=== block 1 ===
Fig. 1: block 1, metal layers overlaid
(3 px per µm)
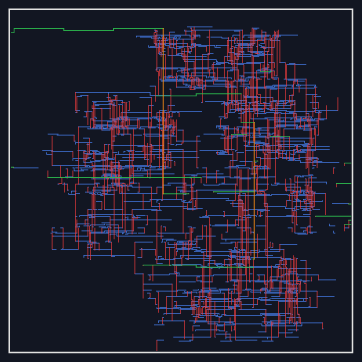

==> config.mk <==
export PLATFORM = sky130hd
export DESIGN_NAME = stopwatch_key_ctrl
export DESIGN_NICKNAME = d
export VERILOG_FILES = /design/src/rtl/stopwatch_key_ctrl.sv
export SDC_FILE = /design/constraint.sdc
export NUM_CORES = 1
export LEC_CHECK = 0
export CAP_MARGIN = 20
export CORE_MARGIN = 2
export CORE_UTILIZATION = 35
export DETAILED_ROUTE_END_ITERATION = 10
export PLACE_DENSITY_LB_ADDON = 0.3
export SYNTH_ARGS = -nofsm -noshare
export SYNTH_HDL_FRONTEND = slang
export SYNTH_SLANG_ARGS = --single-unit
==> constraint.sdc <==
create_clock -name CLOCK_50 -period 2.9 [get_ports CLOCK_50]
set_input_delay 0.87 -clock CLOCK_50 [delete_from_list [all_inputs] [get_ports CLOCK_50]]
set_output_delay 0.87 -clock CLOCK_50 [all_outputs]
set_load 0.01 [all_outputs]
==> src/rtl/stopwatch_key_ctrl.sv <==
// Key conditioning and run/lap/pause sequencing for the stopwatch datapath.
// Synchronizes and debounces the two active-low keys, then drives the tick gate, counter clear and display hold.
module stopwatch_key_ctrl #(
    parameter int DEBOUNCE_CYCLES   = 1_000_000,
    parameter int LONG_PRESS_CYCLES = 50_000_000
) (
    input  logic       CLOCK_50,
    input  logic       reset,
    input  logic [1:0] KEY,
    output logic       run_n,
    output logic       clear,
    output logic       lap_hold,
    output logic [1:0] state
);

    // state | meaning
    // IDLE  | stopped at zero (or stopped awaiting clear), not counting
    // RUN   | counting, display live
    // LAP   | counting, display frozen
    // PAUSE | stopped, display shows paused time
    localparam logic [1:0] S_IDLE  = 2'b00;
    localparam logic [1:0] S_RUN   = 2'b01;
    localparam logic [1:0] S_LAP   = 2'b10;
    localparam logic [1:0] S_PAUSE = 2'b11;

    localparam int DW = $clog2(DEBOUNCE_CYCLES) + 1;
    localparam int LW = $clog2(LONG_PRESS_CYCLES) + 1;
    localparam logic [DW-1:0] DB_LAST = DW'(DEBOUNCE_CYCLES - 1);
    localparam logic [LW-1:0] LP_LAST = LW'(LONG_PRESS_CYCLES - 1);
    localparam logic [LW-1:0] LP_MAX  = LW'(LONG_PRESS_CYCLES);

    logic [1:0]    sync1, sync2;
    logic [1:0]    deb, deb_d;
    logic [DW-1:0] db_cnt [2];
    logic [LW-1:0] hold_cnt;
    logic          long_done;
    logic          press0, rel1, long1;
    logic [1:0]    nxt_state;
    logic          clr_nxt;

    always_ff @(posedge CLOCK_50) begin
        if (reset) begin
            sync1 <= 2'b11;
            sync2 <= 2'b11;
        end else begin
            sync1 <= KEY;
            sync2 <= sync1;
        end
    end

    // Level flips only after DEBOUNCE_CYCLES consecutive disagreeing samples.
    always_ff @(posedge CLOCK_50) begin
        if (reset) begin
            deb       <= 2'b11;
            deb_d     <= 2'b11;
            db_cnt[0] <= '0;
            db_cnt[1] <= '0;
        end else begin
            deb_d <= deb;
            for (int i = 0; i < 2; i++) begin
                if (sync2[i] != deb[i]) begin
                    if (db_cnt[i] == DB_LAST) begin
                        deb[i]    <= sync2[i];
                        db_cnt[i] <= '0;
                    end else begin
                        db_cnt[i] <= db_cnt[i] + DW'(1);
                    end
                end else begin
                    db_cnt[i] <= '0;
                end
            end
        end
    end

    // long_done stays set until the key is back up for a full cycle so the release edge is swallowed.
    always_ff @(posedge CLOCK_50) begin
        if (reset) begin
            hold_cnt  <= '0;
            long_done <= 1'b0;
            press0    <= 1'b0;
            rel1      <= 1'b0;
            long1     <= 1'b0;
        end else begin
            press0 <= deb_d[0] & ~deb[0];
            rel1   <= ~deb_d[1] & deb[1] & ~long_done;
            long1  <= ~deb[1] && (hold_cnt == LP_LAST);
            if (deb[1]) begin
                hold_cnt <= '0;
            end else if (hold_cnt != LP_MAX) begin
                hold_cnt <= hold_cnt + LW'(1);
            end
            if (~deb[1] && (hold_cnt == LP_LAST)) begin
                long_done <= 1'b1;
            end else if (deb[1] && deb_d[1]) begin
                long_done <= 1'b0;
            end
        end
    end

    always_comb begin
        nxt_state = state;
        clr_nxt   = 1'b0;
        if (long1) begin
            nxt_state = S_IDLE;
            clr_nxt   = 1'b1;
        end else if (press0) begin
            case (state)
                S_IDLE:  nxt_state = S_RUN;
                S_RUN:   nxt_state = S_PAUSE;
                S_LAP:   nxt_state = S_PAUSE;
                S_PAUSE: nxt_state = S_RUN;
                default: nxt_state = S_IDLE;
            endcase
        end else if (rel1) begin
            case (state)
                S_IDLE: begin
                    nxt_state = S_IDLE;
                    clr_nxt   = 1'b1;
                end
                S_RUN:   nxt_state = S_LAP;
                S_LAP:   nxt_state = S_RUN;
                S_PAUSE: begin
                    nxt_state = S_IDLE;
                    clr_nxt   = 1'b1;
                end
                default: nxt_state = S_IDLE;
            endcase
        end
    end

    always_ff @(posedge CLOCK_50) begin
        if (reset) begin
            state    <= S_IDLE;
            clear    <= 1'b0;
            run_n    <= 1'b1;
            lap_hold <= 1'b0;
        end else begin
            state    <= nxt_state;
            clear    <= clr_nxt;
            run_n    <= ~((nxt_state == S_RUN) || (nxt_state == S_LAP));
            lap_hold <= (nxt_state == S_LAP);
        end
    end

endmodule

=== block 2 ===
$ cat src/rtl/quadrature_encoder_pkg.sv
// Shared types and constants for the quadrature encoder generator.
//   qenc_state_e : FSM state (StStop, StRun)
//   Phase0..3    : Gray-coded {A, B} phases in CCW order 00, 01, 11, 10
//   MinPeriod    : smallest legal nonzero step period, in clocks
//   next_phase() : one-step phase advance in either direction
package quadrature_encoder_pkg;

   typedef enum logic {
      StStop,
      StRun
   } qenc_state_e;

   localparam logic [1:0] Phase0 = 2'b00;
   localparam logic [1:0] Phase1 = 2'b01;
   localparam logic [1:0] Phase2 = 2'b11;
   localparam logic [1:0] Phase3 = 2'b10;

   localparam int unsigned MinPeriod = 2;

   // ccw = 1 walks 00->01->11->10, ccw = 0 walks the reverse; always a single Gray step
   function automatic logic [1:0] next_phase(input logic [1:0] ph, input logic ccw);
      logic [1:0] n;
      case (ph)
         Phase0:  n = ccw ? Phase1 : Phase3;
         Phase1:  n = ccw ? Phase2 : Phase0;
         Phase2:  n = ccw ? Phase3 : Phase1;
         default: n = ccw ? Phase0 : Phase2;
      endcase
      return n;
   endfunction

endpackage

$ cat src/rtl/quadrature_phase_stepper.sv
// 2-bit Gray phase register for the emulated encoder channels.
// Ports:
//   i_clk, i_rst_n : clock, asynchronous active-low reset
//   i_step         : advance the phase by one step this cycle
//   i_ccw          : step direction (1 = CCW, 0 = CW)
//   o_phase        : registered {A, B}
//   o_a_rise       : the step taken this cycle raises A
module quadrature_phase_stepper
   import quadrature_encoder_pkg::*;
(
   input  logic       i_clk,
   input  logic       i_rst_n,
   input  logic       i_step,
   input  logic       i_ccw,
   output logic [1:0] o_phase,
   output logic       o_a_rise
);

   logic [1:0] r_phase;
   logic [1:0] w_phase_next;

   assign w_phase_next = next_phase(r_phase, i_ccw);
   assign o_a_rise     = i_step & w_phase_next[1] & ~r_phase[1];
   assign o_phase      = r_phase;

   always_ff @(posedge i_clk or negedge i_rst_n) begin
      if (!i_rst_n) begin
         r_phase <= Phase0;
      end else if (i_step) begin
         r_phase <= w_phase_next;
      end
   end

endmodule

$ cat src/rtl/quadrature_encoder_gen.sv
// Avalon-MM controlled quadrature encoder emulator.
// Ports:
//   clk_clk, rst_reset_n   : clock, asynchronous active-low reset
//   avalon_slave_*         : addr 0 = signed speed (clocks/step, sign = direction),
//                            addr 1 = position counter; zero-wait-state reads
//   encoded_out            : registered {A, B}
//   index_out              : once-per-revolution pulse (only with QENC_INDEX_EN)
// Build option: define QENC_INDEX_EN to add the modulo-CPR step counter and index_out.
module quadrature_encoder_gen
   import quadrature_encoder_pkg::*;
#(
   parameter int unsigned PERIOD_W = 24,
   parameter int unsigned POS_W    = 32,
   parameter int unsigned CPR      = 28
) (
   input  logic        clk_clk,
   input  logic        rst_reset_n,
   input  logic        avalon_slave_address,
   input  logic [31:0] avalon_slave_writedata,
   output logic [31:0] avalon_slave_readdata,
   input  logic        avalon_slave_write,
   input  logic        avalon_slave_read,
   output logic [1:0]  encoded_out
`ifdef QENC_INDEX_EN
   ,
   output logic        index_out
`endif
);

   localparam logic [32:0] MaxMag = (33'd1 << PERIOD_W) - 33'd1;

   // |speed| saturated to the timer width; nonzero values below MinPeriod are raised to it
   function automatic logic [PERIOD_W-1:0] speed_mag(input logic [31:0] s);
      logic [31:0] a;
      a = s[31] ? (~s + 32'd1) : s;
      if ({1'b0, a} > MaxMag) return '1;
      else if (a == 32'd0) return '0;
      else if (a < 32'(MinPeriod)) return PERIOD_W'(MinPeriod);
      else return a[PERIOD_W-1:0];
   endfunction

   qenc_state_e         r_state;
   logic [PERIOD_W-1:0] r_timer;
   logic [31:0]         r_speed;
   logic [POS_W-1:0]    r_pos;

   logic                w_speed_wr;
   logic                w_pos_wr;
   logic                w_boundary;
   logic                w_step;
   logic                w_ccw;
   logic                w_a_rise;
   logic [PERIOD_W-1:0] w_wr_mag;
   logic [PERIOD_W-1:0] w_cur_mag;
   logic                w_unused_read;

   assign w_speed_wr    = avalon_slave_write & ~avalon_slave_address;
   assign w_pos_wr      = avalon_slave_write & avalon_slave_address;
   assign w_wr_mag      = speed_mag(avalon_slave_writedata);
   assign w_cur_mag     = speed_mag(r_speed);
   assign w_unused_read = avalon_slave_read;

   // Step direction and period come from the speed stored at the boundary, so a write
   // mid-step only takes effect when the running timer expires.
   assign w_boundary = (r_state == StRun) && (r_timer <= PERIOD_W'(1));
   assign w_step     = w_boundary && (r_speed != 32'd0);
   assign w_ccw      = ~r_speed[31];

   always_ff @(posedge clk_clk or negedge rst_reset_n) begin
      if (!rst_reset_n) begin
         r_state <= StStop;
         r_timer <= '0;
         r_speed <= '0;
      end else begin
         if (w_speed_wr) begin
            r_speed <= avalon_slave_writedata;
         end
         case (r_state)
            StStop: begin
               if (w_speed_wr && (w_wr_mag != '0)) begin
                  r_timer <= w_wr_mag;
                  r_state <= StRun;
               end
            end
            StRun: begin
               if (!w_boundary) begin
                  r_timer <= r_timer - PERIOD_W'(1);
               end else if (r_speed == 32'd0) begin
                  r_timer <= '0;
                  r_state <= StStop;
               end else begin
                  r_timer <= w_cur_mag;
               end
            end
         endcase
      end
   end

   quadrature_phase_stepper u_stepper (
      .i_clk    (clk_clk),
      .i_rst_n  (rst_reset_n),
      .i_step   (w_step),
      .i_ccw    (w_ccw),
      .o_phase  (encoded_out),
      .o_a_rise (w_a_rise)
   );

   // Bus write takes priority over a coincident A rise
   always_ff @(posedge clk_clk or negedge rst_reset_n) begin
      if (!rst_reset_n) begin
         r_pos <= '0;
      end else if (w_pos_wr) begin
         r_pos <= avalon_slave_writedata[POS_W-1:0];
      end else if (w_a_rise) begin
         r_pos <= w_ccw ? (r_pos + POS_W'(1)) : (r_pos - POS_W'(1));
      end
   end

   always_comb begin
      avalon_slave_readdata = r_speed;
      if (avalon_slave_address) begin
         avalon_slave_readdata = 32'(signed'(r_pos));
      end
   end

`ifdef QENC_INDEX_EN
   localparam int unsigned IdxW = (CPR > 1) ? $clog2(CPR) : 1;

   logic [IdxW-1:0] r_step_cnt;
   logic [IdxW-1:0] w_step_cnt_next;
   logic            r_index;

   always_comb begin
      w_step_cnt_next = r_step_cnt;
      if (w_ccw) begin
         w_step_cnt_next = (r_step_cnt == IdxW'(CPR - 1)) ? '0 : r_step_cnt + IdxW'(1);
      end else begin
         w_step_cnt_next = (r_step_cnt == '0) ? IdxW'(CPR - 1) : r_step_cnt - IdxW'(1);
      end
   end

   // Index is registered alongside the phase so it spans exactly the zero-count step
   always_ff @(posedge clk_clk or negedge rst_reset_n) begin
      if (!rst_reset_n) begin
         r_step_cnt <= '0;
         r_index    <= 1'b0;
      end else if (w_step) begin
         r_step_cnt <= w_step_cnt_next;
         r_index    <= (w_step_cnt_next == '0);
      end
   end

   assign index_out = r_index;
`endif

endmodule

$ cat config.mk
export PLATFORM = sky130hd
export DESIGN_NAME = quadrature_encoder_gen
export DESIGN_NICKNAME = d
export VERILOG_FILES = /design/src/rtl/quadrature_encoder_pkg.sv /design/src/rtl/quadrature_phase_stepper.sv /design/src/rtl/quadrature_encoder_gen.sv
export SDC_FILE = /design/constraint.sdc
export NUM_CORES = 1
export LEC_CHECK = 0
export CAP_MARGIN = 0
export CORE_MARGIN = 5
export CORE_UTILIZATION = 53
export CTS_CLUSTER_DIAMETER = 40
export DETAILED_ROUTE_END_ITERATION = 16
export PLACE_DENSITY = 0.83
export SYNTH_ARGS = -nofsm -noshare
export SYNTH_HDL_FRONTEND = slang
export SYNTH_SLANG_ARGS = --single-unit
$ cat constraint.sdc
create_clock -name clk_clk -period 6.1 [get_ports clk_clk]
set_input_delay 0.915 -clock clk_clk [delete_from_list [all_inputs] [get_ports clk_clk]]
set_output_delay 0.915 -clock clk_clk [all_outputs]
set_load 0.05 [all_outputs]
=== block 3 ===
`src/rtl/diff_serial_pkg.sv`:
```
// Shared types and constants for the bit-serial subtractor.
package diff_serial_pkg;

  typedef enum logic [1:0] {
    IDLE = 2'd0,
    RUN  = 2'd1,
    DONE = 2'd2
  } state_t;

  // Default datapath width, kept identical to the combinational adder.
  localparam int BUS_WIDTH = 8;

endpackage

```
`src/rtl/diff_serial_sub_bit.sv`:
```
// Single-bit full subtractor: d = a - b - bin, bout set when the result underflows.
module sub_bit (
  input  logic a,
  input  logic b,
  input  logic bin,
  output logic d,
  output logic bout
);

  assign d    = a ^ b ^ bin;
  assign bout = (~a & b) | (~(a ^ b) & bin);

endmodule

```
`src/rtl/diff_serial.sv`:
```
// Bit-serial unsigned subtractor: one full-subtractor cell reused LSB first over WIDTH cycles.
// Handshakes: a transfer happens on a rising edge where valid and ready are both high;
// in_ready is high only in IDLE, out_valid only in DONE, and out_valid holds until out_ready.
module diff_serial
  import diff_serial_pkg::*;
#(
  parameter int WIDTH = BUS_WIDTH
) (
  input  logic             clk,
  input  logic             rst_n,
  input  logic             in_valid,
  output logic             in_ready,
  input  logic [WIDTH-1:0] in1,
  input  logic [WIDTH-1:0] in2,
  output logic             out_valid,
  input  logic             out_ready,
  output logic [WIDTH-1:0] out,
  output logic             borrow,
  output state_t           dbg_state_o
);

  localparam int CW = $clog2(WIDTH);
  localparam logic [CW-1:0] CNT_LAST = CW'(WIDTH - 1);
  localparam logic [CW-1:0] CNT_ONE  = CW'(1);

  state_t           state_q;
  logic [WIDTH-1:0] a_q, b_q, r_q, out_q;
  logic [CW-1:0]    cnt_q;
  logic             brw_q, borrow_q;

  logic             bit_d, brw_d;
  logic [WIDTH-1:0] r_d;

  sub_bit u_sub_bit (
    .a    (a_q[0]),
    .b    (b_q[0]),
    .bin  (brw_q),
    .d    (bit_d),
    .bout (brw_d)
  );

  assign r_d = {bit_d, r_q[WIDTH-1:1]};

  always_ff @(posedge clk or negedge rst_n) begin
    if (!rst_n) begin
      state_q  <= IDLE;
      a_q      <= '0;
      b_q      <= '0;
      r_q      <= '0;
      cnt_q    <= '0;
      brw_q    <= 1'b0;
      out_q    <= '0;
      borrow_q <= 1'b0;
    end else begin
      case (state_q)
        IDLE: begin
          if (in_valid) begin
            a_q     <= in1;
            b_q     <= in2;
            brw_q   <= 1'b0;
            cnt_q   <= '0;
            state_q <= RUN;
          end
        end
        RUN: begin
          r_q   <= r_d;
          a_q   <= a_q >> 1;
          b_q   <= b_q >> 1;
          brw_q <= brw_d;
          // Counter parks at its last value so it never wraps within an operation.
          if (cnt_q == CNT_LAST) begin
            out_q    <= r_d;
            borrow_q <= brw_d;
            state_q  <= DONE;
          end else begin
            cnt_q <= cnt_q + CNT_ONE;
          end
        end
        DONE: begin
          if (out_ready) state_q <= IDLE;
        end
        default: state_q <= IDLE;
      endcase
    end
  end

  assign in_ready    = (state_q == IDLE);
  assign out_valid   = (state_q == DONE);
  assign out         = out_q;
  assign borrow      = borrow_q;
  assign dbg_state_o = state_q;

endmodule

```
`config.mk`:
```
export PLATFORM = sky130hd
export DESIGN_NAME = diff_serial
export DESIGN_NICKNAME = d
export VERILOG_FILES = /design/src/rtl/diff_serial_pkg.sv /design/src/rtl/diff_serial_sub_bit.sv /design/src/rtl/diff_serial.sv
export SDC_FILE = /design/constraint.sdc
export NUM_CORES = 1
export LEC_CHECK = 0
export CAP_MARGIN = 20
export CORE_MARGIN = 3
export CORE_UTILIZATION = 51
export CTS_CLUSTER_DIAMETER = 120
export DETAILED_ROUTE_END_ITERATION = 10
export GPL_ROUTABILITY_DRIVEN = 0
export GPL_TIMING_DRIVEN = 0
export PLACE_DENSITY = 0.78
export SETUP_SLACK_MARGIN = 0.3
export SKIP_CTS_REPAIR_TIMING = 1
export SYNTH_ARGS = -nofsm -noshare
export SYNTH_HDL_FRONTEND = slang
export SYNTH_SLANG_ARGS = --single-unit
```
`constraint.sdc`:
```
create_clock -name clk -period 2.01 [get_ports clk]
set_clock_uncertainty 0.2 [all_clocks]
set_input_delay 0.402 -clock clk [delete_from_list [all_inputs] [get_ports clk]]
set_output_delay 0.402 -clock clk [all_outputs]
set_load 0.01 [all_outputs]
```
=== block 4 ===
$ cat src/rtl/hazard_scoreboard.sv
// ID-stage hazard scoreboard: per-register pending latency, exception drain/hold FSM, stall cause.
// Optional stall-cycle counter built when HAZ_PERF_CNT_EN is defined.
module hazard_scoreboard #(
    parameter int RADDR_WIDTH = 5,
    parameter int ALU_LAT     = 1,
    parameter int LOAD_LAT    = 2
) (
    input  logic                   clk,
    input  logic                   rst,
    input  logic                   id_valid,
    input  logic [RADDR_WIDTH-1:0] id_rs1,
    input  logic                   id_read1,
    input  logic [RADDR_WIDTH-1:0] id_rs2,
    input  logic                   id_read2,
    input  logic                   id_early_use,
    input  logic                   id_reg_write,
    input  logic [RADDR_WIDTH-1:0] id_rd,
    input  logic                   id_mem_read,
    input  logic                   env_exception,
    input  logic                   bp_exception,
    input  logic                   exc_resume,
    output logic                   stall,
    output logic [1:0]             stall_cause,
    output logic                   exc_drained,
    output logic [31:0]            perf_stall_cnt
);
    localparam int NREG = 1 << RADDR_WIDTH;
    localparam int CW   = 3;

    localparam logic [1:0] ST_IDLE  = 2'd0;
    localparam logic [1:0] ST_DRAIN = 2'd1;
    localparam logic [1:0] ST_HOLD  = 2'd2;

    localparam logic [CW-1:0] ALU_L  = CW'(ALU_LAT);
    localparam logic [CW-1:0] LOAD_L = CW'(LOAD_LAT);

    // x0 has no storage; lookups of address 0 return zero
    logic [CW-1:0] p_q [1:NREG-1];
    logic [CW-1:0] p_d [1:NREG-1];
    logic [1:0]    state_q, state_d;

    logic [CW-1:0] p_rs1, p_rs2;
    logic          rd1, rd2;
    logic          early_haz, data_haz, exc_stall;
    logic          issue, all_zero;

    always_comb begin
        p_rs1 = '0;
        p_rs2 = '0;
        if (id_rs1 != '0) p_rs1 = p_q[id_rs1];
        if (id_rs2 != '0) p_rs2 = p_q[id_rs2];
    end

    assign rd1 = id_valid & id_read1 & (id_rs1 != '0);
    assign rd2 = id_valid & id_read2 & (id_rs2 != '0);

    // EX->EX forwarding covers a producer one cycle from done, but ID consumers cannot use it
    assign early_haz = id_early_use &
                       ((rd1 & (p_rs1 != '0)) | (rd2 & (p_rs2 != '0)));
    assign data_haz  = ~id_early_use &
                       ((rd1 & (p_rs1 > CW'(1))) | (rd2 & (p_rs2 > CW'(1))));

    assign exc_stall = (state_q != ST_IDLE) | env_exception | bp_exception;

    assign stall = exc_stall | early_haz | data_haz;

    always_comb begin
        stall_cause = 2'b00;
        if (exc_stall)      stall_cause = 2'b11;
        else if (early_haz) stall_cause = 2'b10;
        else if (data_haz)  stall_cause = 2'b01;
    end

    assign exc_drained = (state_q == ST_HOLD);

    assign issue = id_valid & ~stall & id_reg_write & (id_rd != '0);

    always_comb begin
        all_zero = 1'b1;
        for (int r = 1; r < NREG; r++) begin
            p_d[r] = (p_q[r] != '0) ? p_q[r] - CW'(1) : '0;
            if (issue && (id_rd == RADDR_WIDTH'(r)))
                p_d[r] = id_mem_read ? LOAD_L : ALU_L;
            if (p_q[r] != '0) all_zero = 1'b0;
        end
    end

    always_comb begin
        state_d = state_q;
        case (state_q)
            ST_IDLE:  if (env_exception | bp_exception) state_d = ST_DRAIN;
            ST_DRAIN: if (all_zero)                     state_d = ST_HOLD;
            ST_HOLD:  if (exc_resume)                   state_d = ST_IDLE;
            default:                                    state_d = ST_IDLE;
        endcase
    end

    always_ff @(posedge clk or posedge rst) begin
        if (rst) begin
            state_q <= ST_IDLE;
            for (int r = 1; r < NREG; r++) p_q[r] <= '0;
        end else begin
            state_q <= state_d;
            for (int r = 1; r < NREG; r++) p_q[r] <= p_d[r];
        end
    end

`ifdef HAZ_PERF_CNT_EN
    logic [31:0] perf_q;

    always_ff @(posedge clk or posedge rst) begin
        if (rst)
            perf_q <= '0;
        else if (stall && (perf_q != 32'hFFFF_FFFF))
            perf_q <= perf_q + 32'd1;
    end

    assign perf_stall_cnt = perf_q;
`else
    assign perf_stall_cnt = 32'd0;
`endif

endmodule
$ cat config.mk
export PLATFORM = sky130hd
export DESIGN_NAME = hazard_scoreboard
export DESIGN_NICKNAME = d
export VERILOG_FILES = /design/src/rtl/hazard_scoreboard.sv
export SDC_FILE = /design/constraint.sdc
export NUM_CORES = 1
export LEC_CHECK = 0
export ABC_AREA = 1
export CAP_MARGIN = 20
export CORE_MARGIN = 8
export CORE_UTILIZATION = 54
export CTS_BUF_LIST = sky130_fd_sc_hd__clkbuf_2
export DETAILED_ROUTE_END_ITERATION = 10
export PLACE_DENSITY = 0.8
export SKIP_LAST_GASP = 1
export SLEW_MARGIN = 25
export SYNTH_ARGS = -nofsm -noshare
export SYNTH_HDL_FRONTEND = slang
export SYNTH_SLANG_ARGS = --single-unit
$ cat constraint.sdc
create_clock -name clk -period 3.2 [get_ports clk]
set_input_delay 0.8 -clock clk [delete_from_list [all_inputs] [get_ports clk]]
set_output_delay 0.8 -clock clk [all_outputs]
set_load 0.01 [all_outputs]
Fig. 2: block 4, the clock network
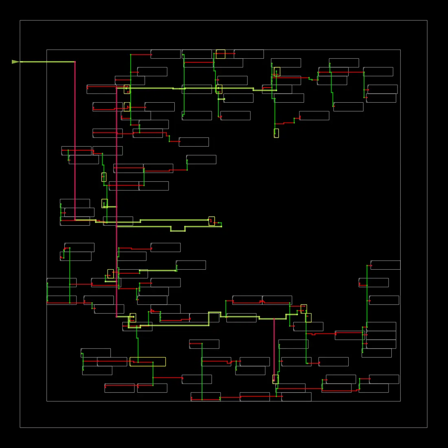
Clock Skews: 44.2 ps
CTS Sinks: 95
reported clock group power: 0.582 mW

==> metrics.yaml, block 4 <==
critical_path:
  crit_family: "simple AND/OR/NAND/NOR gates"
  cp.arrival_ps: 2370
logic_synthesis:
  syn_avg_cell_area_um2: 6.47
  ys_ff: 95
  logic_family: "simple AND/OR/NAND/NOR gates"
  enable_flop_cells: 0
  common_cells: "nand2_1, nor2_1, inv_1, dfrtp_1, nand3_1"
  synth_area_um2: 6540
sta:
  tightestPinTransition_ps: 646
  maxSlewHeadroom_pct: 56.5
flow_run:
  log.warning_count: 28
global_route:
  grt_util_met2_pct: 42.0
clocking:
  clockBufferDepth: 2
power:
  power_leader: "registers"
final_layout:
  largest_reg_flops: 93
detailed_routing:
  top_layer: "met4"
status:
  outcome: "complete, no violations"
block 4: worst reg2reg max path, delay by kind of cell, from the launching register on:
family / cells / cell delay, ps
AOI/OAI and AO/OA: 1 / 150
buffers and inverters: 5 / 550
DFF: 1 / 470
and+or+nand+nor: 13 / 1320
block 4: layout make-up:
cell class / count / area (µm²)
Fill cell: 1140 / 4300
Multi-Input combinational cell: 754 / 3530
Sequential cell: 95 / 2380
Timing Repair Buffer: 102 / 931
Inverter: 129 / 489
Tap cell: 147 / 184
Clock buffer: 10 / 50.0
Clock inverter: 5 / 50.0
block 4: worst paths after layout:
check | startpoint | to | slack [ps] | cells past startpoint
worst max-delay path | id_rs2[0] | stall | 30 | 15
worst min-delay path | rst | p_q[88]$_DFF_PP0_ | 520 | 2
worst max register to register | p_q[43]$_DFF_PP0_ | p_q[91]$_DFF_PP0_ | 640 | 19
max in group asynchronous | rst | p_q[22]$_DFF_PP0_ | 2020 | 3
worst min register to register | p_q[89]$_DFF_PP0_ | p_q[89]$_DFF_PP0_ | 520 | 2
min in group clk | p_q[89]$_DFF_PP0_ | p_q[89]$_DFF_PP0_ | 520 | 2
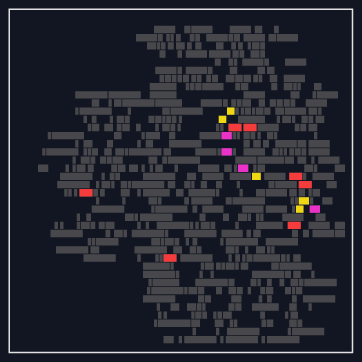
Fig. 3. Selected gate families (block 1).
(3 px per µm)
[fa/ha/maj cells] red | cells: 7
[non-inverting ao/oa cells] yellow | cells: 5 | where: east
[mux cells] magenta | cells: 4

About Fig. 1:
[metal 2] red | wire length: 3430 µm
[metal 3] green | wire length: 237 µm
[metal 1] blue | wire length: 3990 µm
[metal 4] orange | wire length: 101 µm

==> metrics.yaml, block 1 <==
status:
  outcome: "complete, no violations"
power:
  seqPwrFrac_pct: 50.6
  comb_power_mw: 0.0632
  power_frac_clock_pct: 47.0
  p_int_mw: 2.09
final_layout:
  area_growth_pct: 17.4
  buf_share_pct: 2.67
  most-common-layout-cells: "nor2_1, dfxtp_1, edfxtp_1, conb_1, nand2_1"
sta:
  tightestPinTransition_ps: 778
  setup_tns_ps: 0
  maxSlewHeadroom_pct: 47.6
  rsz0062_at_grt: "false"
  period_used_pct: 81.5
  final-setup-viol-count: 0
global_route:
  grt_usage_pct: 12.9
  met1_usage_pct: 17.8
  grt_pass1_vias: 2973
logic_synthesis:
  yosysWarnings: 0
  yosys.area_share.aoi_pct: 8.57
  ys_area_um2: 4230
critical_path:
  startpoint: "db_cnt[0][7]$_SDFFCE_PP0P_"
  cp.arrival_ps: 2450
floorplan:
  die_y_um: 114
  io_pins: 9
block 1: cells in the mapped netlist (3+ instances only):
| master | count | area, µm² |
|---|---|---|
| dfxtp_1 | 44 | 881 |
| nand4_1 | 17 | 106 |
| or4_1 | 18 | 135 |
| or3_1 | 15 | 93.8 |
| buf_2 | 7 | 35.0 |
| nand2_1 | 31 | 116 |
| xor2_1 | 19 | 166 |
| o21ai_0 | 14 | 70.1 |
| ha_1 | 7 | 87.6 |
| nand3_1 | 24 | 120 |
| and2_1 | 3 | 18.8 |
| o31ai_1 | 13 | 97.6 |
| nor3_1 | 12 | 60.1 |
| xnor2_1 | 19 | 166 |
| clkbuf_1 | 9 | 33.8 |
| mux2i_1 | 4 | 40.0 |
| edfxtp_1 | 42 | 1260 |
| and4_1 | 6 | 52.6 |
| nor2_1 | 48 | 180 |
| a21oi_1 | 24 | 120 |
| or2_2 | 8 | 50.1 |
| inv_1 | 17 | 63.8 |
| nor4_1 | 9 | 56.3 |
| nand3b_1 | 3 | 22.5 |
| and3_1 | 4 | 25.0 |
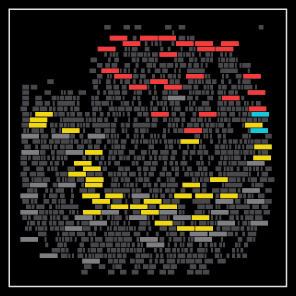
Fig. 4. Sequential cells grouped by signal name (block 2).
(2 px per µm)
[r_speed] yellow | flops: 32
[u_stepper.o_phase] cyan | flops: 2
[r_timer] red | flops: 24

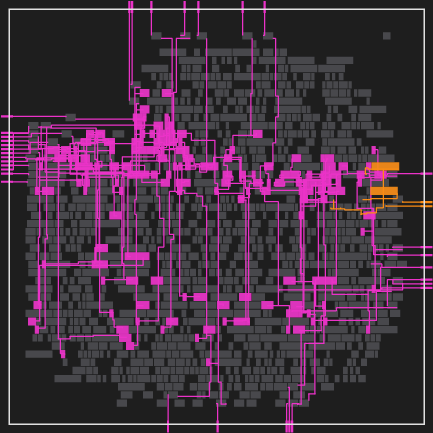
Fig. 5. Nets reached from selected ports (block 2).
(3 px per µm)
[encoded_out] orange | bits: 2 | direction: output | end cells: 2 | wire: 85.2 µm
[avalon_slave_writedata] magenta | bits: 32 | direction: input | end cells: 169 | wire: 3660 µm

==> metrics.yaml, block 2 <==
status:
  outcome: "complete, no violations"
placement:
  gp_congestion: 0.967
logic_synthesis:
  ys_area_um2: 8660
  synth_cell_type_count: 63
  flop_cell: "dfrtp_1"
  top_cells_by_area: "dfrtp_1, mux2_2, nand2_1"
  ys_seq_share_pct: 26.3
critical_path:
  slowest_delay_ps: 730
  endpoint: "r_timer[22]$_DFFE_PN0P_"
  cp_max_fo: 14
  setup.worst_path.start_class: "input pin"
  cp-end-kind: "flip-flop"
sta:
  fmax_ghz: 0.194
  hold_viol_final: 0
  tightestPinTransition_ps: 1020
  rsz0062_at_grt: "false"
  maxSlewHeadroom_pct: 32.1
  period_used_pct: 84.4
floorplan:
  die_x_um: 138
  core-area_um2: 15900
detailed_routing:
  wl_per_cell_um: 19.2
  routed_wl_um: 25900
  vias: 8735
final_layout:
  comb_area_um2: 5960
  most-common-layout-cells: "nand2_1, o21ai_0, dfrtp_1, a21oi_1, nor2_1"
  fin_util_pct: 61.2
global_route:
  gr-total-overflow: 0
  grt_pass1_wl_um: 41100
worst_hold_path:
  min_to: "u_stepper.o_phase[0]$_DFFE_PN0P_"
power:
  peakVddDrop_mv: 0.156
==> block 2: where the power goes <==
part / switching (mW) / internal (mW) / leakage [nW]
Sequential: 0.126 / 0.686 / 1.05
Clock: 0.246 / 0.379 / 0.162
Combinational: 0.604 / 0.422 / 2.60
==> block 2: per-stage QoR <==
step                      hold slack [ps]  setup slack [ps]  power [mW]
after floorplan                       484              2070        1.55
after global placement                508               923        1.79
after detailed placement              524               752        1.82
after CTS                             538              1130        2.45
after global routing                  567               729        2.59
final                                 536               949        2.46
==> block 2: per-layer routing <==
metal	global-route usage, %	wire length (µm)
met1	35.5	10700
met2	45.5	12300
met3	4.49	1960
met4	11.1	997
met5	0	0
==> block 2: cell type report <==
class / instances / area share, %
multi-input combinational: 914 / 61.1
inverter: 25 / 0.961
clock buffer: 11 / 2.59
sequential: 91 / 23.3
timing repair buffer: 88 / 8.51
tap: 216 / 2.77
clock inverter: 4 / 0.756
==> block 2: tightest hold or removal path: stages, from the launching register on <==
cell and delay [ps]:
dfrtp_1 380, nand2_1 60, o21ai_0 70
==> block 2: flip-flops by register name (all words and copies together), names as in the netlist <==
register,count
u_stepper.o_phase,2
r_timer,24
r_pos,32
r_speed,32
r_state,1
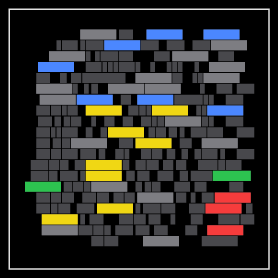
Fig. 6. Sequential cells grouped by signal name (block 3).
(4 px per µm)
[cnt_q] red | flops: 3
[r_q] blue | flops: 7
[b_q] yellow | flops: 8
[dbg_state_o] green | flops: 2
Util after Layout: 73.9%
seq pwr: 1.34 mW

==> metrics.yaml, block 3 <==
logic_synthesis:
  top_cell: "dfrtp_1"
  ys_ff: 38
  ys_sh_xor_pct: 0
final_layout:
  final_nets: 226
  buffers_excl_clock: 48
  n_fill_cell: 244
floorplan:
  rows: 20
  core-area_um2: 3150
critical_path:
  crit_required_ps: 1410
  slowest_delay_ps: 460
  path_cells: "buf_6 > nor2_2 > dlymetal6s2s_1"
  setup.worst_path.start_class: "flip-flop"
  cp.arrival_ps: 1260
sta:
  rsz0062_at_grt: "true"
  final-setup-viol-count: 0
  tightestPinTransition_ps: 824
detailed_routing:
  top_layer: "met4"
  m1WireLength_um: 1680
  vias_per_cell: 5.56
global_route:
  grt_pass1_wl_um: 6400
  busiest_layer: "met2"
  grt_usage_pct: 20.2
  grt.met3_usage_pct: 4.16
clocking:
  clockBufferDepth: 2
status:
  outcome: "complete, no violations"
## block 3: report_power, final
part,switching [mW],total [mW],internal [mW]
sequential,0.223,1.34,1.11
clock,0.270,0.531,0.261
combinational,0.707,1.48,0.774
total,1.20,3.35,2.15
## block 3: placed cells by master, fill, tap and decap left out, types with 3 or more instances in the layout
cell,Yosys,final
dlymetal6s2s_1,0,12
a22o_1,5,5
nand3b_1,6,6
dfrtp_1,38,37
a22oi_1,4,4
nand2b_1,5,4
buf_4,2,5
buf_2,5,6
clkdlybuf4s50_1,0,18
buf_6,2,4
clkbuf_4,0,5
nand3_1,4,4
o21ai_0,5,5
mux2_1,7,7
a211oi_2,3,3
inv_1,7,6
nand2_1,29,29
a2bb2oi_1,4,4
o22a_1,4,4
nor2_2,2,3
## block 3: final timing paths
path | endpoint | slack, ps | cells past startpoint
setup / recovery | in_ready | 150 | 3
hold / removal | r_q[1]$_DFFE_PN0N_ | 300 | 2
setup reg to reg | out[0]$_DFFE_PN0P_ | 280 | 5
hold reg to reg | r_q[1]$_DFFE_PN0N_ | 300 | 2
max in group asynchronous | dbg_state_o[1]$_DFFE_PN0P_ | 590 | 2
min in group asynchronous | cnt_q[1]$_DFFE_PN0P_ | 460 | 2

==> gallery <==
Metal layers overlaid.
picture 1
(3 px per µm)
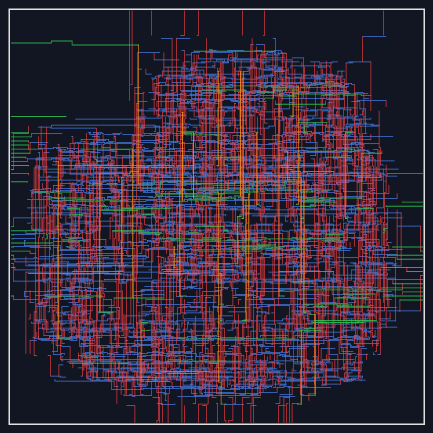
picture 2
(6 px per µm)
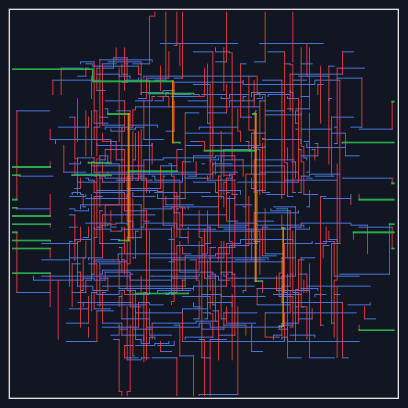
picture 3
(3 px per µm)
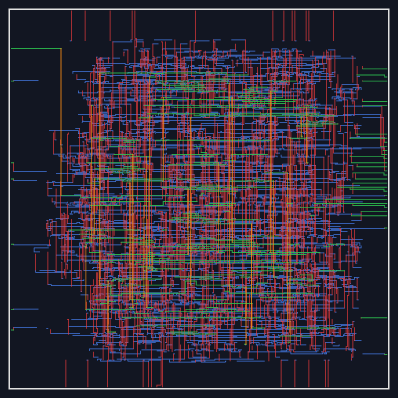
| from | picture |
|---|---|
| block 2 | picture 1 |
| block 3 | picture 2 |
| block 4 | picture 3 |
Of these, smallest die: picture 2


=== block 5 ===
Fig. 7: block 5, sequential cells grouped by signal name
(2 px per µm)
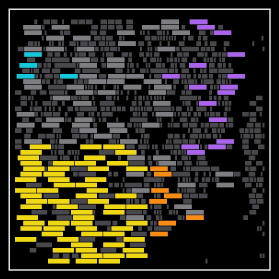

## src/rtl/jedro_1_uart_pkg.sv

```systemverilog
// Shared definitions for the jedro_1 UART blocks: register indices, STATUS
// bit positions and the transmitter state encoding.
package jedro_1_uart_pkg;

  localparam logic [1:0] REG_TXDATA  = 2'd0;
  localparam logic [1:0] REG_STATUS  = 2'd1;
  localparam logic [1:0] REG_BAUDDIV = 2'd2;

  localparam int ST_BUSY      = 0;
  localparam int ST_EMPTY     = 1;
  localparam int ST_FULL      = 2;
  localparam int ST_OVERFLOW  = 3;
  localparam int ST_IRQ_EN    = 4;
  localparam int ST_COUNT_LSB = 8;

  typedef enum logic [1:0] {IDLE, START, DATA, STOP} uart_tx_state_e;

endpackage

```

## src/rtl/jedro_1_sync_fifo.sv

```systemverilog
// Single-clock FIFO with show-ahead output; a push into a full FIFO is only
// accepted when a pop happens in the same cycle.
module jedro_1_sync_fifo #(
  parameter int WIDTH = 8,
  parameter int DEPTH = 8
) (
  input  logic                   clk_i,
  input  logic                   rstn_i,
  input  logic                   push,
  input  logic                   pop,
  input  logic [WIDTH-1:0]       din,
  output logic [WIDTH-1:0]       dout,
  output logic                   full,
  output logic                   empty,
  output logic [$clog2(DEPTH):0] count
);

  localparam int AW = $clog2(DEPTH);

  logic [WIDTH-1:0] mem [DEPTH];
  logic [AW-1:0]    wr_ptr;
  logic [AW-1:0]    rd_ptr;
  logic             do_push;
  logic             do_pop;

  assign full    = (count == ($clog2(DEPTH)+1)'(DEPTH));
  assign empty   = (count == '0);
  assign do_pop  = pop && !empty;
  assign do_push = push && (!full || do_pop);
  assign dout    = mem[rd_ptr];

  always_ff @(posedge clk_i) begin
    if (do_push) mem[wr_ptr] <= din;
  end

  always_ff @(posedge clk_i or negedge rstn_i) begin
    if (!rstn_i) begin
      wr_ptr <= '0;
      rd_ptr <= '0;
      count  <= '0;
    end else begin
      if (do_push) wr_ptr <= wr_ptr + AW'(1);
      if (do_pop)  rd_ptr <= rd_ptr + AW'(1);
      case ({do_push, do_pop})
        2'b10:   count <= count + 1'b1;
        2'b01:   count <= count - 1'b1;
        default: count <= count;
      endcase
    end
  end

endmodule

```

## src/rtl/jedro_1_uart_tx_mmio.sv

```systemverilog
// Memory-mapped 8N1 UART transmitter: bus decode, TXDATA/STATUS/BAUDDIV
// registers, TX FIFO, baud down-counter and the serialiser FSM.
module jedro_1_uart_tx_mmio
  import jedro_1_uart_pkg::*;
#(
  parameter int                    DATA_WIDTH       = 32,
  parameter int                    ADDR_WIDTH       = 32,
  parameter logic [ADDR_WIDTH-1:0] BASE_ADDR        = 32'h1000_0000,
  parameter int                    FIFO_DEPTH       = 8,
  parameter logic [15:0]           DEFAULT_BAUD_DIV = 16'd16
) (
  input  logic                  clk_i,
  input  logic                  rstn_i,
  input  logic                  en_i,
  input  logic [ADDR_WIDTH-1:0] addr_i,
  input  logic [3:0]            we_i,
  input  logic [DATA_WIDTH-1:0] wdata_i,
  output logic [DATA_WIDTH-1:0] rdata_o,
  output logic                  tx_o,
  output logic                  irq_o
);

  logic        sel, wr_txdata, wr_status, wr_baud, rd;
  logic [1:0]  idx;
  logic        overflow, irq_en, busy;
  logic [15:0] baud_div, baud_new;
  logic [DATA_WIDTH-1:0] status;

  logic        fifo_pop, fifo_full, fifo_empty;
  logic [7:0]  fifo_dout;
  logic [$clog2(FIFO_DEPTH):0] fifo_count;

  uart_tx_state_e state_q, state_d;
  logic [15:0] baud_cnt_q, baud_cnt_d, bit_div_q, bit_div_d;
  logic [2:0]  bit_cnt_q, bit_cnt_d;
  logic [7:0]  sr_q, sr_d;
  logic        start_frame;

  logic unused_bits;
  assign unused_bits = ^{wdata_i[DATA_WIDTH-1:16], addr_i[1:0]};

  assign sel       = en_i && (addr_i[ADDR_WIDTH-1:4] == BASE_ADDR[ADDR_WIDTH-1:4]);
  assign idx       = addr_i[3:2];
  assign wr_txdata = sel && (idx == REG_TXDATA) && we_i[0];
  assign wr_status = sel && (idx == REG_STATUS) && we_i[0];
  assign wr_baud   = sel && (idx == REG_BAUDDIV) && (we_i[1:0] != 2'b00);
  assign rd        = sel && (we_i == 4'b0000);
  assign busy      = (state_q != IDLE);

  assign baud_new = {we_i[1] ? wdata_i[15:8] : baud_div[15:8],
                     we_i[0] ? wdata_i[7:0]  : baud_div[7:0]};

  jedro_1_sync_fifo #(.WIDTH(8), .DEPTH(FIFO_DEPTH)) u_tx_fifo (
    .clk_i  (clk_i),
    .rstn_i (rstn_i),
    .push   (wr_txdata),
    .pop    (fifo_pop),
    .din    (wdata_i[7:0]),
    .dout   (fifo_dout),
    .full   (fifo_full),
    .empty  (fifo_empty),
    .count  (fifo_count)
  );

  always_comb begin
    status                      = '0;
    status[ST_BUSY]             = busy;
    status[ST_EMPTY]            = fifo_empty;
    status[ST_FULL]             = fifo_full;
    status[ST_OVERFLOW]         = overflow;
    status[ST_IRQ_EN]           = irq_en;
    status[ST_COUNT_LSB +: 4]   = 4'(fifo_count);
  end

  always_ff @(posedge clk_i or negedge rstn_i) begin
    if (!rstn_i) begin
      rdata_o  <= '0;
      overflow <= 1'b0;
      irq_en   <= 1'b0;
      baud_div <= DEFAULT_BAUD_DIV;
      irq_o    <= 1'b0;
    end else begin
      if (wr_txdata && fifo_full && !fifo_pop) overflow <= 1'b1;
      else if (wr_status && wdata_i[ST_OVERFLOW]) overflow <= 1'b0;
      if (wr_status) irq_en <= wdata_i[ST_IRQ_EN];
      // A zero divider would stall the baud counter, so it is stored as 1.
      if (wr_baud) baud_div <= (baud_new == 16'd0) ? 16'd1 : baud_new;
      if (rd) begin
        case (idx)
          REG_STATUS:  rdata_o <= status;
          REG_BAUDDIV: rdata_o <= DATA_WIDTH'(baud_div);
          default:     rdata_o <= '0;
        endcase
      end
      irq_o <= irq_en & fifo_empty & ~busy;
    end
  end

  always_ff @(posedge clk_i or negedge rstn_i) begin
    if (!rstn_i) begin
      state_q    <= IDLE;
      baud_cnt_q <= '0;
      bit_div_q  <= '0;
      bit_cnt_q  <= '0;
      sr_q       <= '0;
    end else begin
      state_q    <= state_d;
      baud_cnt_q <= baud_cnt_d;
      bit_div_q  <= bit_div_d;
      bit_cnt_q  <= bit_cnt_d;
      sr_q       <= sr_d;
    end
  end

  always_comb begin
    state_d     = state_q;
    baud_cnt_d  = baud_cnt_q;
    bit_div_d   = bit_div_q;
    bit_cnt_d   = bit_cnt_q;
    sr_d        = sr_q;
    start_frame = 1'b0;
    tx_o        = 1'b1;
    case (state_q)
      IDLE: start_frame = !fifo_empty;
      START: begin
        tx_o = 1'b0;
        if (baud_cnt_q == 16'd0) begin
          baud_cnt_d = bit_div_q - 16'd1;
          state_d    = DATA;
        end else baud_cnt_d = baud_cnt_q - 16'd1;
      end
      DATA: begin
        tx_o = sr_q[0];
        if (baud_cnt_q == 16'd0) begin
          baud_cnt_d = bit_div_q - 16'd1;
          sr_d       = {1'b0, sr_q[7:1]};
          bit_cnt_d  = bit_cnt_q + 3'd1;
          if (bit_cnt_q == 3'd7) state_d = STOP;
        end else baud_cnt_d = baud_cnt_q - 16'd1;
      end
      STOP: begin
        if (baud_cnt_q == 16'd0) begin
          if (!fifo_empty) start_frame = 1'b1;
          else state_d = IDLE;
        end else baud_cnt_d = baud_cnt_q - 16'd1;
      end
      default: state_d = IDLE;
    endcase
    // The divider is sampled only here, so BAUDDIV writes land on the next frame.
    if (start_frame) begin
      sr_d       = fifo_dout;
      bit_div_d  = baud_div;
      baud_cnt_d = baud_div - 16'd1;
      bit_cnt_d  = 3'd0;
      state_d    = START;
    end
  end

  assign fifo_pop = start_frame;

endmodule

```

## config.mk

```make
export PLATFORM = sky130hd
export DESIGN_NAME = jedro_1_uart_tx_mmio
export DESIGN_NICKNAME = d
export VERILOG_FILES = /design/src/rtl/jedro_1_uart_pkg.sv /design/src/rtl/jedro_1_sync_fifo.sv /design/src/rtl/jedro_1_uart_tx_mmio.sv
export SDC_FILE = /design/constraint.sdc
export NUM_CORES = 1
export LEC_CHECK = 0
export ABC_AREA = 0
export CORE_MARGIN = 2
export CORE_UTILIZATION = 50
export CTS_CLUSTER_DIAMETER = 30
export DETAILED_ROUTE_END_ITERATION = 7
export PLACE_DENSITY = 0.7
export SLEW_MARGIN = 0
export SYNTH_ARGS = -nofsm -noshare
export SYNTH_HDL_FRONTEND = slang
export SYNTH_SLANG_ARGS = --single-unit
```

## constraint.sdc

```tcl
create_clock -name clk_i -period 4.9 [get_ports clk_i]
set_input_delay 0.98 -clock clk_i [delete_from_list [all_inputs] [get_ports clk_i]]
set_output_delay 0.98 -clock clk_i [all_outputs]
set_load 0.005 [all_outputs]
```

=== block 6 ===
`config.mk`:
```
export PLATFORM = sky130hd
export DESIGN_NAME = icache_dm
export DESIGN_NICKNAME = d
export VERILOG_FILES = /design/src/rtl/icache_dm.sv
export SDC_FILE = /design/constraint.sdc
export NUM_CORES = 2
export LEC_CHECK = 0
export ABC_AREA = 1
export CAP_MARGIN = 20
export CORE_ASPECT_RATIO = 0.9
export CORE_MARGIN = 2
export CORE_UTILIZATION = 40
export DETAILED_ROUTE_END_ITERATION = 6
export MAX_ROUTING_LAYER = met4
export PLACE_DENSITY = 0.58
export SETUP_SLACK_MARGIN = 0.5
export SYNTH_ARGS = -nofsm -noshare
export SYNTH_HDL_FRONTEND = slang
export SYNTH_SLANG_ARGS = --single-unit
```
`constraint.sdc`:
```
create_clock -name clk_in -period 4.7 [get_ports clk_in]
set_input_delay 0.94 -clock clk_in [delete_from_list [all_inputs] [get_ports clk_in]]
set_output_delay 0.94 -clock clk_in [all_outputs]
set_load 0.03 [all_outputs]
```
`src/rtl/icache_dm.sv`:
```
// Direct-mapped one-word-line instruction cache: 1-cycle hit, byte-serial refill on miss (out_valid at C6 with continuous grant).
// Output holds while out_valid & !out_ready; req_ready_out drops during refill or stalled output; rdy_in=0 freezes everything.
module icache_dm #(
  parameter int ICACHE_LINES = 64,
  parameter int ADDR_WIDTH   = 32
) (
  input  logic                  clk_in,
  input  logic                  rst_n_in,
  input  logic                  rdy_in,
  input  logic                  flush_in,
  input  logic                  req_valid_in,
  input  logic [ADDR_WIDTH-1:0] req_pc_in,
  output logic                  req_ready_out,
  output logic                  out_valid,
  input  logic                  out_ready,
  output logic [31:0]           instr_out,
  output logic [ADDR_WIDTH-1:0] instr_pc_out,
  output logic                  mem_req_out,
  input  logic                  mem_gnt_in,
  output logic [ADDR_WIDTH-1:0] mem_a_out,
  input  logic [7:0]            mem_din
);
  localparam int IDX_W = $clog2(ICACHE_LINES);
  localparam int TAG_W = ADDR_WIDTH - 2 - IDX_W;

  typedef enum logic [1:0] {S_IDLE, S_FETCH, S_RESP} state_t;

  state_t                  r_state;
  logic [ICACHE_LINES-1:0] r_valid;
  logic [TAG_W-1:0]        r_tag  [ICACHE_LINES];
  logic [31:0]             r_data [ICACHE_LINES];
  logic [ADDR_WIDTH-1:0]   r_pc;
  logic [23:0]             r_buf;
  logic [2:0]              r_issue_cnt;
  logic [2:0]              r_recv_cnt;
  logic                    r_pending;
  logic                    r_rdy_q;

  logic [ADDR_WIDTH-1:0]   w_req_pc;
  logic [IDX_W-1:0]        w_req_idx;
  logic [TAG_W-1:0]        w_req_tag;
  logic [IDX_W-1:0]        w_fill_idx;
  logic [TAG_W-1:0]        w_fill_tag;
  logic                    w_hit;
  logic                    w_accept;
  logic                    w_lost;
  logic                    w_got;
  logic                    w_issue;
  logic                    w_fill;
  logic [31:0]             w_word;

  assign w_req_pc   = req_pc_in & ~ADDR_WIDTH'(3);
  assign w_req_idx  = w_req_pc[2+IDX_W-1:2];
  assign w_req_tag  = w_req_pc[ADDR_WIDTH-1:2+IDX_W];
  assign w_fill_idx = r_pc[2+IDX_W-1:2];
  assign w_fill_tag = r_pc[ADDR_WIDTH-1:2+IDX_W];
  assign w_hit      = r_valid[w_req_idx] & (r_tag[w_req_idx] == w_req_tag);

  assign req_ready_out = (r_state == S_IDLE) & (~out_valid | out_ready);
  assign w_accept      = rdy_in & ~flush_in & req_valid_in & req_ready_out;

  // A byte that returned during a frozen cycle was dropped: rewind issue to it.
  assign w_lost = r_pending & ~r_rdy_q;
  assign w_got  = r_pending & r_rdy_q;

  assign mem_req_out = rdy_in & ~flush_in & (r_state == S_FETCH) & ~r_issue_cnt[2] & ~w_lost;
  assign mem_a_out   = {r_pc[ADDR_WIDTH-1:2], r_issue_cnt[1:0]};
  assign w_issue     = mem_req_out & mem_gnt_in;

  assign w_word = {mem_din, r_buf};
  assign w_fill = rdy_in & ~flush_in & (r_state == S_FETCH) & w_got & (r_recv_cnt == 3'd3);

  always_ff @(posedge clk_in or negedge rst_n_in) begin
    if (!rst_n_in) begin
      r_state      <= S_IDLE;
      r_valid      <= '0;
      r_pc         <= '0;
      r_buf        <= '0;
      r_issue_cnt  <= '0;
      r_recv_cnt   <= '0;
      r_pending    <= 1'b0;
      r_rdy_q      <= 1'b1;
      out_valid    <= 1'b0;
      instr_out    <= '0;
      instr_pc_out <= '0;
    end else if (!rdy_in) begin
      r_rdy_q <= 1'b0;
    end else begin
      r_rdy_q <= 1'b1;
      if (flush_in) begin
        r_state     <= S_IDLE;
        out_valid   <= 1'b0;
        r_issue_cnt <= '0;
        r_recv_cnt  <= '0;
        r_pending   <= 1'b0;
      end else begin
        case (r_state)
          S_IDLE: begin
            if (w_accept) begin
              if (w_hit) begin
                out_valid    <= 1'b1;
                instr_out    <= r_data[w_req_idx];
                instr_pc_out <= w_req_pc;
              end else begin
                out_valid   <= 1'b0;
                r_pc        <= w_req_pc;
                r_issue_cnt <= '0;
                r_recv_cnt  <= '0;
                r_pending   <= 1'b0;
                r_state     <= S_FETCH;
              end
            end else if (out_ready) begin
              out_valid <= 1'b0;
            end
          end
          S_FETCH: begin
            r_pending <= w_issue;
            if (w_lost) begin
              r_issue_cnt <= r_recv_cnt;
            end else if (w_issue) begin
              r_issue_cnt <= r_issue_cnt + 3'd1;
            end
            if (w_got) begin
              case (r_recv_cnt[1:0])
                2'd0:    r_buf[7:0]   <= mem_din;
                2'd1:    r_buf[15:8]  <= mem_din;
                2'd2:    r_buf[23:16] <= mem_din;
                default: ;
              endcase
              r_recv_cnt <= r_recv_cnt + 3'd1;
            end
            if (w_fill) begin
              r_valid[w_fill_idx] <= 1'b1;
              out_valid           <= 1'b1;
              instr_out           <= w_word;
              instr_pc_out        <= r_pc;
              r_state             <= S_RESP;
            end
          end
          S_RESP: begin
            if (out_ready) begin
              out_valid <= 1'b0;
              r_state   <= S_IDLE;
            end
          end
          default: r_state <= S_IDLE;
        endcase
      end
    end
  end

  always_ff @(posedge clk_in) begin
    if (w_fill) begin
      r_tag[w_fill_idx]  <= w_fill_tag;
      r_data[w_fill_idx] <= w_word;
    end
  end
endmodule

```
Fig. 8: block 6, the clock network
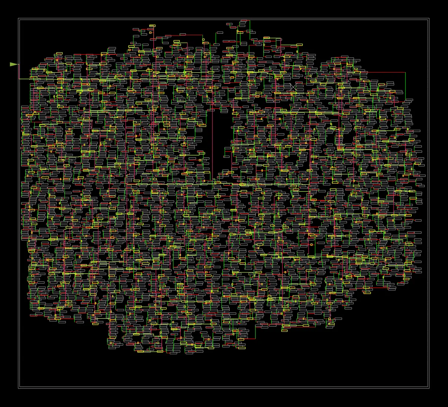
clk_buf instances: 498
CTS Sinks: 3775
reported clock group power: 29.9 mW

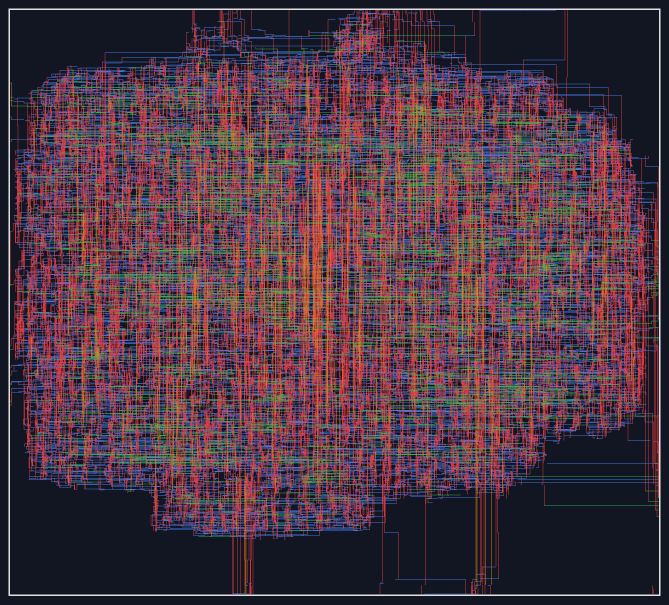
Fig. 9. Metal layers overlaid (block 6).
(1 px per µm)
[metal 3] green | wire length: 50.7 mm
[metal 2] red | wire length: 228 mm
[metal 4] orange | wire length: 19400 µm
[metal 1] blue | wire length: 201 mm

==> metrics.yaml, block 6 <==
detailed_routing:
  routed_wl_um: 500000
  ant_nets: 0
  drc_errors: 1
  vias: 103000
  vias_per_cell: 5.89
final_layout:
  nMultiInputCombCells: 7277
  reg_top3: "r_data x2048, r_tag x1536, r_valid x64"
  largest_reg_flops: 2048
  seq_area_share_pct: 65.0
  lay_top_count: "edfxtp_1"
  top_register: "r_data"
  buf_share_pct: 4.59
  inverters_excl_clock: 65
floorplan:
  chip_area_um2: 379000
  core-area_um2: 373000
  rows: 213
  io_pins: 146
logic_synthesis:
  synth_area_um2: 150000
  yosys.area_share.aoi_pct: 7.62
  syn_avg_cell_area_um2: 12.5
  ys_ff: 3775
power:
  peakVddDrop_mv: 0.440
  p_leak_nw: 61.9
  p_total_mw: 79.4
critical_path:
  setup.worst_path.start_class: "flip-flop"
  worst-setup-path-type: "flip-flop to output pin"
  path_cells: "inv_1 > ha_4 > inv_2 > nor2_1 > buf_4 > nand2_1 > nor3_1 > clkdlybuf4s50_1"
  cpMaxStageDelayCell: "clkdlybuf4s50_1"
placement:
  dpl.cell_count: 16700
  place_area_um2: 161000
  gp_congestion: 0.838
sta:
  worst_slack_ps: 801
  rsz0062_at_grt: "false"
  setup_tns_ps: 0
clocking:
  cts_resized: 0
status:
  outcome: "finished with violations"
  violations: "DRC"
global_route:
  grt_max_degree: 198
worst_hold_path:
  hold_class: "input pin to async pin"
## block 6: path summary, 6_finish.rpt
check	from	end
min	rst_n_in	instr_pc_out[18]$_DFFE_PN0P_
min in group clk_in	mem_din[0]	r_data[44][24]$_DFFE_PP_
max in group asynchronous	rst_n_in	r_buf[11]$_DFFE_PN0P_
min reg2reg	r_valid[36]$_DFFE_PN0P_	r_valid[36]$_DFFE_PN0P_
max	r_state[1]$_DFFE_PN0P_	mem_req_out
max reg2reg	r_state[1]$_DFFE_PN0P_	r_tag[1][0]$_DFFE_PP_
## block 6: power by group through the flow
| stage | clock [mW] | combinational (mW) | sequential (mW) |
|---|---|---|---|
| final | 29.9 | 10.0 | 39.5 |
| after floorplan | 0 | 3.36 | 41.8 |
| after global routing | 31.5 | 10.7 | 39.6 |
| after detailed placement | 0 | 9.97 | 40.3 |
| after global placement | 0 | 9.75 | 40.2 |
| after CTS | 30.1 | 10.0 | 39.6 |
## block 6: cell families after synthesis
group	after synthesis
XOR/XNOR	2
buffers and inverters	907
flip-flops	3775
AND-OR/OR-AND	2064
AND/OR/NAND/NOR	5199
other	1
adder cells (fa/ha/maj)	10
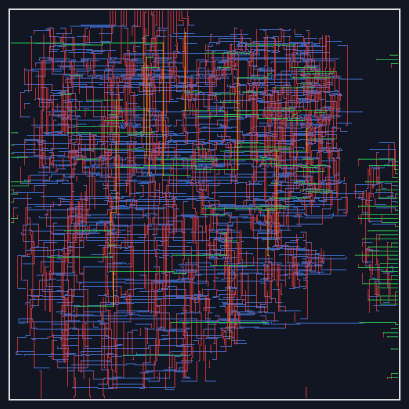
Fig. 10. Metal layers overlaid (block 5).
(3 px per µm)
[metal 4] orange | wire length: 346 µm
[metal 3] green | wire length: 1200 µm
[metal 1] blue | wire length: 8010 µm
[metal 2] red | wire length: 8420 µm
vias: 5702
wire per inst: 18.0 µm
total track usage: 22.4%
final wirelength: 18000 µm

## Picture notes: Fig. 7
[u_tx_fifo.mem] yellow | flops: 64
[baud_cnt_q] purple | flops: 16
[u_tx_fifo.count] cyan | flops: 4 | where: north-west
[sr_q] orange | flops: 8 | where: south

==> metrics.yaml, block 5 <==
placement:
  gp_congestion: 0.912
  dp_slack_ps: 1110
global_route:
  gr-total-overflow: 0
  grt_max_degree: 51
  grt_pass1_vias: 5627
logic_synthesis:
  top_cell: "nand2_1"
  adder_share_pct: 3.17
  yosysWarnings: 0
  common_cells: "nand2_1, dfrtp_1, edfxtp_1, o21ai_0, nor2_1"
  top_cell_area_share_pct: 28.2
  async_reset_ff_share_pct: 58.4
critical_path:
  crit_required_ps: 5200
  startpoint: "addr_i[5]"
  reg2reg_slack_ps: 1580
clocking:
  cts_tree: "built"
  cts_resized: 0
  cts.sinks: 154
detailed_routing:
  drt_iter0_drc: 497
  vias_per_cell: 5.72
  wl_met2_um: 8420
sta:
  hold_viol_final: 0
  fmax_ghz: 0.300
  drv_slew: 0
status:
  outcome: "complete, no violations"
final_layout:
  inverters_excl_clock: 20
  comb_share_pct: 36.8
power:
  comb_power_mw: 0.112
  power_frac_clock_pct: 46.8
  peakVddDrop_mv: 0.249
  p_total_mw: 2.76
-- block 5: state kept, by name, indices dropped and copies added, names as in the netlist --
| signal | flops |
|---|---|
| sr_q | 8 |
| baud_div | 16 |
| bit_div_q | 16 |
| u_tx_fifo.wr_ptr | 3 |
| u_tx_fifo.count | 4 |
| u_tx_fifo.rd_ptr | 3 |
| baud_cnt_q | 16 |
| state_q | 2 |
| rdata_o | 16 |
| bit_cnt_q | 3 |
| irq_o | 1 |
| irq_en | 1 |
| overflow | 1 |
| u_tx_fifo.mem | 64 |
-- block 5: worst max-delay path, cell delays in order --
cell and delay (ps):
clkdlybuf4s50_1 400, nor4_1 280, nand4_1 170, nor3_2 200, buf_4 210, nand4_4 170, ha_1 300, xor2_1 190
ha_1 200, a21oi_1 140, xor2_1 160, nor2_1 70, xor2_1 140
-- block 5: per-stage QoR --
| step | util [%] | cell area, µm² |
|---|---|---|
| after floorplan | - | 7950 |
| after detailed placement | 56.6 | 8670 |
| after global placement | 56.6 | 8670 |
| after CTS | 60.4 | 9250 |
| final | 60.4 | 9250 |
| after global routing | 60.4 | 9250 |

=== block 7 ===
Fig. 11: block 7, metal layers overlaid
(2 px per µm)
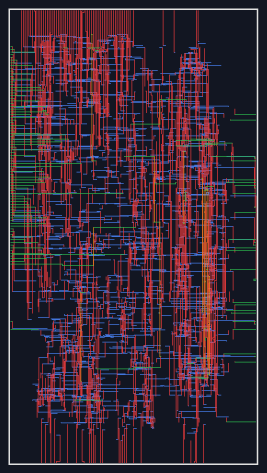

`src/rtl/histogram_accumulator_if.sv`:
```
// Memory-side bundle of the histogram stage: input-image read port and scratchpad read/write ports.
// Latency: none (wires only); both memories return read data one clock after the address.
// Backpressure: none; the stage owns both memories for the duration of a run.
//
// Ports (master = histogram stage, slave = memories):
//   in_raddr  m->s  input word index          in_rdata  s->m  packed pixel word
//   sp_raddr  m->s  {bank,bin} read address   sp_rdata  s->m  bin count
//   sp_waddr  m->s  {bank,bin} write address  sp_wdata  m->s  bin count
//   sp_we     m->s  scratchpad write enable
interface histogram_accumulator_if #(
  parameter int PIX_W        = 8,
  parameter int PIX_PER_WORD = 16,
  parameter int COUNT_W      = 16,
  parameter int ADDR_W       = 16
);
  logic [ADDR_W-1:0]             in_raddr;
  logic [PIX_W*PIX_PER_WORD-1:0] in_rdata;
  logic [PIX_W:0]                sp_raddr;
  logic [COUNT_W-1:0]            sp_rdata;
  logic [PIX_W:0]                sp_waddr;
  logic [COUNT_W-1:0]            sp_wdata;
  logic                          sp_we;

  modport master (
    output in_raddr, sp_raddr, sp_waddr, sp_wdata, sp_we,
    input  in_rdata, sp_rdata
  );

  modport slave (
    input  in_raddr, sp_raddr, sp_waddr, sp_wdata, sp_we,
    output in_rdata, sp_rdata
  );
endinterface

```
`src/rtl/histogram_accumulator.sv`:
```
// Histogram stage: optionally clears a scratchpad bank, then counts NUM_WORDS*PIX_PER_WORD pixels into it.
// Latency: done rises CLR+N+4 clocks after start is sampled (CLR = 2**PIX_W when clearing, else 0).
// Backpressure: none; one bin per clock while clearing, one pixel per clock while counting.
//
// Ports:
//   clock, rst_n          clock and asynchronous active-low reset
//   start                 level request; sampled in IDLE together with clear_en and bank_sel
//   clear_en, bank_sel    zero the bank before counting / scratchpad bank (address MSB)
//   busy, done, overflow  run in progress / run complete (held until start low) / sticky saturation
//   mem                   master side of histogram_accumulator_if (input memory + scratchpad)
module histogram_accumulator #(
  parameter int PIX_W        = 8,
  parameter int PIX_PER_WORD = 16,
  parameter int NUM_WORDS    = 4,
  parameter int COUNT_W      = 16,
  parameter int ADDR_W       = 16
) (
  input  logic clock,
  input  logic rst_n,
  input  logic start,
  input  logic clear_en,
  input  logic bank_sel,
  output logic busy,
  output logic done,
  output logic overflow,
  histogram_accumulator_if.master mem
);

  localparam int NPIX   = NUM_WORDS * PIX_PER_WORD;
  localparam int CNT_W  = $clog2(NPIX + 2);
  localparam int LANE_W = $clog2(PIX_PER_WORD);

  // COUNT cycle 0 is the prefetch, cycles 1..N extract pixels, cycle N+1 has the last pixel in stage A.
  localparam logic [CNT_W-1:0]   CNT_N       = CNT_W'(NPIX);
  localparam logic [CNT_W-1:0]   CNT_LAST    = CNT_W'(NPIX + 1);
  localparam logic [LANE_W-1:0]  LANE_LAST   = LANE_W'(PIX_PER_WORD - 1);
  localparam logic [LANE_W-1:0]  LANE_PRE    = LANE_W'(PIX_PER_WORD - 2);
  localparam logic [ADDR_W-1:0]  RADDR_LAST  = ADDR_W'(NUM_WORDS - 1);
  localparam logic [COUNT_W-1:0] COUNT_MAX   = {COUNT_W{1'b1}};
  localparam logic [PIX_W-1:0]   BIN_LAST    = {PIX_W{1'b1}};

  typedef enum logic [2:0] {S_IDLE, S_CLEAR, S_COUNT, S_DRAIN, S_DONE} state_t;

  state_t state_q, state_d;

  logic              bank_q,  bank_d;
  logic [PIX_W-1:0]  clr_q,   clr_d;
  logic [CNT_W-1:0]  cnt_q,   cnt_d;
  logic [LANE_W-1:0] lane_q,  lane_d;
  logic [ADDR_W-1:0] raddr_q, raddr_d;
  logic              drain_q, drain_d;
  logic              ovf_q,   ovf_d;

  // Pixel pipeline: X (extract, registered into A), A (scratchpad read), B (increment), C (write),
  // W (write committed last cycle, kept for forwarding).
  logic [PIX_W-1:0]   pa_q, pb_q, pc_q, pw_q;
  logic               pa_vld_q, pb_vld_q, pc_vld_q, pw_vld_q;
  logic [COUNT_W-1:0] pc_cnt_q, pw_cnt_q;

  logic               start_acc;
  logic               ext_vld;
  logic [PIX_W-1:0]   pix_ext;
  logic [COUNT_W-1:0] fwd_cnt;
  logic               sat;
  logic [COUNT_W-1:0] inc_cnt;

  assign start_acc = (state_q == S_IDLE) && start;
  assign ext_vld   = (state_q == S_COUNT) && (cnt_q != '0) && (cnt_q <= CNT_N);
  assign pix_ext   = mem.in_rdata[int'(lane_q) * PIX_W +: PIX_W];

  // Scratchpad reads return pre-write data, so the two most recent writes may be newer than sp_rdata.
  always_comb begin : forward
    fwd_cnt = mem.sp_rdata;
    if (pc_vld_q && (pc_q == pb_q)) begin
      fwd_cnt = pc_cnt_q;
    end else if (pw_vld_q && (pw_q == pb_q)) begin
      fwd_cnt = pw_cnt_q;
    end
    sat     = (fwd_cnt == COUNT_MAX);
    inc_cnt = sat ? fwd_cnt : fwd_cnt + COUNT_W'(1);
  end

  // ---------------- FSM: state register ----------------
  always_ff @(posedge clock or negedge rst_n) begin
    if (!rst_n) begin
      state_q <= S_IDLE;
    end else begin
      state_q <= state_d;
    end
  end

  // ---------------- FSM: next state ----------------
  always_comb begin : next_state
    state_d = state_q;
    case (state_q)
      S_IDLE:  if (start) state_d = clear_en ? S_CLEAR : S_COUNT;
      S_CLEAR: if (clr_q == BIN_LAST) state_d = S_COUNT;
      S_COUNT: if (cnt_q == CNT_LAST) state_d = S_DRAIN;
      S_DRAIN: if (drain_q) state_d = S_DONE;
      S_DONE:  if (!start) state_d = S_IDLE;
      default: state_d = S_IDLE;
    endcase
  end

  // ---------------- FSM: outputs ----------------
  always_comb begin : outputs
    busy         = 1'b0;
    done         = 1'b0;
    mem.sp_we    = pc_vld_q;
    mem.sp_waddr = {bank_q, pc_q};
    mem.sp_wdata = pc_cnt_q;
    case (state_q)
      S_CLEAR: begin
        busy         = 1'b1;
        mem.sp_we    = 1'b1;
        mem.sp_waddr = {bank_q, clr_q};
        mem.sp_wdata = '0;
      end
      S_COUNT, S_DRAIN: busy = 1'b1;
      S_DONE:           done = 1'b1;
      default: ;
    endcase
  end

  assign mem.in_raddr = raddr_q;
  assign mem.sp_raddr = {bank_q, pa_q};
  assign overflow     = ovf_q;

  // ---------------- control counters ----------------
  always_comb begin : ctrl_next
    bank_d  = bank_q;
    clr_d   = clr_q;
    cnt_d   = cnt_q;
    lane_d  = lane_q;
    raddr_d = raddr_q;
    drain_d = drain_q;
    ovf_d   = ovf_q | (pb_vld_q & sat);
    if (start_acc) begin
      bank_d  = bank_sel;
      clr_d   = '0;
      cnt_d   = '0;
      lane_d  = '0;
      raddr_d = '0;
      drain_d = 1'b0;
      ovf_d   = 1'b0;
    end else begin
      if (state_q == S_CLEAR) clr_d = clr_q + 1'b1;
      if (state_q == S_COUNT) cnt_d = cnt_q + 1'b1;
      if (ext_vld) begin
        lane_d = (lane_q == LANE_LAST) ? '0 : lane_q + 1'b1;
        // Fetch the next word one clock before its first lane is needed, so words abut with no bubble.
        if ((lane_q == LANE_PRE) && (raddr_q != RADDR_LAST)) raddr_d = raddr_q + 1'b1;
      end
      if (state_q == S_DRAIN) drain_d = ~drain_q;
    end
  end

  always_ff @(posedge clock or negedge rst_n) begin
    if (!rst_n) begin
      bank_q  <= 1'b0;
      clr_q   <= '0;
      cnt_q   <= '0;
      lane_q  <= '0;
      raddr_q <= '0;
      drain_q <= 1'b0;
      ovf_q   <= 1'b0;
    end else begin
      bank_q  <= bank_d;
      clr_q   <= clr_d;
      cnt_q   <= cnt_d;
      lane_q  <= lane_d;
      raddr_q <= raddr_d;
      drain_q <= drain_d;
      ovf_q   <= ovf_d;
    end
  end

  // ---------------- pixel pipeline ----------------
  always_ff @(posedge clock or negedge rst_n) begin
    if (!rst_n) begin
      pa_q     <= '0;
      pb_q     <= '0;
      pc_q     <= '0;
      pw_q     <= '0;
      pa_vld_q <= 1'b0;
      pb_vld_q <= 1'b0;
      pc_vld_q <= 1'b0;
      pw_vld_q <= 1'b0;
      pc_cnt_q <= '0;
      pw_cnt_q <= '0;
    end else begin
      if (ext_vld) pa_q <= pix_ext;
      pa_vld_q <= ext_vld;
      pb_q     <= pa_q;
      pb_vld_q <= pa_vld_q;
      pc_q     <= pb_q;
      pc_cnt_q <= inc_cnt;
      pc_vld_q <= pb_vld_q;
      pw_q     <= pc_q;
      pw_cnt_q <= pc_cnt_q;
      pw_vld_q <= pc_vld_q;
    end
  end

endmodule

```
`src/flat_wrapper.sv`:
```
// flat-port wrapper written by rule: the top's interface ports become plain ports
module histogram_accumulator_flat 
#(
  parameter int PIX_W        = 8,
  parameter int PIX_PER_WORD = 16,
  parameter int NUM_WORDS    = 4,
  parameter int COUNT_W      = 16,
  parameter int ADDR_W       = 16
)
  (clock, rst_n, start, clear_en, bank_sel, busy, done, overflow, mem_in_raddr, mem_sp_raddr, mem_sp_waddr, mem_sp_wdata, mem_sp_we, mem_in_rdata, mem_sp_rdata);
  histogram_accumulator_if #(.PIX_W(PIX_W), .PIX_PER_WORD(PIX_PER_WORD), .COUNT_W(COUNT_W), .ADDR_W(ADDR_W)) mem_i ();
  input  logic clock;
  input  logic rst_n;
  input  logic start;
  input  logic clear_en;
  input  logic bank_sel;
  output logic busy;
  output logic done;
  output logic overflow;
  output wire logic [$bits(mem_i.in_raddr)-1:0] mem_in_raddr;
  output wire logic [$bits(mem_i.sp_raddr)-1:0] mem_sp_raddr;
  output wire logic [$bits(mem_i.sp_waddr)-1:0] mem_sp_waddr;
  output wire logic [$bits(mem_i.sp_wdata)-1:0] mem_sp_wdata;
  output wire logic [$bits(mem_i.sp_we)-1:0] mem_sp_we;
  input wire logic [$bits(mem_i.in_rdata)-1:0] mem_in_rdata;
  input wire logic [$bits(mem_i.sp_rdata)-1:0] mem_sp_rdata;
  assign mem_in_raddr = mem_i.in_raddr;
  assign mem_sp_raddr = mem_i.sp_raddr;
  assign mem_sp_waddr = mem_i.sp_waddr;
  assign mem_sp_wdata = mem_i.sp_wdata;
  assign mem_sp_we = mem_i.sp_we;
  assign mem_i.in_rdata = mem_in_rdata;
  assign mem_i.sp_rdata = mem_sp_rdata;
  histogram_accumulator #(.PIX_W(PIX_W), .PIX_PER_WORD(PIX_PER_WORD), .NUM_WORDS(NUM_WORDS), .COUNT_W(COUNT_W), .ADDR_W(ADDR_W)) u_core (.clock(clock), .rst_n(rst_n), .start(start), .clear_en(clear_en), .bank_sel(bank_sel), .busy(busy), .done(done), .overflow(overflow), .mem(mem_i));
endmodule
```
`config.mk`:
```
export PLATFORM = sky130hd
export DESIGN_NAME = histogram_accumulator_flat
export DESIGN_NICKNAME = d
export VERILOG_FILES = /design/src/rtl/histogram_accumulator_if.sv /design/src/rtl/histogram_accumulator.sv /design/src/flat_wrapper.sv
export SDC_FILE = /design/constraint.sdc
export NUM_CORES = 1
export LEC_CHECK = 0
export CELL_PAD_IN_SITES_DETAIL_PLACEMENT = 1
export CELL_PAD_IN_SITES_GLOBAL_PLACEMENT = 2
export CORE_ASPECT_RATIO = 2
export CORE_MARGIN = 10
export CORE_UTILIZATION = 29
export CTS_CLUSTER_SIZE = 30
export DETAILED_ROUTE_END_ITERATION = 10
export PLACE_DENSITY_LB_ADDON = 0.1
export SYNTH_ARGS = -nofsm -noshare
export SYNTH_HDL_FRONTEND = slang
export SYNTH_SLANG_ARGS = --single-unit
```
`constraint.sdc`:
```
create_clock -name clock -period 3.9 [get_ports clock]
set_input_delay 0.975 -clock clock [delete_from_list [all_inputs] [get_ports clock]]
set_output_delay 0.975 -clock clock [all_outputs]
set_load 0.01 [all_outputs]
```
=== block 8 ===
===== config.mk =====
export PLATFORM = sky130hd
export DESIGN_NAME = hm01b0_stream_tx_flat
export DESIGN_NICKNAME = d
export VERILOG_FILES = /design/src/rtl/hm01b0_stream_tx_if.sv /design/src/rtl/hm01b0_stream_tx.sv /design/src/flat_wrapper.sv
export SDC_FILE = /design/constraint.sdc
export NUM_CORES = 1
export LEC_CHECK = 0
export CORE_ASPECT_RATIO = 0.8
export CORE_MARGIN = 3
export CORE_UTILIZATION = 60
export CTS_CLUSTER_DIAMETER = 40
export DETAILED_ROUTE_END_ITERATION = 6
export PLACE_DENSITY = 0.91
export SLEW_MARGIN = 20
export SYNTH_ARGS = -nofsm -noshare
export SYNTH_HDL_FRONTEND = slang
export SYNTH_SLANG_ARGS = --single-unit
export TNS_END_PERCENT = 50

===== constraint.sdc =====
create_clock -name clock -period 5 [get_ports clock]
set_input_delay 0.5 -clock clock [delete_from_list [all_inputs] [get_ports clock]]
set_output_delay 0.5 -clock clock [all_outputs]
set_load 0.005 [all_outputs]

===== src/rtl/hm01b0_stream_tx_if.sv =====
// Control and video bundle for the HM01B0-style parallel video source.
// master = transmitter, slave = downstream receiver / controller.
interface hm01b0_stream_tx_if;
  logic       start;
  logic       continuous;
  logic [1:0] mode;
  logic [7:0] solid_value;
  logic       pixclk;
  logic [7:0] pixdata;
  logic       hsync;
  logic       vsync;
  logic       busy;
  logic       frame_done;

  modport master (
    input  start, continuous, mode, solid_value,
    output pixclk, pixdata, hsync, vsync, busy, frame_done
  );

  modport slave (
    output start, continuous, mode, solid_value,
    input  pixclk, pixdata, hsync, vsync, busy, frame_done
  );
endinterface


===== src/rtl/hm01b0_stream_tx.sv =====
// HM01B0-style parallel video source with programmable geometry and test
// patterns; all video updates land on the pixclk falling edge.
module hm01b0_stream_tx #(
  parameter int WIDTH  = 320,
  parameter int HEIGHT = 240,
  parameter int HBLANK = 16,
  parameter int VPORCH = 8,
  parameter int VBLANK = 64,
  parameter int CLKDIV = 4
) (
  input logic               clock,
  input logic               reset,
  hm01b0_stream_tx_if.master bus
);
  localparam logic [2:0] S_IDLE   = 3'd0;
  localparam logic [2:0] S_VFRONT = 3'd1;
  localparam logic [2:0] S_ACTIVE = 3'd2;
  localparam logic [2:0] S_HBL    = 3'd3;
  localparam logic [2:0] S_VBL    = 3'd4;

  localparam int CM0 = VPORCH > HBLANK ? VPORCH : HBLANK;
  localparam int CM  = CM0 > VBLANK ? CM0 : VBLANK;
  localparam int DW  = CLKDIV > 1 ? $clog2(CLKDIV) : 1;
  localparam int XW  = WIDTH > 1 ? $clog2(WIDTH) : 1;
  localparam int YW  = HEIGHT > 1 ? $clog2(HEIGHT) : 1;
  localparam int CW  = CM > 1 ? $clog2(CM) : 1;

  logic [DW-1:0] div_q, div_d;
  logic          pclk_q, pclk_d;
  logic [2:0]    state_q, state_d;
  logic [CW-1:0] cnt_q, cnt_d;
  logic [XW-1:0] x_q, x_d;
  logic [YW-1:0] y_q, y_d;
  logic          vs_q, vs_d;
  logic          hs_q, hs_d;
  logic [7:0]    pd_q, pd_d;
  logic          busy_q, busy_d;
  logic          done_q, done_d;
  logic          pend_q, pend_d;
  logic [7:0]    fc_q, fc_d;
  logic [1:0]    mode_q, mode_d;
  logic [7:0]    solid_q, solid_d;
  logic          tick, fall, launch;

  function automatic logic [7:0] pattern(
    input logic [1:0]    m,
    input logic [7:0]    sv,
    input logic [7:0]    fc,
    input logic [XW-1:0] x,
    input logic [YW-1:0] y
  );
    logic [7:0] r;
    unique case (m)
      2'd0:    r = (((32'(x) >> 3) ^ (32'(y) >> 3)) & 32'd1) != 0
                   ? 8'hFF : 8'h00;
      2'd1:    r = 8'(32'(x));
      2'd2:    r = sv;
      default: r = 8'(32'(fc) + 32'(x) + 32'(y));
    endcase
    return r;
  endfunction

  assign tick   = (div_q == DW'(CLKDIV - 1));
  assign fall   = tick & pclk_q;
  assign div_d  = tick ? '0 : div_q + 1'b1;
  assign pclk_d = tick ? ~pclk_q : pclk_q;

  always_comb begin
    state_d = state_q;
    cnt_d   = cnt_q;
    x_d     = x_q;
    y_d     = y_q;
    vs_d    = vs_q;
    hs_d    = hs_q;
    pd_d    = pd_q;
    busy_d  = busy_q;
    fc_d    = fc_q;
    mode_d  = mode_q;
    solid_d = solid_q;
    done_d  = 1'b0;
    launch  = 1'b0;
    pend_d  = pend_q | (bus.start & (state_q == S_IDLE) & ~busy_q);
    if (fall) begin
      unique case (state_q)
        S_IDLE: launch = pend_q;
        S_VFRONT:
          if (cnt_q == CW'(VPORCH - 1)) begin
            state_d = S_ACTIVE;
            x_d     = '0;
            y_d     = '0;
            hs_d    = 1'b1;
          end else begin
            cnt_d = cnt_q + 1'b1;
          end
        S_ACTIVE:
          if (x_q == XW'(WIDTH - 1)) begin
            state_d = S_HBL;
            cnt_d   = '0;
            hs_d    = 1'b0;
          end else begin
            x_d = x_q + 1'b1;
          end
        S_HBL:
          if (cnt_q == CW'(HBLANK - 1)) begin
            cnt_d = '0;
            if (y_q != YW'(HEIGHT - 1)) begin
              state_d = S_ACTIVE;
              x_d     = '0;
              y_d     = y_q + 1'b1;
              hs_d    = 1'b1;
            end else begin
              vs_d    = 1'b0;
              done_d  = 1'b1;
              fc_d    = fc_q + 8'd1;
              busy_d  = bus.continuous;
              state_d = bus.continuous ? S_VBL : S_IDLE;
            end
          end else begin
            cnt_d = cnt_q + 1'b1;
          end
        S_VBL:
          if (cnt_q == CW'(VBLANK - 1)) launch = 1'b1;
          else cnt_d = cnt_q + 1'b1;
        default: begin
          state_d = S_IDLE;
          vs_d    = 1'b0;
          hs_d    = 1'b0;
          busy_d  = 1'b0;
        end
      endcase
      // Launching a frame consumes the pending request so a start that
      // lands on the same clock cannot queue a second frame.
      if (launch) begin
        mode_d  = bus.mode;
        solid_d = bus.solid_value;
        vs_d    = 1'b1;
        hs_d    = 1'b0;
        busy_d  = 1'b1;
        pend_d  = 1'b0;
        cnt_d   = '0;
        state_d = S_VFRONT;
      end
      pd_d = hs_d ? pattern(mode_q, solid_q, fc_q, x_d, y_d) : 8'h00;
    end
  end

  always_ff @(posedge clock or posedge reset) begin
    if (reset) begin
      div_q   <= '0;
      pclk_q  <= 1'b0;
      state_q <= S_IDLE;
      cnt_q   <= '0;
      x_q     <= '0;
      y_q     <= '0;
      vs_q    <= 1'b0;
      hs_q    <= 1'b0;
      pd_q    <= 8'h00;
      busy_q  <= 1'b0;
      done_q  <= 1'b0;
      pend_q  <= 1'b0;
      fc_q    <= 8'h00;
      mode_q  <= 2'd0;
      solid_q <= 8'h00;
    end else begin
      div_q   <= div_d;
      pclk_q  <= pclk_d;
      state_q <= state_d;
      cnt_q   <= cnt_d;
      x_q     <= x_d;
      y_q     <= y_d;
      vs_q    <= vs_d;
      hs_q    <= hs_d;
      pd_q    <= pd_d;
      busy_q  <= busy_d;
      done_q  <= done_d;
      pend_q  <= pend_d;
      fc_q    <= fc_d;
      mode_q  <= mode_d;
      solid_q <= solid_d;
    end
  end

  assign bus.pixclk     = pclk_q;
  assign bus.pixdata    = pd_q;
  assign bus.hsync      = hs_q;
  assign bus.vsync      = vs_q;
  assign bus.busy       = busy_q;
  assign bus.frame_done = done_q;
endmodule


===== src/flat_wrapper.sv =====
// flat-port wrapper written by rule: the top's interface ports become plain ports
module hm01b0_stream_tx_flat 
#(
  parameter int WIDTH  = 320,
  parameter int HEIGHT = 240,
  parameter int HBLANK = 16,
  parameter int VPORCH = 8,
  parameter int VBLANK = 64,
  parameter int CLKDIV = 4
)
  (clock, reset, bus_start, bus_continuous, bus_mode, bus_solid_value, bus_pixclk, bus_pixdata, bus_hsync, bus_vsync, bus_busy, bus_frame_done);
  hm01b0_stream_tx_if bus_i ();
  input logic clock;
  input logic reset;
  input wire logic [$bits(bus_i.start)-1:0] bus_start;
  input wire logic [$bits(bus_i.continuous)-1:0] bus_continuous;
  input wire logic [$bits(bus_i.mode)-1:0] bus_mode;
  input wire logic [$bits(bus_i.solid_value)-1:0] bus_solid_value;
  output wire logic [$bits(bus_i.pixclk)-1:0] bus_pixclk;
  output wire logic [$bits(bus_i.pixdata)-1:0] bus_pixdata;
  output wire logic [$bits(bus_i.hsync)-1:0] bus_hsync;
  output wire logic [$bits(bus_i.vsync)-1:0] bus_vsync;
  output wire logic [$bits(bus_i.busy)-1:0] bus_busy;
  output wire logic [$bits(bus_i.frame_done)-1:0] bus_frame_done;
  assign bus_i.start = bus_start;
  assign bus_i.continuous = bus_continuous;
  assign bus_i.mode = bus_mode;
  assign bus_i.solid_value = bus_solid_value;
  assign bus_pixclk = bus_i.pixclk;
  assign bus_pixdata = bus_i.pixdata;
  assign bus_hsync = bus_i.hsync;
  assign bus_vsync = bus_i.vsync;
  assign bus_busy = bus_i.busy;
  assign bus_frame_done = bus_i.frame_done;
  hm01b0_stream_tx #(.WIDTH(WIDTH), .HEIGHT(HEIGHT), .HBLANK(HBLANK), .VPORCH(VPORCH), .VBLANK(VBLANK), .CLKDIV(CLKDIV)) u_core (.clock(clock), .reset(reset), .bus(bus_i));
endmodule

=== block 9 ===
==> config.mk <==
export PLATFORM = sky130hd
export DESIGN_NAME = serial_adder_ctrl
export DESIGN_NICKNAME = d
export VERILOG_FILES = /design/src/rtl/serial_adder_ctrl.sv
export SDC_FILE = /design/constraint.sdc
export NUM_CORES = 1
export LEC_CHECK = 0
export ABC_AREA = 1
export CORE_MARGIN = 10
export CORE_UTILIZATION = 53
export CTS_CLUSTER_DIAMETER = 80
export DETAILED_ROUTE_END_ITERATION = 16
export HOLD_SLACK_MARGIN = 0.1
export PLACE_DENSITY_LB_ADDON = 0.3
export RECOVER_POWER = 100
export SYNTH_ARGS = -nofsm -noshare
export SYNTH_HDL_FRONTEND = slang
export SYNTH_SLANG_ARGS = --single-unit
==> constraint.sdc <==
create_clock -name i_clk -period 1.58 [get_ports i_clk]
set_input_delay 0.316 -clock i_clk [delete_from_list [all_inputs] [get_ports i_clk]]
set_output_delay 0.316 -clock i_clk [all_outputs]
set_load 0.01 [all_outputs]
==> src/rtl/serial_adder_ctrl.sv <==
// Bit-serial adder: one full_adder cell is reused per clock, LSB-first, to build a WIDTH-bit sum.
// Optional subtract mode (port i_sub) is compiled in when SERIAL_ADDER_SUB_EN is defined.

module full_adder (
  input  logic i_bit1,
  input  logic i_bit2,
  input  logic i_cin,
  output logic o_sum,
  output logic o_carry
);
  assign o_sum   = i_bit1 ^ i_bit2 ^ i_cin;
  assign o_carry = (i_bit1 & i_bit2) | (i_cin & (i_bit1 ^ i_bit2));
endmodule

module serial_adder_ctrl #(
  parameter int WIDTH = 8
) (
  input  logic             i_clk,
  input  logic             i_rst,
  input  logic             i_valid,
  output logic             o_ready,
  input  logic [WIDTH-1:0] i_a,
  input  logic [WIDTH-1:0] i_b,
  output logic             o_valid,
  input  logic             i_ready,
  output logic [WIDTH-1:0] o_sum,
  output logic             o_cout
`ifdef SERIAL_ADDER_SUB_EN
  ,
  input  logic             i_sub
`endif
);

  // Handshakes: a transfer happens on a rising edge where valid and ready are both 1.
  // Upstream: o_ready is 1 only in IDLE. Downstream: o_valid is 1 only in DONE, and
  // o_sum/o_cout are held stable until the edge where i_ready is seen high.

  localparam int CW = $clog2(WIDTH + 1);

  typedef enum logic [1:0] {
    S_IDLE = 2'd0,
    S_RUN  = 2'd1,
    S_DONE = 2'd2
  } state_e;

  state_e           state_q, state_d;
  logic [WIDTH-1:0] a_q, a_d;
  logic [WIDTH-1:0] b_q, b_d;
  logic [WIDTH-1:0] sum_q, sum_d;
  logic             carry_q, carry_d;
  logic [CW-1:0]    count_q, count_d;
  logic             sub_q, sub_d;
  logic             sub_in;

  logic             fa_bit2;
  logic             fa_sum;
  logic             fa_carry;
  logic [WIDTH-1:0] sum_shifted;

`ifdef SERIAL_ADDER_SUB_EN
  assign sub_in = i_sub;
`else
  assign sub_in = 1'b0;
`endif

  // Subtraction is a + ~b + 1: invert b bit-by-bit and seed the carry with 1.
  assign fa_bit2 = b_q[0] ^ sub_q;

  full_adder u_fa (
    .i_bit1  (a_q[0]),
    .i_bit2  (fa_bit2),
    .i_cin   (carry_q),
    .o_sum   (fa_sum),
    .o_carry (fa_carry)
  );

  generate
    if (WIDTH == 1) begin : g_shift_w1
      assign sum_shifted = fa_sum;
    end else begin : g_shift_wn
      assign sum_shifted = {fa_sum, sum_q[WIDTH-1:1]};
    end
  endgenerate

  always_ff @(posedge i_clk or posedge i_rst) begin
    if (i_rst) begin
      state_q <= S_IDLE;
      a_q     <= '0;
      b_q     <= '0;
      sum_q   <= '0;
      carry_q <= 1'b0;
      count_q <= '0;
      sub_q   <= 1'b0;
    end else begin
      state_q <= state_d;
      a_q     <= a_d;
      b_q     <= b_d;
      sum_q   <= sum_d;
      carry_q <= carry_d;
      count_q <= count_d;
      sub_q   <= sub_d;
    end
  end

  always_comb begin
    state_d = state_q;
    a_d     = a_q;
    b_d     = b_q;
    sum_d   = sum_q;
    carry_d = carry_q;
    count_d = count_q;
    sub_d   = sub_q;
    o_ready = 1'b0;
    o_valid = 1'b0;

    unique case (state_q)
      S_IDLE: begin
        o_ready = 1'b1;
        if (i_valid) begin
          a_d     = i_a;
          b_d     = i_b;
          sub_d   = sub_in;
          carry_d = sub_in;
          count_d = '0;
          state_d = S_RUN;
        end
      end
      S_RUN: begin
        sum_d   = sum_shifted;
        carry_d = fa_carry;
        a_d     = a_q >> 1;
        b_d     = b_q >> 1;
        count_d = count_q + CW'(1);
        if (count_q == CW'(WIDTH - 1)) begin
          state_d = S_DONE;
        end
      end
      S_DONE: begin
        o_valid = 1'b1;
        if (i_ready) begin
          state_d = S_IDLE;
        end
      end
      default: begin
        state_d = S_IDLE;
      end
    endcase
  end

  assign o_sum  = sum_q;
  assign o_cout = carry_q;

endmodule

Fig. 12: block 8, metal layers overlaid
(4 px per µm)
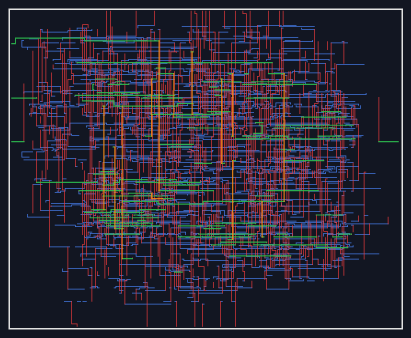
[metal 1] blue | wire length: 4290 µm
[metal 4] orange | wire length: 264 µm
[metal 3] green | wire length: 862 µm
[metal 2] red | wire length: 4600 µm

==> metrics.yaml, block 8 <==
status:
  outcome: "complete, no violations"
floorplan:
  die_y_um: 79.5
  fp_util_pct: 62.5
  rows: 26
logic_synthesis:
  synth_simple_gate_area_share_pct: 19.5
  mux_area_share_pct: 4.85
  top_cell_area_share_pct: 37.1
  ys_sh_xor_pct: 2.16
  ys_ff: 60
global_route:
  met1_usage_pct: 37.1
  busiest_layer: "met2"
  grt_util_met2_pct: 42.1
  grt_usage_pct: 27.4
  antenna_found_initial: 0
  gr-total-overflow: 0
final_layout:
  antenna_cells: 0
  comb_area_um2: 2330
  seq_area_um2: 1500
  fin_util_pct: 70.4
  final_layout_size_suffix_gt1_share_pct: 8.97
  most-common-layout-cells: "nand2_1, dfrtp_1, o21ai_0, inv_1, clkdlybuf4s50_1"
  final_nets: 497
critical_path:
  rr_endpoint: "u_core.bus.pixdata[7]$_DFFE_PP0P_"
  startpoint: "u_core.cnt_q[0]$_DFFE_PP0P_"
  reg2reg_slack_ps: 440
  ff2ff_path_depth: 15
  setup.worst_path.start_class: "flip-flop"
  endpoint: "u_core.bus.pixdata[7]$_DFFE_PP0P_"
detailed_routing:
  top_layer: "met4"
  routed_wl_um: 10000
power:
  pg_seq_mw: 0.496
  power_frac_comb_pct: 3.3
  swShare_pct: 20.2
  power_frac_clock_pct: 50.9
placement:
  gp_congestion: 0.960
clocking:
  root_buffer: "clkbuf_8"
  clockBufferDepth: 2
sta:
  fin_crit_ps: 4560
block 8: through the flow:
step | hold WS [ps] | instance area [µm²] | setup slack, ps | cells
after floorplan | 403 | 4050 | 1290 | 452
after global placement | 413 | 4300 | 920 | 536
after detailed placement | 429 | 4300 | 639 | 536
after CTS | 438 | 4550 | 591 | 552
after global routing | 448 | 4550 | 147 | 552
final | 429 | 4550 | 442 | 552
block 8: sequential cells by signal, indices dropped and copies added, names as in the netlist:
register,cells
u_core.cnt_q,6
u_core.fc_q,8
u_core.bus.pixdata,8
u_core.div_q,2
u_core.bus.busy,1
u_core.y_q,8
u_core.mode_q,2
u_core.bus.frame_done,1
u_core.solid_q,8
u_core.state_q,3
u_core.bus.pixclk,1
u_core.bus.vsync,1
u_core.x_q,9
u_core.pend_q,1
u_core.bus.hsync,1
block 8: final cells by class:
| type | instances | area share, % |
|---|---|---|
| clock buffers | 12 | 3.41 |
| clock inverters | 4 | 2.09 |
| inverters | 27 | 2.23 |
| well taps | 84 | 2.31 |
| multi-input cells | 338 | 51.1 |
| flip-flops and latches | 60 | 33.0 |
| repair buffers | 27 | 5.88 |
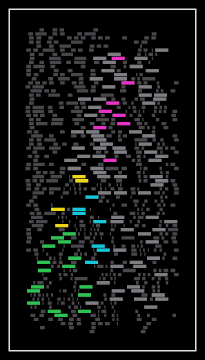
Fig. 13. Sequential cells grouped by signal name (block 7).
(1.5 px per µm)
[u_core.mem.in_raddr] green | flops: 16 | where: south-west
[u_core.lane_q] yellow | flops: 4
[u_core.pw_q] magenta | flops: 8
[u_core.cnt_q] cyan | flops: 7

About Fig. 11:
[metal 2] red | wire length: 14300 µm
[metal 1] blue | wire length: 7200 µm
[metal 3] green | wire length: 1420 µm
[metal 4] orange | wire length: 641 µm
final wirelength: 23600 µm
vias: 5221
total track usage: 16.9%
wire per inst: 23.2 µm

==> metrics.yaml, block 7 <==
sta:
  hold_viol_final: 0
  fin_crit_ps: 3490
  rsz0062_at_grt: "false"
  setup_tns_ps: 0
  holdWs_ps: 367
global_route:
  met1_usage_pct: 14.7
logic_synthesis:
  ys_seq_share_pct: 44.0
  ys_sh_xor_pct: 7.21
  mux_area_share_pct: 18.8
  ys_cells: 544
  enable_flop_cells: 0
  async_reset_ff_share_pct: 100
  ys_area_um2: 6200
placement:
  dpl.cell_count: 999
  place_area_um2: 8570
power:
  p_sw_mw: 2.13
  swShare_pct: 39.4
  peakVddDrop_mv: 0.214
  pg_seq_mw: 1.80
  powerClk_mw: 0.937
  p_total_mw: 5.42
worst_hold_path:
  min_path_cells: 0
  hold_path_startpoint: "u_core.pa_vld_q$_DFF_PN0_"
  min_to: "u_core.pb_vld_q$_DFF_PN0_"
clocking:
  cts.sinks: 109
  hold_buffers: 0
  clkTransAtPathRegs_ps: 80
critical_path:
  crit_required_ps: 2920
  reg2reg_from: "u_core.pb_q[4]$_DFF_PN0_"
  setup.worst_path.start_class: "flip-flop"
  reg2reg_slack_ps: 530
detailed_routing:
  vias_per_cell: 5.13
  drc_errors: 0
floorplan:
  die_x_um: 123
  core-area_um2: 21000
final_layout:
  final_nets: 898
  fin_area_um2: 8870
  fin_util_pct: 42.2
  antenna_cells: 2
status:
  outcome: "complete, no violations"
flow_run:
  cap_viol_max_count: 0
## block 7: Yosys cell counts (2+ instances only)
cell type,instances,share of area (%)
mux4_2,40,15
nor3_2,3,0.48
o21ai_0,8,0.65
nor3b_1,3,0.36
nor3_1,5,0.40
ha_1,8,1.6
mux2i_1,3,0.48
buf_4,3,0.36
nand3_2,2,0.32
nand2b_1,4,0.40
dfrtp_1,109,44
and3_1,10,1.0
nand4_1,22,2.2
inv_1,8,0.48
buf_2,4,0.32
a31oi_2,8,1.6
and2_1,2,0.20
nand2_1,29,1.8
nor3b_2,2,0.40
nor2b_1,16,1.6
and4_1,2,0.28
or3_1,6,0.61
xnor2_1,31,4.4
nor4_1,19,1.9
or2_2,3,0.30
buf_6,2,0.36
o31ai_1,14,1.7
a31oi_1,8,0.81
nor2_1,49,3.0
nand3_1,18,1.5
clkbuf_1,25,1.5
mux2_1,3,0.55
buf_1,5,0.30
mux2_2,18,3.3
a21oi_1,16,1.3
xor2_1,20,2.8
## block 7: routing by layer
| metal | vias up | share of wire (%) |
|---|---|---|
| met1 | 2614 | 31 |
| met5 | - | 0 |
| met3 | 28 | 6.0 |
| met2 | 171 | 61 |
| li1 | 2408 | - |
| met4 | 0 | 2.7 |
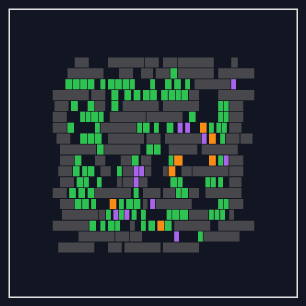
Fig. 14. Selected gate families (block 9).
(4 px per µm)
[inv cells] purple | cells: 12 | where: centre
[nand cells] green | cells: 99
[aoi and oai cells] orange | cells: 7 | where: centre
most common logic cell in the routed design: nand3_1
Cell Count, Final, Fillers Out: 231
Comb/total area: 30.0%

==> metrics.yaml, block 9 <==
status:
  outcome: "complete, no violations"
worst_hold_path:
  min_to: "o_sum[0]$_DFFE_PP0N_"
  hold_class: "flip-flop to flip-flop"
critical_path:
  crit_required_ps: 1260
  slowest_delay_ps: 540
  endpoint: "o_cout"
  ff2ff_path_depth: 6
  timing.critical_path.buf_inv: 1
  reg2reg_from: "state_q[1]$_DFFE_PP0P_"
  path_cells: "clkdlybuf4s50_1"
  worst-setup-path-type: "flip-flop to output pin"
logic_synthesis:
  synth_cell_type_count: 19
  syn_inst: 166
  synth_simple_gate_area_share_pct: 32.7
  top_cells_by_area: "dfrtp_1, nand3_1, nand2_1"
clocking:
  root_buffer: "clkbuf_4"
  clockBufferDepth: 2
  clock_latency_ps: 320
  clkTransAtPathRegs_ps: 90
  numCtsBuffers: 5
detailed_routing:
  vias_per_cell: 5.29
  wl_met2_um: 1540
  wl_met3_um: 228
global_route:
  gr-total-overflow: 0
  grt_pass1_vias: 1168
sta:
  drv_slew: 0
power:
  peakVddDrop_mv: 1.04
placement:
  place.port_buffers: 30
floorplan:
  die_x_um: 71.6
## block 9: sequential cells by signal, summed over array words and instances (netlist names)
| signal | count |
|---|---|
| a_q | 8 |
| b_q | 8 |
| o_sum | 8 |
| count_q | 4 |
| state_q | 2 |
| o_cout | 1 |
## block 9: final cells by class
class                           count  area (µm²)  area share (%)
Timing Repair Buffer               37         335            18.8
Multi-Input combinational cell    114         537            30.0
Sequential cell                    31         776            43.4
Inverter                           12        45.0            2.52
Clock inverter                      1        5.00           0.280
Clock buffer                        6        51.3            2.87
Tap cell                           30        37.5            2.10
## block 9: Yosys cell counts
cell type	n
nand2_2	1
clkbuf_1	1
a21oi_1	1
buf_2	5
fa_1	1
buf_4	3
o21ai_0	1
nor2_1	4
nand4_1	1
dfrtp_1	31
xnor2_1	1
nor2_2	1
inv_1	10
o21ai_1	4
o22ai_1	1
ha_1	1
nand3_1	51
inv_2	2
nand2_1	46
## block 9: repair_timing
| item | 4_1_cts | 5_1_grt |
|---|---|---|
| resized | 5 | 5 |
| hold buffers | 0 | 0 |
| buffers inserted | 0 | 0 |
| setup endpoints to repair | 5 | 5 |

==> screenshots <==
Nets reached from selected ports.
shot_01.png
(4 px per µm)
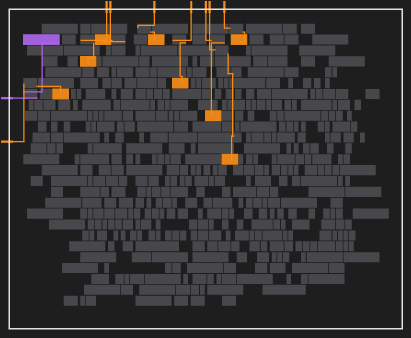
shot_02.png
(3 px per µm)
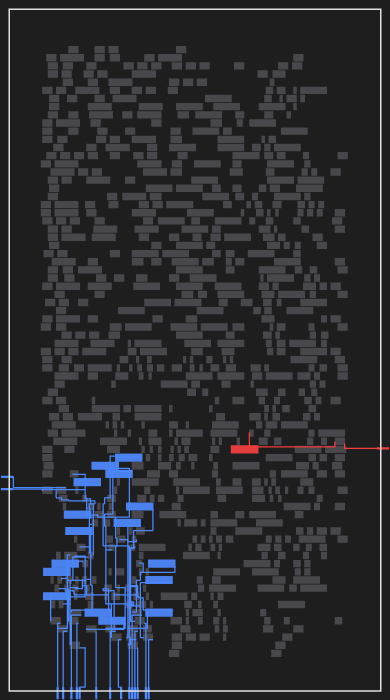
shot_03.png
(6 px per µm)
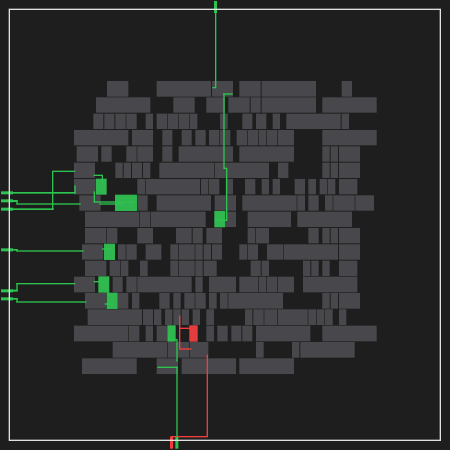
block 7: shot_02.png
block 9: shot_03.png
block 8: shot_01.png
- smallest die: shot_03.png
- most cells: shot_02.png


=== block 10 ===
File: src/rtl/packet_snooper_if.sv
`default_nettype none
// +--------------------------------------------------------------------+
// | packet_snooper_if : stream-in / RAM-write-out bundle for snooper    |
// | Rev 1.0                                                             |
// +--------------------------------------------------------------------+
interface packet_snooper_if #(
   parameter int PORT_ADDR_WIDTH = 10,
   parameter int PORT_DATA_WIDTH = 32
);
   logic                           mem_ready;
   logic [PORT_DATA_WIDTH-1:0]     in_data;
   logic                           in_valid;
   logic                           in_last;
   logic                           in_ready;
   logic [PORT_ADDR_WIDTH-1:0]     wr_addr;
   logic [2*PORT_DATA_WIDTH-1:0]   wr_data;
   logic                           wr_en;
   logic                           len_rst;
   logic                           done;
   logic [PORT_ADDR_WIDTH:0]       pkt_words;
   logic                           overflow;

   modport master (
      output mem_ready, in_data, in_valid, in_last,
      input  in_ready, wr_addr, wr_data, wr_en, len_rst, done, pkt_words, overflow
   );

   modport slave (
      input  mem_ready, in_data, in_valid, in_last,
      output in_ready, wr_addr, wr_data, wr_en, len_rst, done, pkt_words, overflow
   );
endinterface
`default_nettype wire

File: src/rtl/packet_snooper.sv
`default_nettype none
// +--------------------------------------------------------------------+
// | packet_snooper : packs 32-bit word pairs into 64-bit RAM writes     |
// | Rev 1.0                                                             |
// +--------------------------------------------------------------------+
module packet_snooper #(
   parameter int PORT_ADDR_WIDTH = 10,
   parameter int PORT_DATA_WIDTH = 32
) (
   input  wire logic       clk,
   input  wire logic       rst_n,
   packet_snooper_if.slave bus
);
   localparam int DEPTH = 2**PORT_ADDR_WIDTH;
   localparam logic [PORT_ADDR_WIDTH-1:0] c_LAST_PAIR  = PORT_ADDR_WIDTH'(DEPTH - 2);
   localparam logic [PORT_ADDR_WIDTH:0]   c_DEPTH_WORDS = (PORT_ADDR_WIDTH + 1)'(DEPTH);

   typedef enum logic [1:0] {
      IDLE = 2'd0,
      EVEN = 2'd1,
      ODD  = 2'd2,
      DONE = 2'd3
   } state_t;

   state_t                         r_state;
   state_t                         w_next;
   logic                           w_ready;
   logic                           w_beat;
   logic [PORT_ADDR_WIDTH-1:0]     r_addr;
   logic                           r_full;
   logic [PORT_DATA_WIDTH-1:0]     r_hold;
   logic [PORT_ADDR_WIDTH-1:0]     r_wr_addr;
   logic [2*PORT_DATA_WIDTH-1:0]   r_wr_data;
   logic                           r_wr_en;
   logic                           r_len_rst;
   logic [PORT_ADDR_WIDTH:0]       r_pkt_words;
   logic                           r_overflow;

   assign w_ready = (r_state == EVEN) || (r_state == ODD);
   assign w_beat  = bus.in_valid && w_ready;

   always_ff @(posedge clk or negedge rst_n) begin
      if (!rst_n) begin
         r_state <= IDLE;
      end else begin
         r_state <= w_next;
      end
   end

   always_comb begin
      w_next = r_state;
      case (r_state)
         IDLE: if (bus.mem_ready) w_next = EVEN;
         EVEN: if (w_beat) w_next = bus.in_last ? DONE : ODD;
         ODD:  if (w_beat) w_next = bus.in_last ? DONE : EVEN;
         DONE: if (!bus.mem_ready) w_next = IDLE;
         default: w_next = IDLE;
      endcase
   end

   always_ff @(posedge clk or negedge rst_n) begin
      if (!rst_n) begin
         r_addr      <= '0;
         r_full      <= 1'b0;
         r_hold      <= '0;
         r_wr_addr   <= '0;
         r_wr_data   <= '0;
         r_wr_en     <= 1'b0;
         r_len_rst   <= 1'b0;
         r_pkt_words <= '0;
         r_overflow  <= 1'b0;
      end else begin
         r_wr_en   <= 1'b0;
         r_len_rst <= 1'b0;
         case (r_state)
            IDLE: begin
               if (bus.mem_ready) begin
                  r_len_rst   <= 1'b1;
                  r_addr      <= '0;
                  r_full      <= 1'b0;
                  r_wr_addr   <= '0;
                  r_pkt_words <= '0;
                  r_overflow  <= 1'b0;
               end
            end
            EVEN: begin
               if (w_beat) begin
                  if (r_full) begin
                     r_overflow <= 1'b1;
                  end else if (bus.in_last) begin
                     r_wr_en   <= 1'b1;
                     r_wr_addr <= r_addr;
                     r_wr_data <= {bus.in_data, {PORT_DATA_WIDTH{1'b0}}};
                  end else begin
                     r_hold <= bus.in_data;
                  end
               end
            end
            ODD: begin
               if (w_beat) begin
                  if (r_full) begin
                     r_overflow <= 1'b1;
                  end else begin
                     r_wr_en   <= 1'b1;
                     r_wr_addr <= r_addr;
                     r_wr_data <= {r_hold, bus.in_data};
                     // The top pair is the last writable slot; freeze instead of wrapping.
                     if (r_addr == c_LAST_PAIR) begin
                        r_full <= 1'b1;
                     end else begin
                        r_addr <= r_addr + PORT_ADDR_WIDTH'(2);
                     end
                  end
               end
            end
            default: ;
         endcase
         if (w_beat && (r_pkt_words != c_DEPTH_WORDS)) begin
            r_pkt_words <= r_pkt_words + 1'b1;
         end
      end
   end

   assign bus.in_ready  = w_ready;
   assign bus.wr_addr   = r_wr_addr;
   assign bus.wr_data   = r_wr_data;
   assign bus.wr_en     = r_wr_en;
   assign bus.len_rst   = r_len_rst;
   // Held off while the final write strobe is still on the bus.
   assign bus.done      = (r_state == DONE) && !r_wr_en;
   assign bus.pkt_words = r_pkt_words;
   assign bus.overflow  = r_overflow;
endmodule
`default_nettype wire

File: src/flat_wrapper.sv
// flat-port wrapper written by rule: the top's interface ports become plain ports
module packet_snooper_flat 
#(
   parameter int PORT_ADDR_WIDTH = 10,
   parameter int PORT_DATA_WIDTH = 32
)
  (clk, rst_n, bus_mem_ready, bus_in_data, bus_in_valid, bus_in_last, bus_in_ready, bus_wr_addr, bus_wr_data, bus_wr_en, bus_len_rst, bus_done, bus_pkt_words, bus_overflow);
  packet_snooper_if #(.PORT_ADDR_WIDTH(PORT_ADDR_WIDTH), .PORT_DATA_WIDTH(PORT_DATA_WIDTH)) bus_i ();
  input  wire logic clk;
  input  wire logic rst_n;
  input wire logic [$bits(bus_i.mem_ready)-1:0] bus_mem_ready;
  input wire logic [$bits(bus_i.in_data)-1:0] bus_in_data;
  input wire logic [$bits(bus_i.in_valid)-1:0] bus_in_valid;
  input wire logic [$bits(bus_i.in_last)-1:0] bus_in_last;
  output wire logic [$bits(bus_i.in_ready)-1:0] bus_in_ready;
  output wire logic [$bits(bus_i.wr_addr)-1:0] bus_wr_addr;
  output wire logic [$bits(bus_i.wr_data)-1:0] bus_wr_data;
  output wire logic [$bits(bus_i.wr_en)-1:0] bus_wr_en;
  output wire logic [$bits(bus_i.len_rst)-1:0] bus_len_rst;
  output wire logic [$bits(bus_i.done)-1:0] bus_done;
  output wire logic [$bits(bus_i.pkt_words)-1:0] bus_pkt_words;
  output wire logic [$bits(bus_i.overflow)-1:0] bus_overflow;
  assign bus_i.mem_ready = bus_mem_ready;
  assign bus_i.in_data = bus_in_data;
  assign bus_i.in_valid = bus_in_valid;
  assign bus_i.in_last = bus_in_last;
  assign bus_in_ready = bus_i.in_ready;
  assign bus_wr_addr = bus_i.wr_addr;
  assign bus_wr_data = bus_i.wr_data;
  assign bus_wr_en = bus_i.wr_en;
  assign bus_len_rst = bus_i.len_rst;
  assign bus_done = bus_i.done;
  assign bus_pkt_words = bus_i.pkt_words;
  assign bus_overflow = bus_i.overflow;
  packet_snooper #(.PORT_ADDR_WIDTH(PORT_ADDR_WIDTH), .PORT_DATA_WIDTH(PORT_DATA_WIDTH)) u_core (.clk(clk), .rst_n(rst_n), .bus(bus_i));
endmodule
File: config.mk
export PLATFORM = sky130hd
export DESIGN_NAME = packet_snooper_flat
export DESIGN_NICKNAME = d
export VERILOG_FILES = /design/src/rtl/packet_snooper_if.sv /design/src/rtl/packet_snooper.sv /design/src/flat_wrapper.sv
export SDC_FILE = /design/constraint.sdc
export NUM_CORES = 1
export LEC_CHECK = 0
export ABC_CLOCK_PERIOD_IN_PS = 2400
export CAP_MARGIN = 40
export CORE_MARGIN = 4
export CORE_UTILIZATION = 38
export DETAILED_ROUTE_END_ITERATION = 16
export MAX_ROUTING_LAYER = met4
export PLACE_DENSITY = 0.71
export SYNTH_ARGS = -nofsm -noshare
export SYNTH_HDL_FRONTEND = slang
export SYNTH_SLANG_ARGS = --single-unit
File: constraint.sdc
create_clock -name clk -period 2.4 [get_ports clk]
set_input_delay 0.6 -clock clk [delete_from_list [all_inputs] [get_ports clk]]
set_output_delay 0.6 -clock clk [all_outputs]
set_load 0.005 [all_outputs]
=== block 11 ===
[src/rtl/fifo_pkg.sv]
// Shared constants, operation encoding and depth helper for the synchronous FIFO.
// Imported by fifo_ptr_ctrl and fifo_buffer.
package fifo_pkg;

  localparam int DEFAULT_DATA_WIDTH = 32'sd8;
  localparam int DEFAULT_ADDR_WIDTH = 32'sd4;
  localparam int DEFAULT_AE_THRESH  = 32'sd2;
  localparam int AF_MARGIN          = 32'sd2;

  // Encoding of {write accepted, read accepted} for the occupancy update.
  typedef enum logic [1:0] {
    OP_IDLE  = 2'b00,
    OP_READ  = 2'b01,
    OP_WRITE = 2'b10,
    OP_BOTH  = 2'b11
  } fifo_op_e;

  function automatic int depth_of(input int addr_width);
    return int'(32'd1 << addr_width);
  endfunction

  function automatic int default_af_thresh(input int addr_width);
    return depth_of(addr_width) - AF_MARGIN;
  endfunction

endpackage

[src/rtl/fifo_ptr_ctrl.sv]
// Pointer, occupancy, flag and error control for fifo_buffer.
// Wrap-bit pointers make all 2**ADDR_WIDTH entries usable.
module fifo_ptr_ctrl
  import fifo_pkg::*;
#(
  parameter int ADDR_WIDTH = DEFAULT_ADDR_WIDTH,
  parameter int AF_THRESH  = default_af_thresh(ADDR_WIDTH),
  parameter int AE_THRESH  = DEFAULT_AE_THRESH
) (
  input  logic                  clk,
  input  logic                  reset,
  input  logic                  write,
  input  logic                  read,
  input  logic                  clear_err,
  output logic                  wr_en,
  output logic                  rd_en,
  output logic [ADDR_WIDTH-1:0] wr_addr,
  output logic [ADDR_WIDTH-1:0] rd_addr,
  output logic                  empty,
  output logic                  full,
  output logic                  almost_empty,
  output logic                  almost_full,
  output logic [ADDR_WIDTH:0]   count,
  output logic                  overflow,
  output logic                  underflow
);

  localparam logic [ADDR_WIDTH:0] PTR_ZERO = {(ADDR_WIDTH+1){1'b0}};
  localparam logic [ADDR_WIDTH:0] PTR_ONE  = {{ADDR_WIDTH{1'b0}}, 1'b1};
  localparam logic [ADDR_WIDTH:0] AF_LEVEL = AF_THRESH[ADDR_WIDTH:0];
  localparam logic [ADDR_WIDTH:0] AE_LEVEL = AE_THRESH[ADDR_WIDTH:0];

  logic [ADDR_WIDTH:0] wr_ptr_r;
  logic [ADDR_WIDTH:0] rd_ptr_r;
  logic [ADDR_WIDTH:0] count_r;
  logic                overflow_r;
  logic                underflow_r;

  logic                empty_s;
  logic                full_s;
  logic                wr_acc_s;
  logic                rd_acc_s;
  fifo_op_e            op_s;
  logic [ADDR_WIDTH:0] count_nxt_s;
  logic                overflow_nxt_s;
  logic                underflow_nxt_s;

  // Status decode and request acceptance from start-of-cycle state only.
  always_comb begin
    empty_s  = (wr_ptr_r == rd_ptr_r);
    full_s   = (wr_ptr_r[ADDR_WIDTH-1:0] == rd_ptr_r[ADDR_WIDTH-1:0]) &&
               (wr_ptr_r[ADDR_WIDTH] != rd_ptr_r[ADDR_WIDTH]);
    // A write into a full FIFO is fine when the same-cycle read frees the slot.
    wr_acc_s = write & (~full_s | read);
    rd_acc_s = read & ~empty_s;
    op_s     = fifo_op_e'({wr_acc_s, rd_acc_s});
  end

  // Next occupancy and sticky error flags; a new error beats clear_err.
  always_comb begin
    count_nxt_s = count_r;
    case (op_s)
      OP_WRITE: count_nxt_s = count_r + PTR_ONE;
      OP_READ:  count_nxt_s = count_r - PTR_ONE;
      OP_BOTH:  count_nxt_s = count_r;
      OP_IDLE:  count_nxt_s = count_r;
      default:  count_nxt_s = count_r;
    endcase
    overflow_nxt_s  = (write & ~wr_acc_s) | (overflow_r  & ~clear_err);
    underflow_nxt_s = (read  & ~rd_acc_s) | (underflow_r & ~clear_err);
  end

  // Pointer, count and error state registers.
  always_ff @(posedge clk) begin
    if (reset) begin
      wr_ptr_r    <= PTR_ZERO;
      rd_ptr_r    <= PTR_ZERO;
      count_r     <= PTR_ZERO;
      overflow_r  <= 1'b0;
      underflow_r <= 1'b0;
    end else begin
      if (wr_acc_s) begin
        wr_ptr_r <= wr_ptr_r + PTR_ONE;
      end else begin
        wr_ptr_r <= wr_ptr_r;
      end
      if (rd_acc_s) begin
        rd_ptr_r <= rd_ptr_r + PTR_ONE;
      end else begin
        rd_ptr_r <= rd_ptr_r;
      end
      count_r     <= count_nxt_s;
      overflow_r  <= overflow_nxt_s;
      underflow_r <= underflow_nxt_s;
    end
  end

  // Output mapping; flags are pure decodes of registered state.
  always_comb begin
    wr_en        = wr_acc_s;
    rd_en        = rd_acc_s;
    wr_addr      = wr_ptr_r[ADDR_WIDTH-1:0];
    rd_addr      = rd_ptr_r[ADDR_WIDTH-1:0];
    empty        = empty_s;
    full         = full_s;
    almost_empty = (count_r <= AE_LEVEL);
    almost_full  = (count_r >= AF_LEVEL);
    count        = count_r;
    overflow     = overflow_r;
    underflow    = underflow_r;
  end

endmodule

[src/rtl/fifo_buffer.sv]
// Synchronous FIFO top: storage array plus registered read port around fifo_ptr_ctrl.
// Read data appears one cycle after an accepted read, flagged by rd_valid.
module fifo_buffer
  import fifo_pkg::*;
#(
  parameter int DATA_WIDTH = DEFAULT_DATA_WIDTH,
  parameter int ADDR_WIDTH = DEFAULT_ADDR_WIDTH,
  parameter int AF_THRESH  = default_af_thresh(ADDR_WIDTH),
  parameter int AE_THRESH  = DEFAULT_AE_THRESH
) (
  input  logic                  clk,
  input  logic                  reset,
  input  logic                  write,
  input  logic [DATA_WIDTH-1:0] wr_data,
  input  logic                  read,
  output logic [DATA_WIDTH-1:0] rd_data,
  output logic                  rd_valid,
  output logic                  empty,
  output logic                  full,
  output logic                  almost_empty,
  output logic                  almost_full,
  output logic [ADDR_WIDTH:0]   count,
  output logic                  overflow,
  output logic                  underflow,
  input  logic                  clear_err
);

  localparam int DEPTH = depth_of(ADDR_WIDTH);

  logic [DATA_WIDTH-1:0] mem_r [DEPTH];
  logic [DATA_WIDTH-1:0] rd_data_r;
  logic                  rd_valid_r;

  logic                  wr_en_s;
  logic                  rd_en_s;
  logic [ADDR_WIDTH-1:0] wr_addr_s;
  logic [ADDR_WIDTH-1:0] rd_addr_s;

  fifo_ptr_ctrl #(
    .ADDR_WIDTH (ADDR_WIDTH),
    .AF_THRESH  (AF_THRESH),
    .AE_THRESH  (AE_THRESH)
  ) u_ptr_ctrl (
    .clk          (clk),
    .reset        (reset),
    .write        (write),
    .read         (read),
    .clear_err    (clear_err),
    .wr_en        (wr_en_s),
    .rd_en        (rd_en_s),
    .wr_addr      (wr_addr_s),
    .rd_addr      (rd_addr_s),
    .empty        (empty),
    .full         (full),
    .almost_empty (almost_empty),
    .almost_full  (almost_full),
    .count        (count),
    .overflow     (overflow),
    .underflow    (underflow)
  );

  // Storage write port; contents deliberately survive reset.
  always_ff @(posedge clk) begin
    if (wr_en_s) begin
      mem_r[wr_addr_s] <= wr_data;
    end
  end

  // Registered read port; non-blocking read gives the old word when full read+write share a slot.
  always_ff @(posedge clk) begin
    if (reset) begin
      rd_data_r  <= {DATA_WIDTH{1'b0}};
      rd_valid_r <= 1'b0;
    end else begin
      rd_valid_r <= rd_en_s;
      if (rd_en_s) begin
        rd_data_r <= mem_r[rd_addr_s];
      end else begin
        rd_data_r <= rd_data_r;
      end
    end
  end

  // Output mapping.
  always_comb begin
    rd_data  = rd_data_r;
    rd_valid = rd_valid_r;
  end

endmodule

[config.mk]
export PLATFORM = sky130hd
export DESIGN_NAME = fifo_buffer
export DESIGN_NICKNAME = d
export VERILOG_FILES = /design/src/rtl/fifo_pkg.sv /design/src/rtl/fifo_ptr_ctrl.sv /design/src/rtl/fifo_buffer.sv
export SDC_FILE = /design/constraint.sdc
export NUM_CORES = 1
export LEC_CHECK = 0
export CAP_MARGIN = 0
export CORE_MARGIN = 5
export CORE_UTILIZATION = 55
export DETAILED_ROUTE_END_ITERATION = 10
export PLACE_DENSITY = 0.83
export SETUP_SLACK_MARGIN = 0.1
export SLEW_MARGIN = 15
export SYNTH_ARGS = -nofsm -noshare
export SYNTH_HDL_FRONTEND = slang
export SYNTH_SLANG_ARGS = --single-unit
[constraint.sdc]
create_clock -name clk -period 7.8 [get_ports clk]
set_clock_uncertainty 0.2 [all_clocks]
set_input_delay 0.78 -clock clk [delete_from_list [all_inputs] [get_ports clk]]
set_output_delay 0.78 -clock clk [all_outputs]
set_load 0.02 [all_outputs]
Fig. 15: block 10, selected gate families
(3 px per µm)
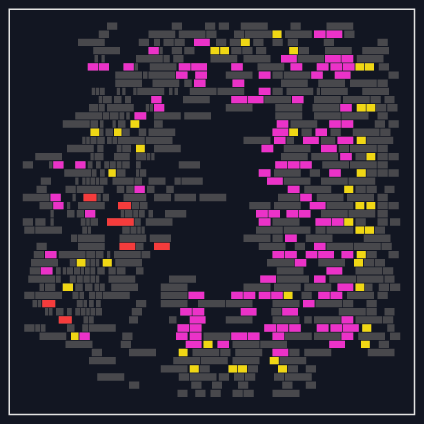
[non-inverting ao/oa cells] yellow | cells: 41 | where: spread over the die
[mux cells] magenta | cells: 112
[fa/ha/maj cells] red | cells: 7 | where: west

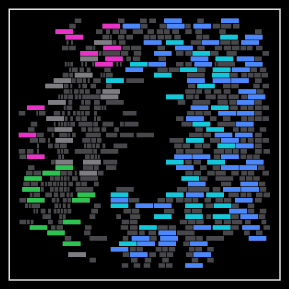
Fig. 16. Sequential cells grouped by signal name (block 10).
(2 px per µm)
[u_core.r_hold] cyan | flops: 32
[u_core.bus.wr_data] blue | flops: 64
[u_core.bus.pkt_words] green | flops: 11
[u_core.bus.wr_addr] magenta | flops: 10
not coloured: 15

==> metrics.yaml, block 10 <==
sta:
  setup_tns_ps: 0
detailed_routing:
  drt_iter0_drc: 203
  wl_met2_um: 7130
floorplan:
  die_y_um: 135
  io_pins: 127
placement:
  dp_slack_ps: -11.8
logic_synthesis:
  largest_area_cell: "dfrtp_1"
  ys_area_um2: 6090
  flop_cell: "dfrtp_1"
  top_cell: "dfrtp_1"
global_route:
  grt_usage_pct: 17.2
  gr-total-overflow: 0
final_layout:
  antenna_cells: 0
critical_path:
  endpoint: "bus_done"
  ff2ff_path_depth: 6
power:
  powerClk_mw: 2.41
status:
  outcome: "complete, no violations"
block 10: cell type report:
cell class | instances | share of cell area [%]
clock buffers | 19 | 5.34
multi-input cells | 286 | 31.2
inverters | 17 | 0.769
clock inverters | 11 | 1.28
well taps | 216 | 3.26
flip-flops and latches | 132 | 39.8
repair buffers | 149 | 18.3
block 10: sequential cells by signal, indices dropped and copies added, names as in the netlist:
register	cells
u_core.r_addr	9
u_core.r_full	1
u_core.bus.wr_en	1
u_core.bus.overflow	1
u_core.bus.wr_data	64
u_core.bus.pkt_words	11
u_core.bus.wr_addr	10
u_core.r_hold	32
u_core.r_state	2
u_core.bus.len_rst	1
block 10: cell families (layout without fill, tap and decap cells):
| group | after synthesis | count (layout) | share of synthesized area, % |
|---|---|---|---|
| adders and majority gates | 7 | 7 | 1.44 |
| muxes | 112 | 112 | 22.2 |
| DFF | 132 | 132 | 54.3 |
| buffers and inverters | 46 | 196 | 3.93 |
| AOI/OAI and AO/OA | 81 | 81 | 10.6 |
| and+or+nand+nor | 86 | 86 | 7.56 |
block 10: worst max-delay path, delay by kind of cell (launching register included):
kind | cells | cell delay [ps]
DFF | 1 | 410
buffers and inverters | 1 | 510
and+or+nand+nor | 1 | 130
adders and majority gates | 1 | 230
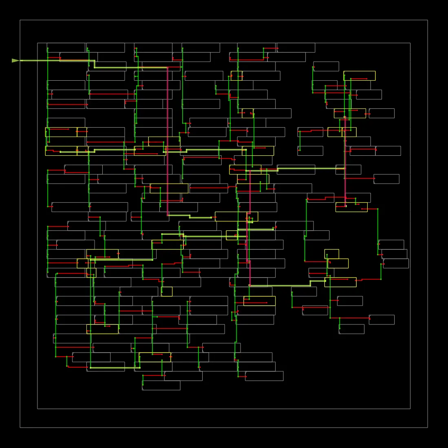
Fig. 17. The clock network (block 11).
TritonCTS Buffers: 17
clk_buf instances: 17
reported clock group power: 0.798 mW
Late-Pin Clk Latency: 420 ps
CTS Sinks: 154

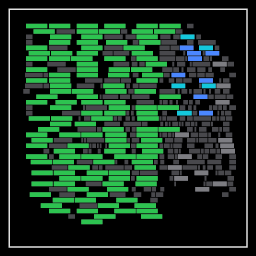
Fig. 18. Sequential cells grouped by signal name (block 11).
(2 px per µm)
[rd_data] blue | flops: 8 | where: north-east
[u_ptr_ctrl.rd_ptr_r] cyan | flops: 5
[mem_r] green | flops: 128
not coloured: 13

==> metrics.yaml, block 11 <==
status:
  outcome: "complete, no violations"
final_layout:
  seq_area_um2: 4370
  fin_util_pct: 64.7
  nMultiInputCombCells: 199
  buffers_excl_clock: 39
  dominant-cell-class: "sequential cells"
  clkCellAreaFrac_pct: 7.84
critical_path:
  rr_endpoint: "u_ptr_ctrl.count[4]$_SDFFE_PP0N_"
  setup.worst_path.start_class: "flip-flop"
  crit_required_ps: 7950
sta:
  maxSlewHeadroom_pct: 23.0
floorplan:
  die_y_um: 118
  io_pins: 33
power:
  comb_power_mw: 0.330
  cellPowerDensity_nw_per_um2: 279
  pg_seq_mw: 0.942
  power_frac_comb_pct: 15.9
logic_synthesis:
  async_reset_ff_share_pct: 0
  ys_ff: 154
detailed_routing:
  drc_errors: 0
  drt_iter0_drc: 395
  wl_per_cell_um: 22.1
clocking:
  clockBufferDepth: 2
  post_cts_buffers: 0
worst_hold_path:
  min_path_cells: 2
placement:
  place_hpwl_um: 7670
global_route:
  grt_pass1_wl_um: 19900
==> block 11: through the flow <==
| step | hold slack [ps] | area [µm²] | std cells | total power, mW | worst slack [ps] |
|---|---|---|---|---|---|
| after floorplan | 337 | 6440 | 378 | 1.18 | 4690 |
| after global placement | 257 | 6830 | 538 | 1.28 | 3810 |
| after detailed placement | 291 | 6830 | 538 | 1.29 | 3700 |
| after CTS | 299 | 7420 | 569 | 2.08 | 3720 |
| after global routing | 313 | 7420 | 569 | 2.15 | 3380 |
| final | 293 | 7420 | 569 | 2.07 | 3680 |
==> block 11: layer usage <==
layer / up-vias / share of wire, % / track usage, %
met5: - / 0 / 0
met4: 0 / 1.7 / 7.38
met3: 15 / 6.8 / 4.82
met2: 154 / 50 / 30.2
met1: 1705 / 42 / 25.2
li1: 1553 / - / -
==> block 11: critical path, cell delays in order, from the launching register on <==
cell	delay [ps]
dfxtp_1	870
xor2_1	240
nor4_4	580
a21boi_2	400
ha_1	410
fa_1	420
a21o_1	190
a21oi_1	160
xor2_1	90
or3_1	320
a21oi_1	150


==> layout pictures side by side <==
Metal layers overlaid.
Plate I
(3 px per µm)
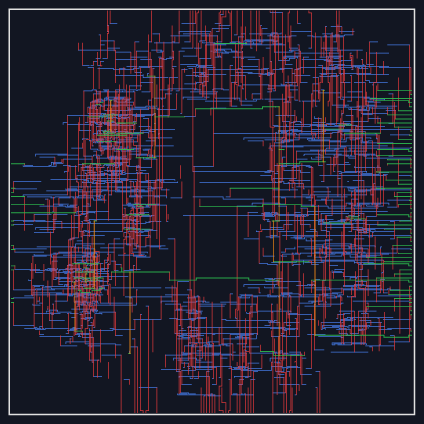
Plate II
(3 px per µm)
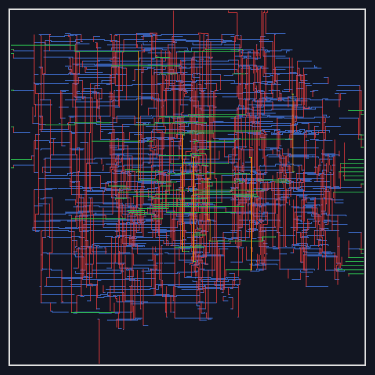
Plate III
(4 px per µm)
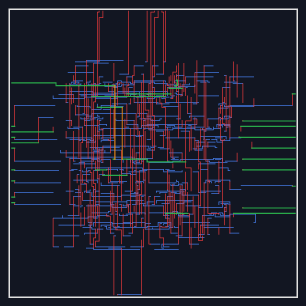
Of these, smallest die: Plate III
- block 10 = Plate I
- block 11 = Plate II
- block 9 = Plate III


==> gallery <==
Selected gate families.
panel A
(3 px per µm)
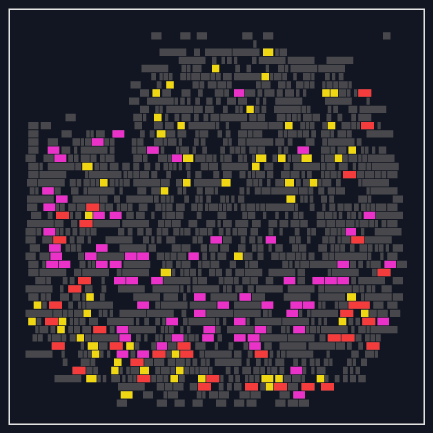
panel B
(3 px per µm)
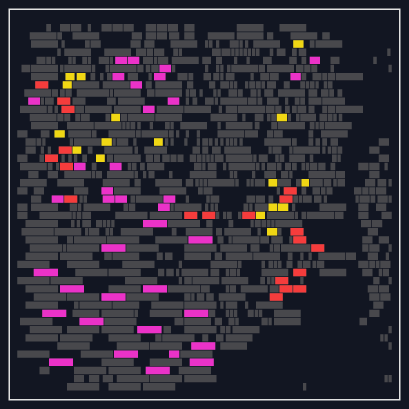
panel C
(3 px per µm)
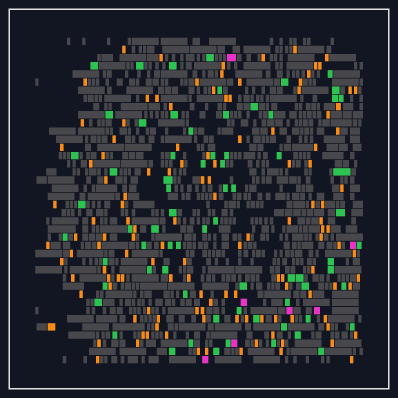
panel D
(6 px per µm)
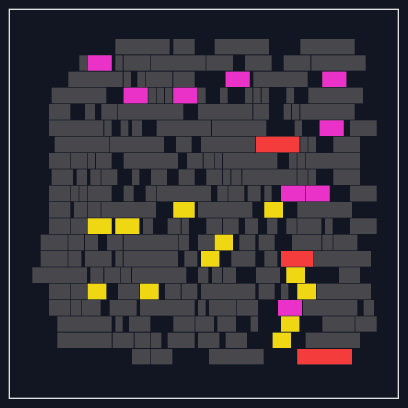
panel E
(2 px per µm)
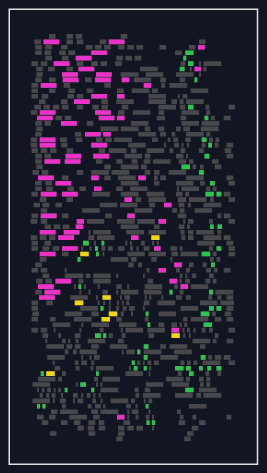
panel F
(4 px per µm)
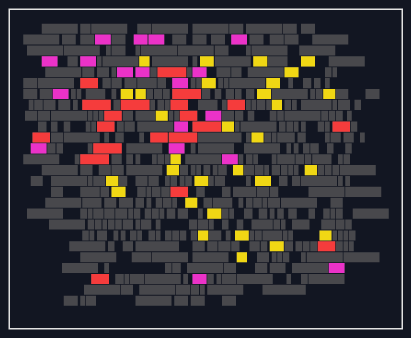
block 4 -> panel C
block 3 -> panel D
block 7 -> panel E
block 5 -> panel B
block 2 -> panel A
block 8 -> panel F
The one with the smallest die is panel D.

Power and IR drop assume default switching activity.
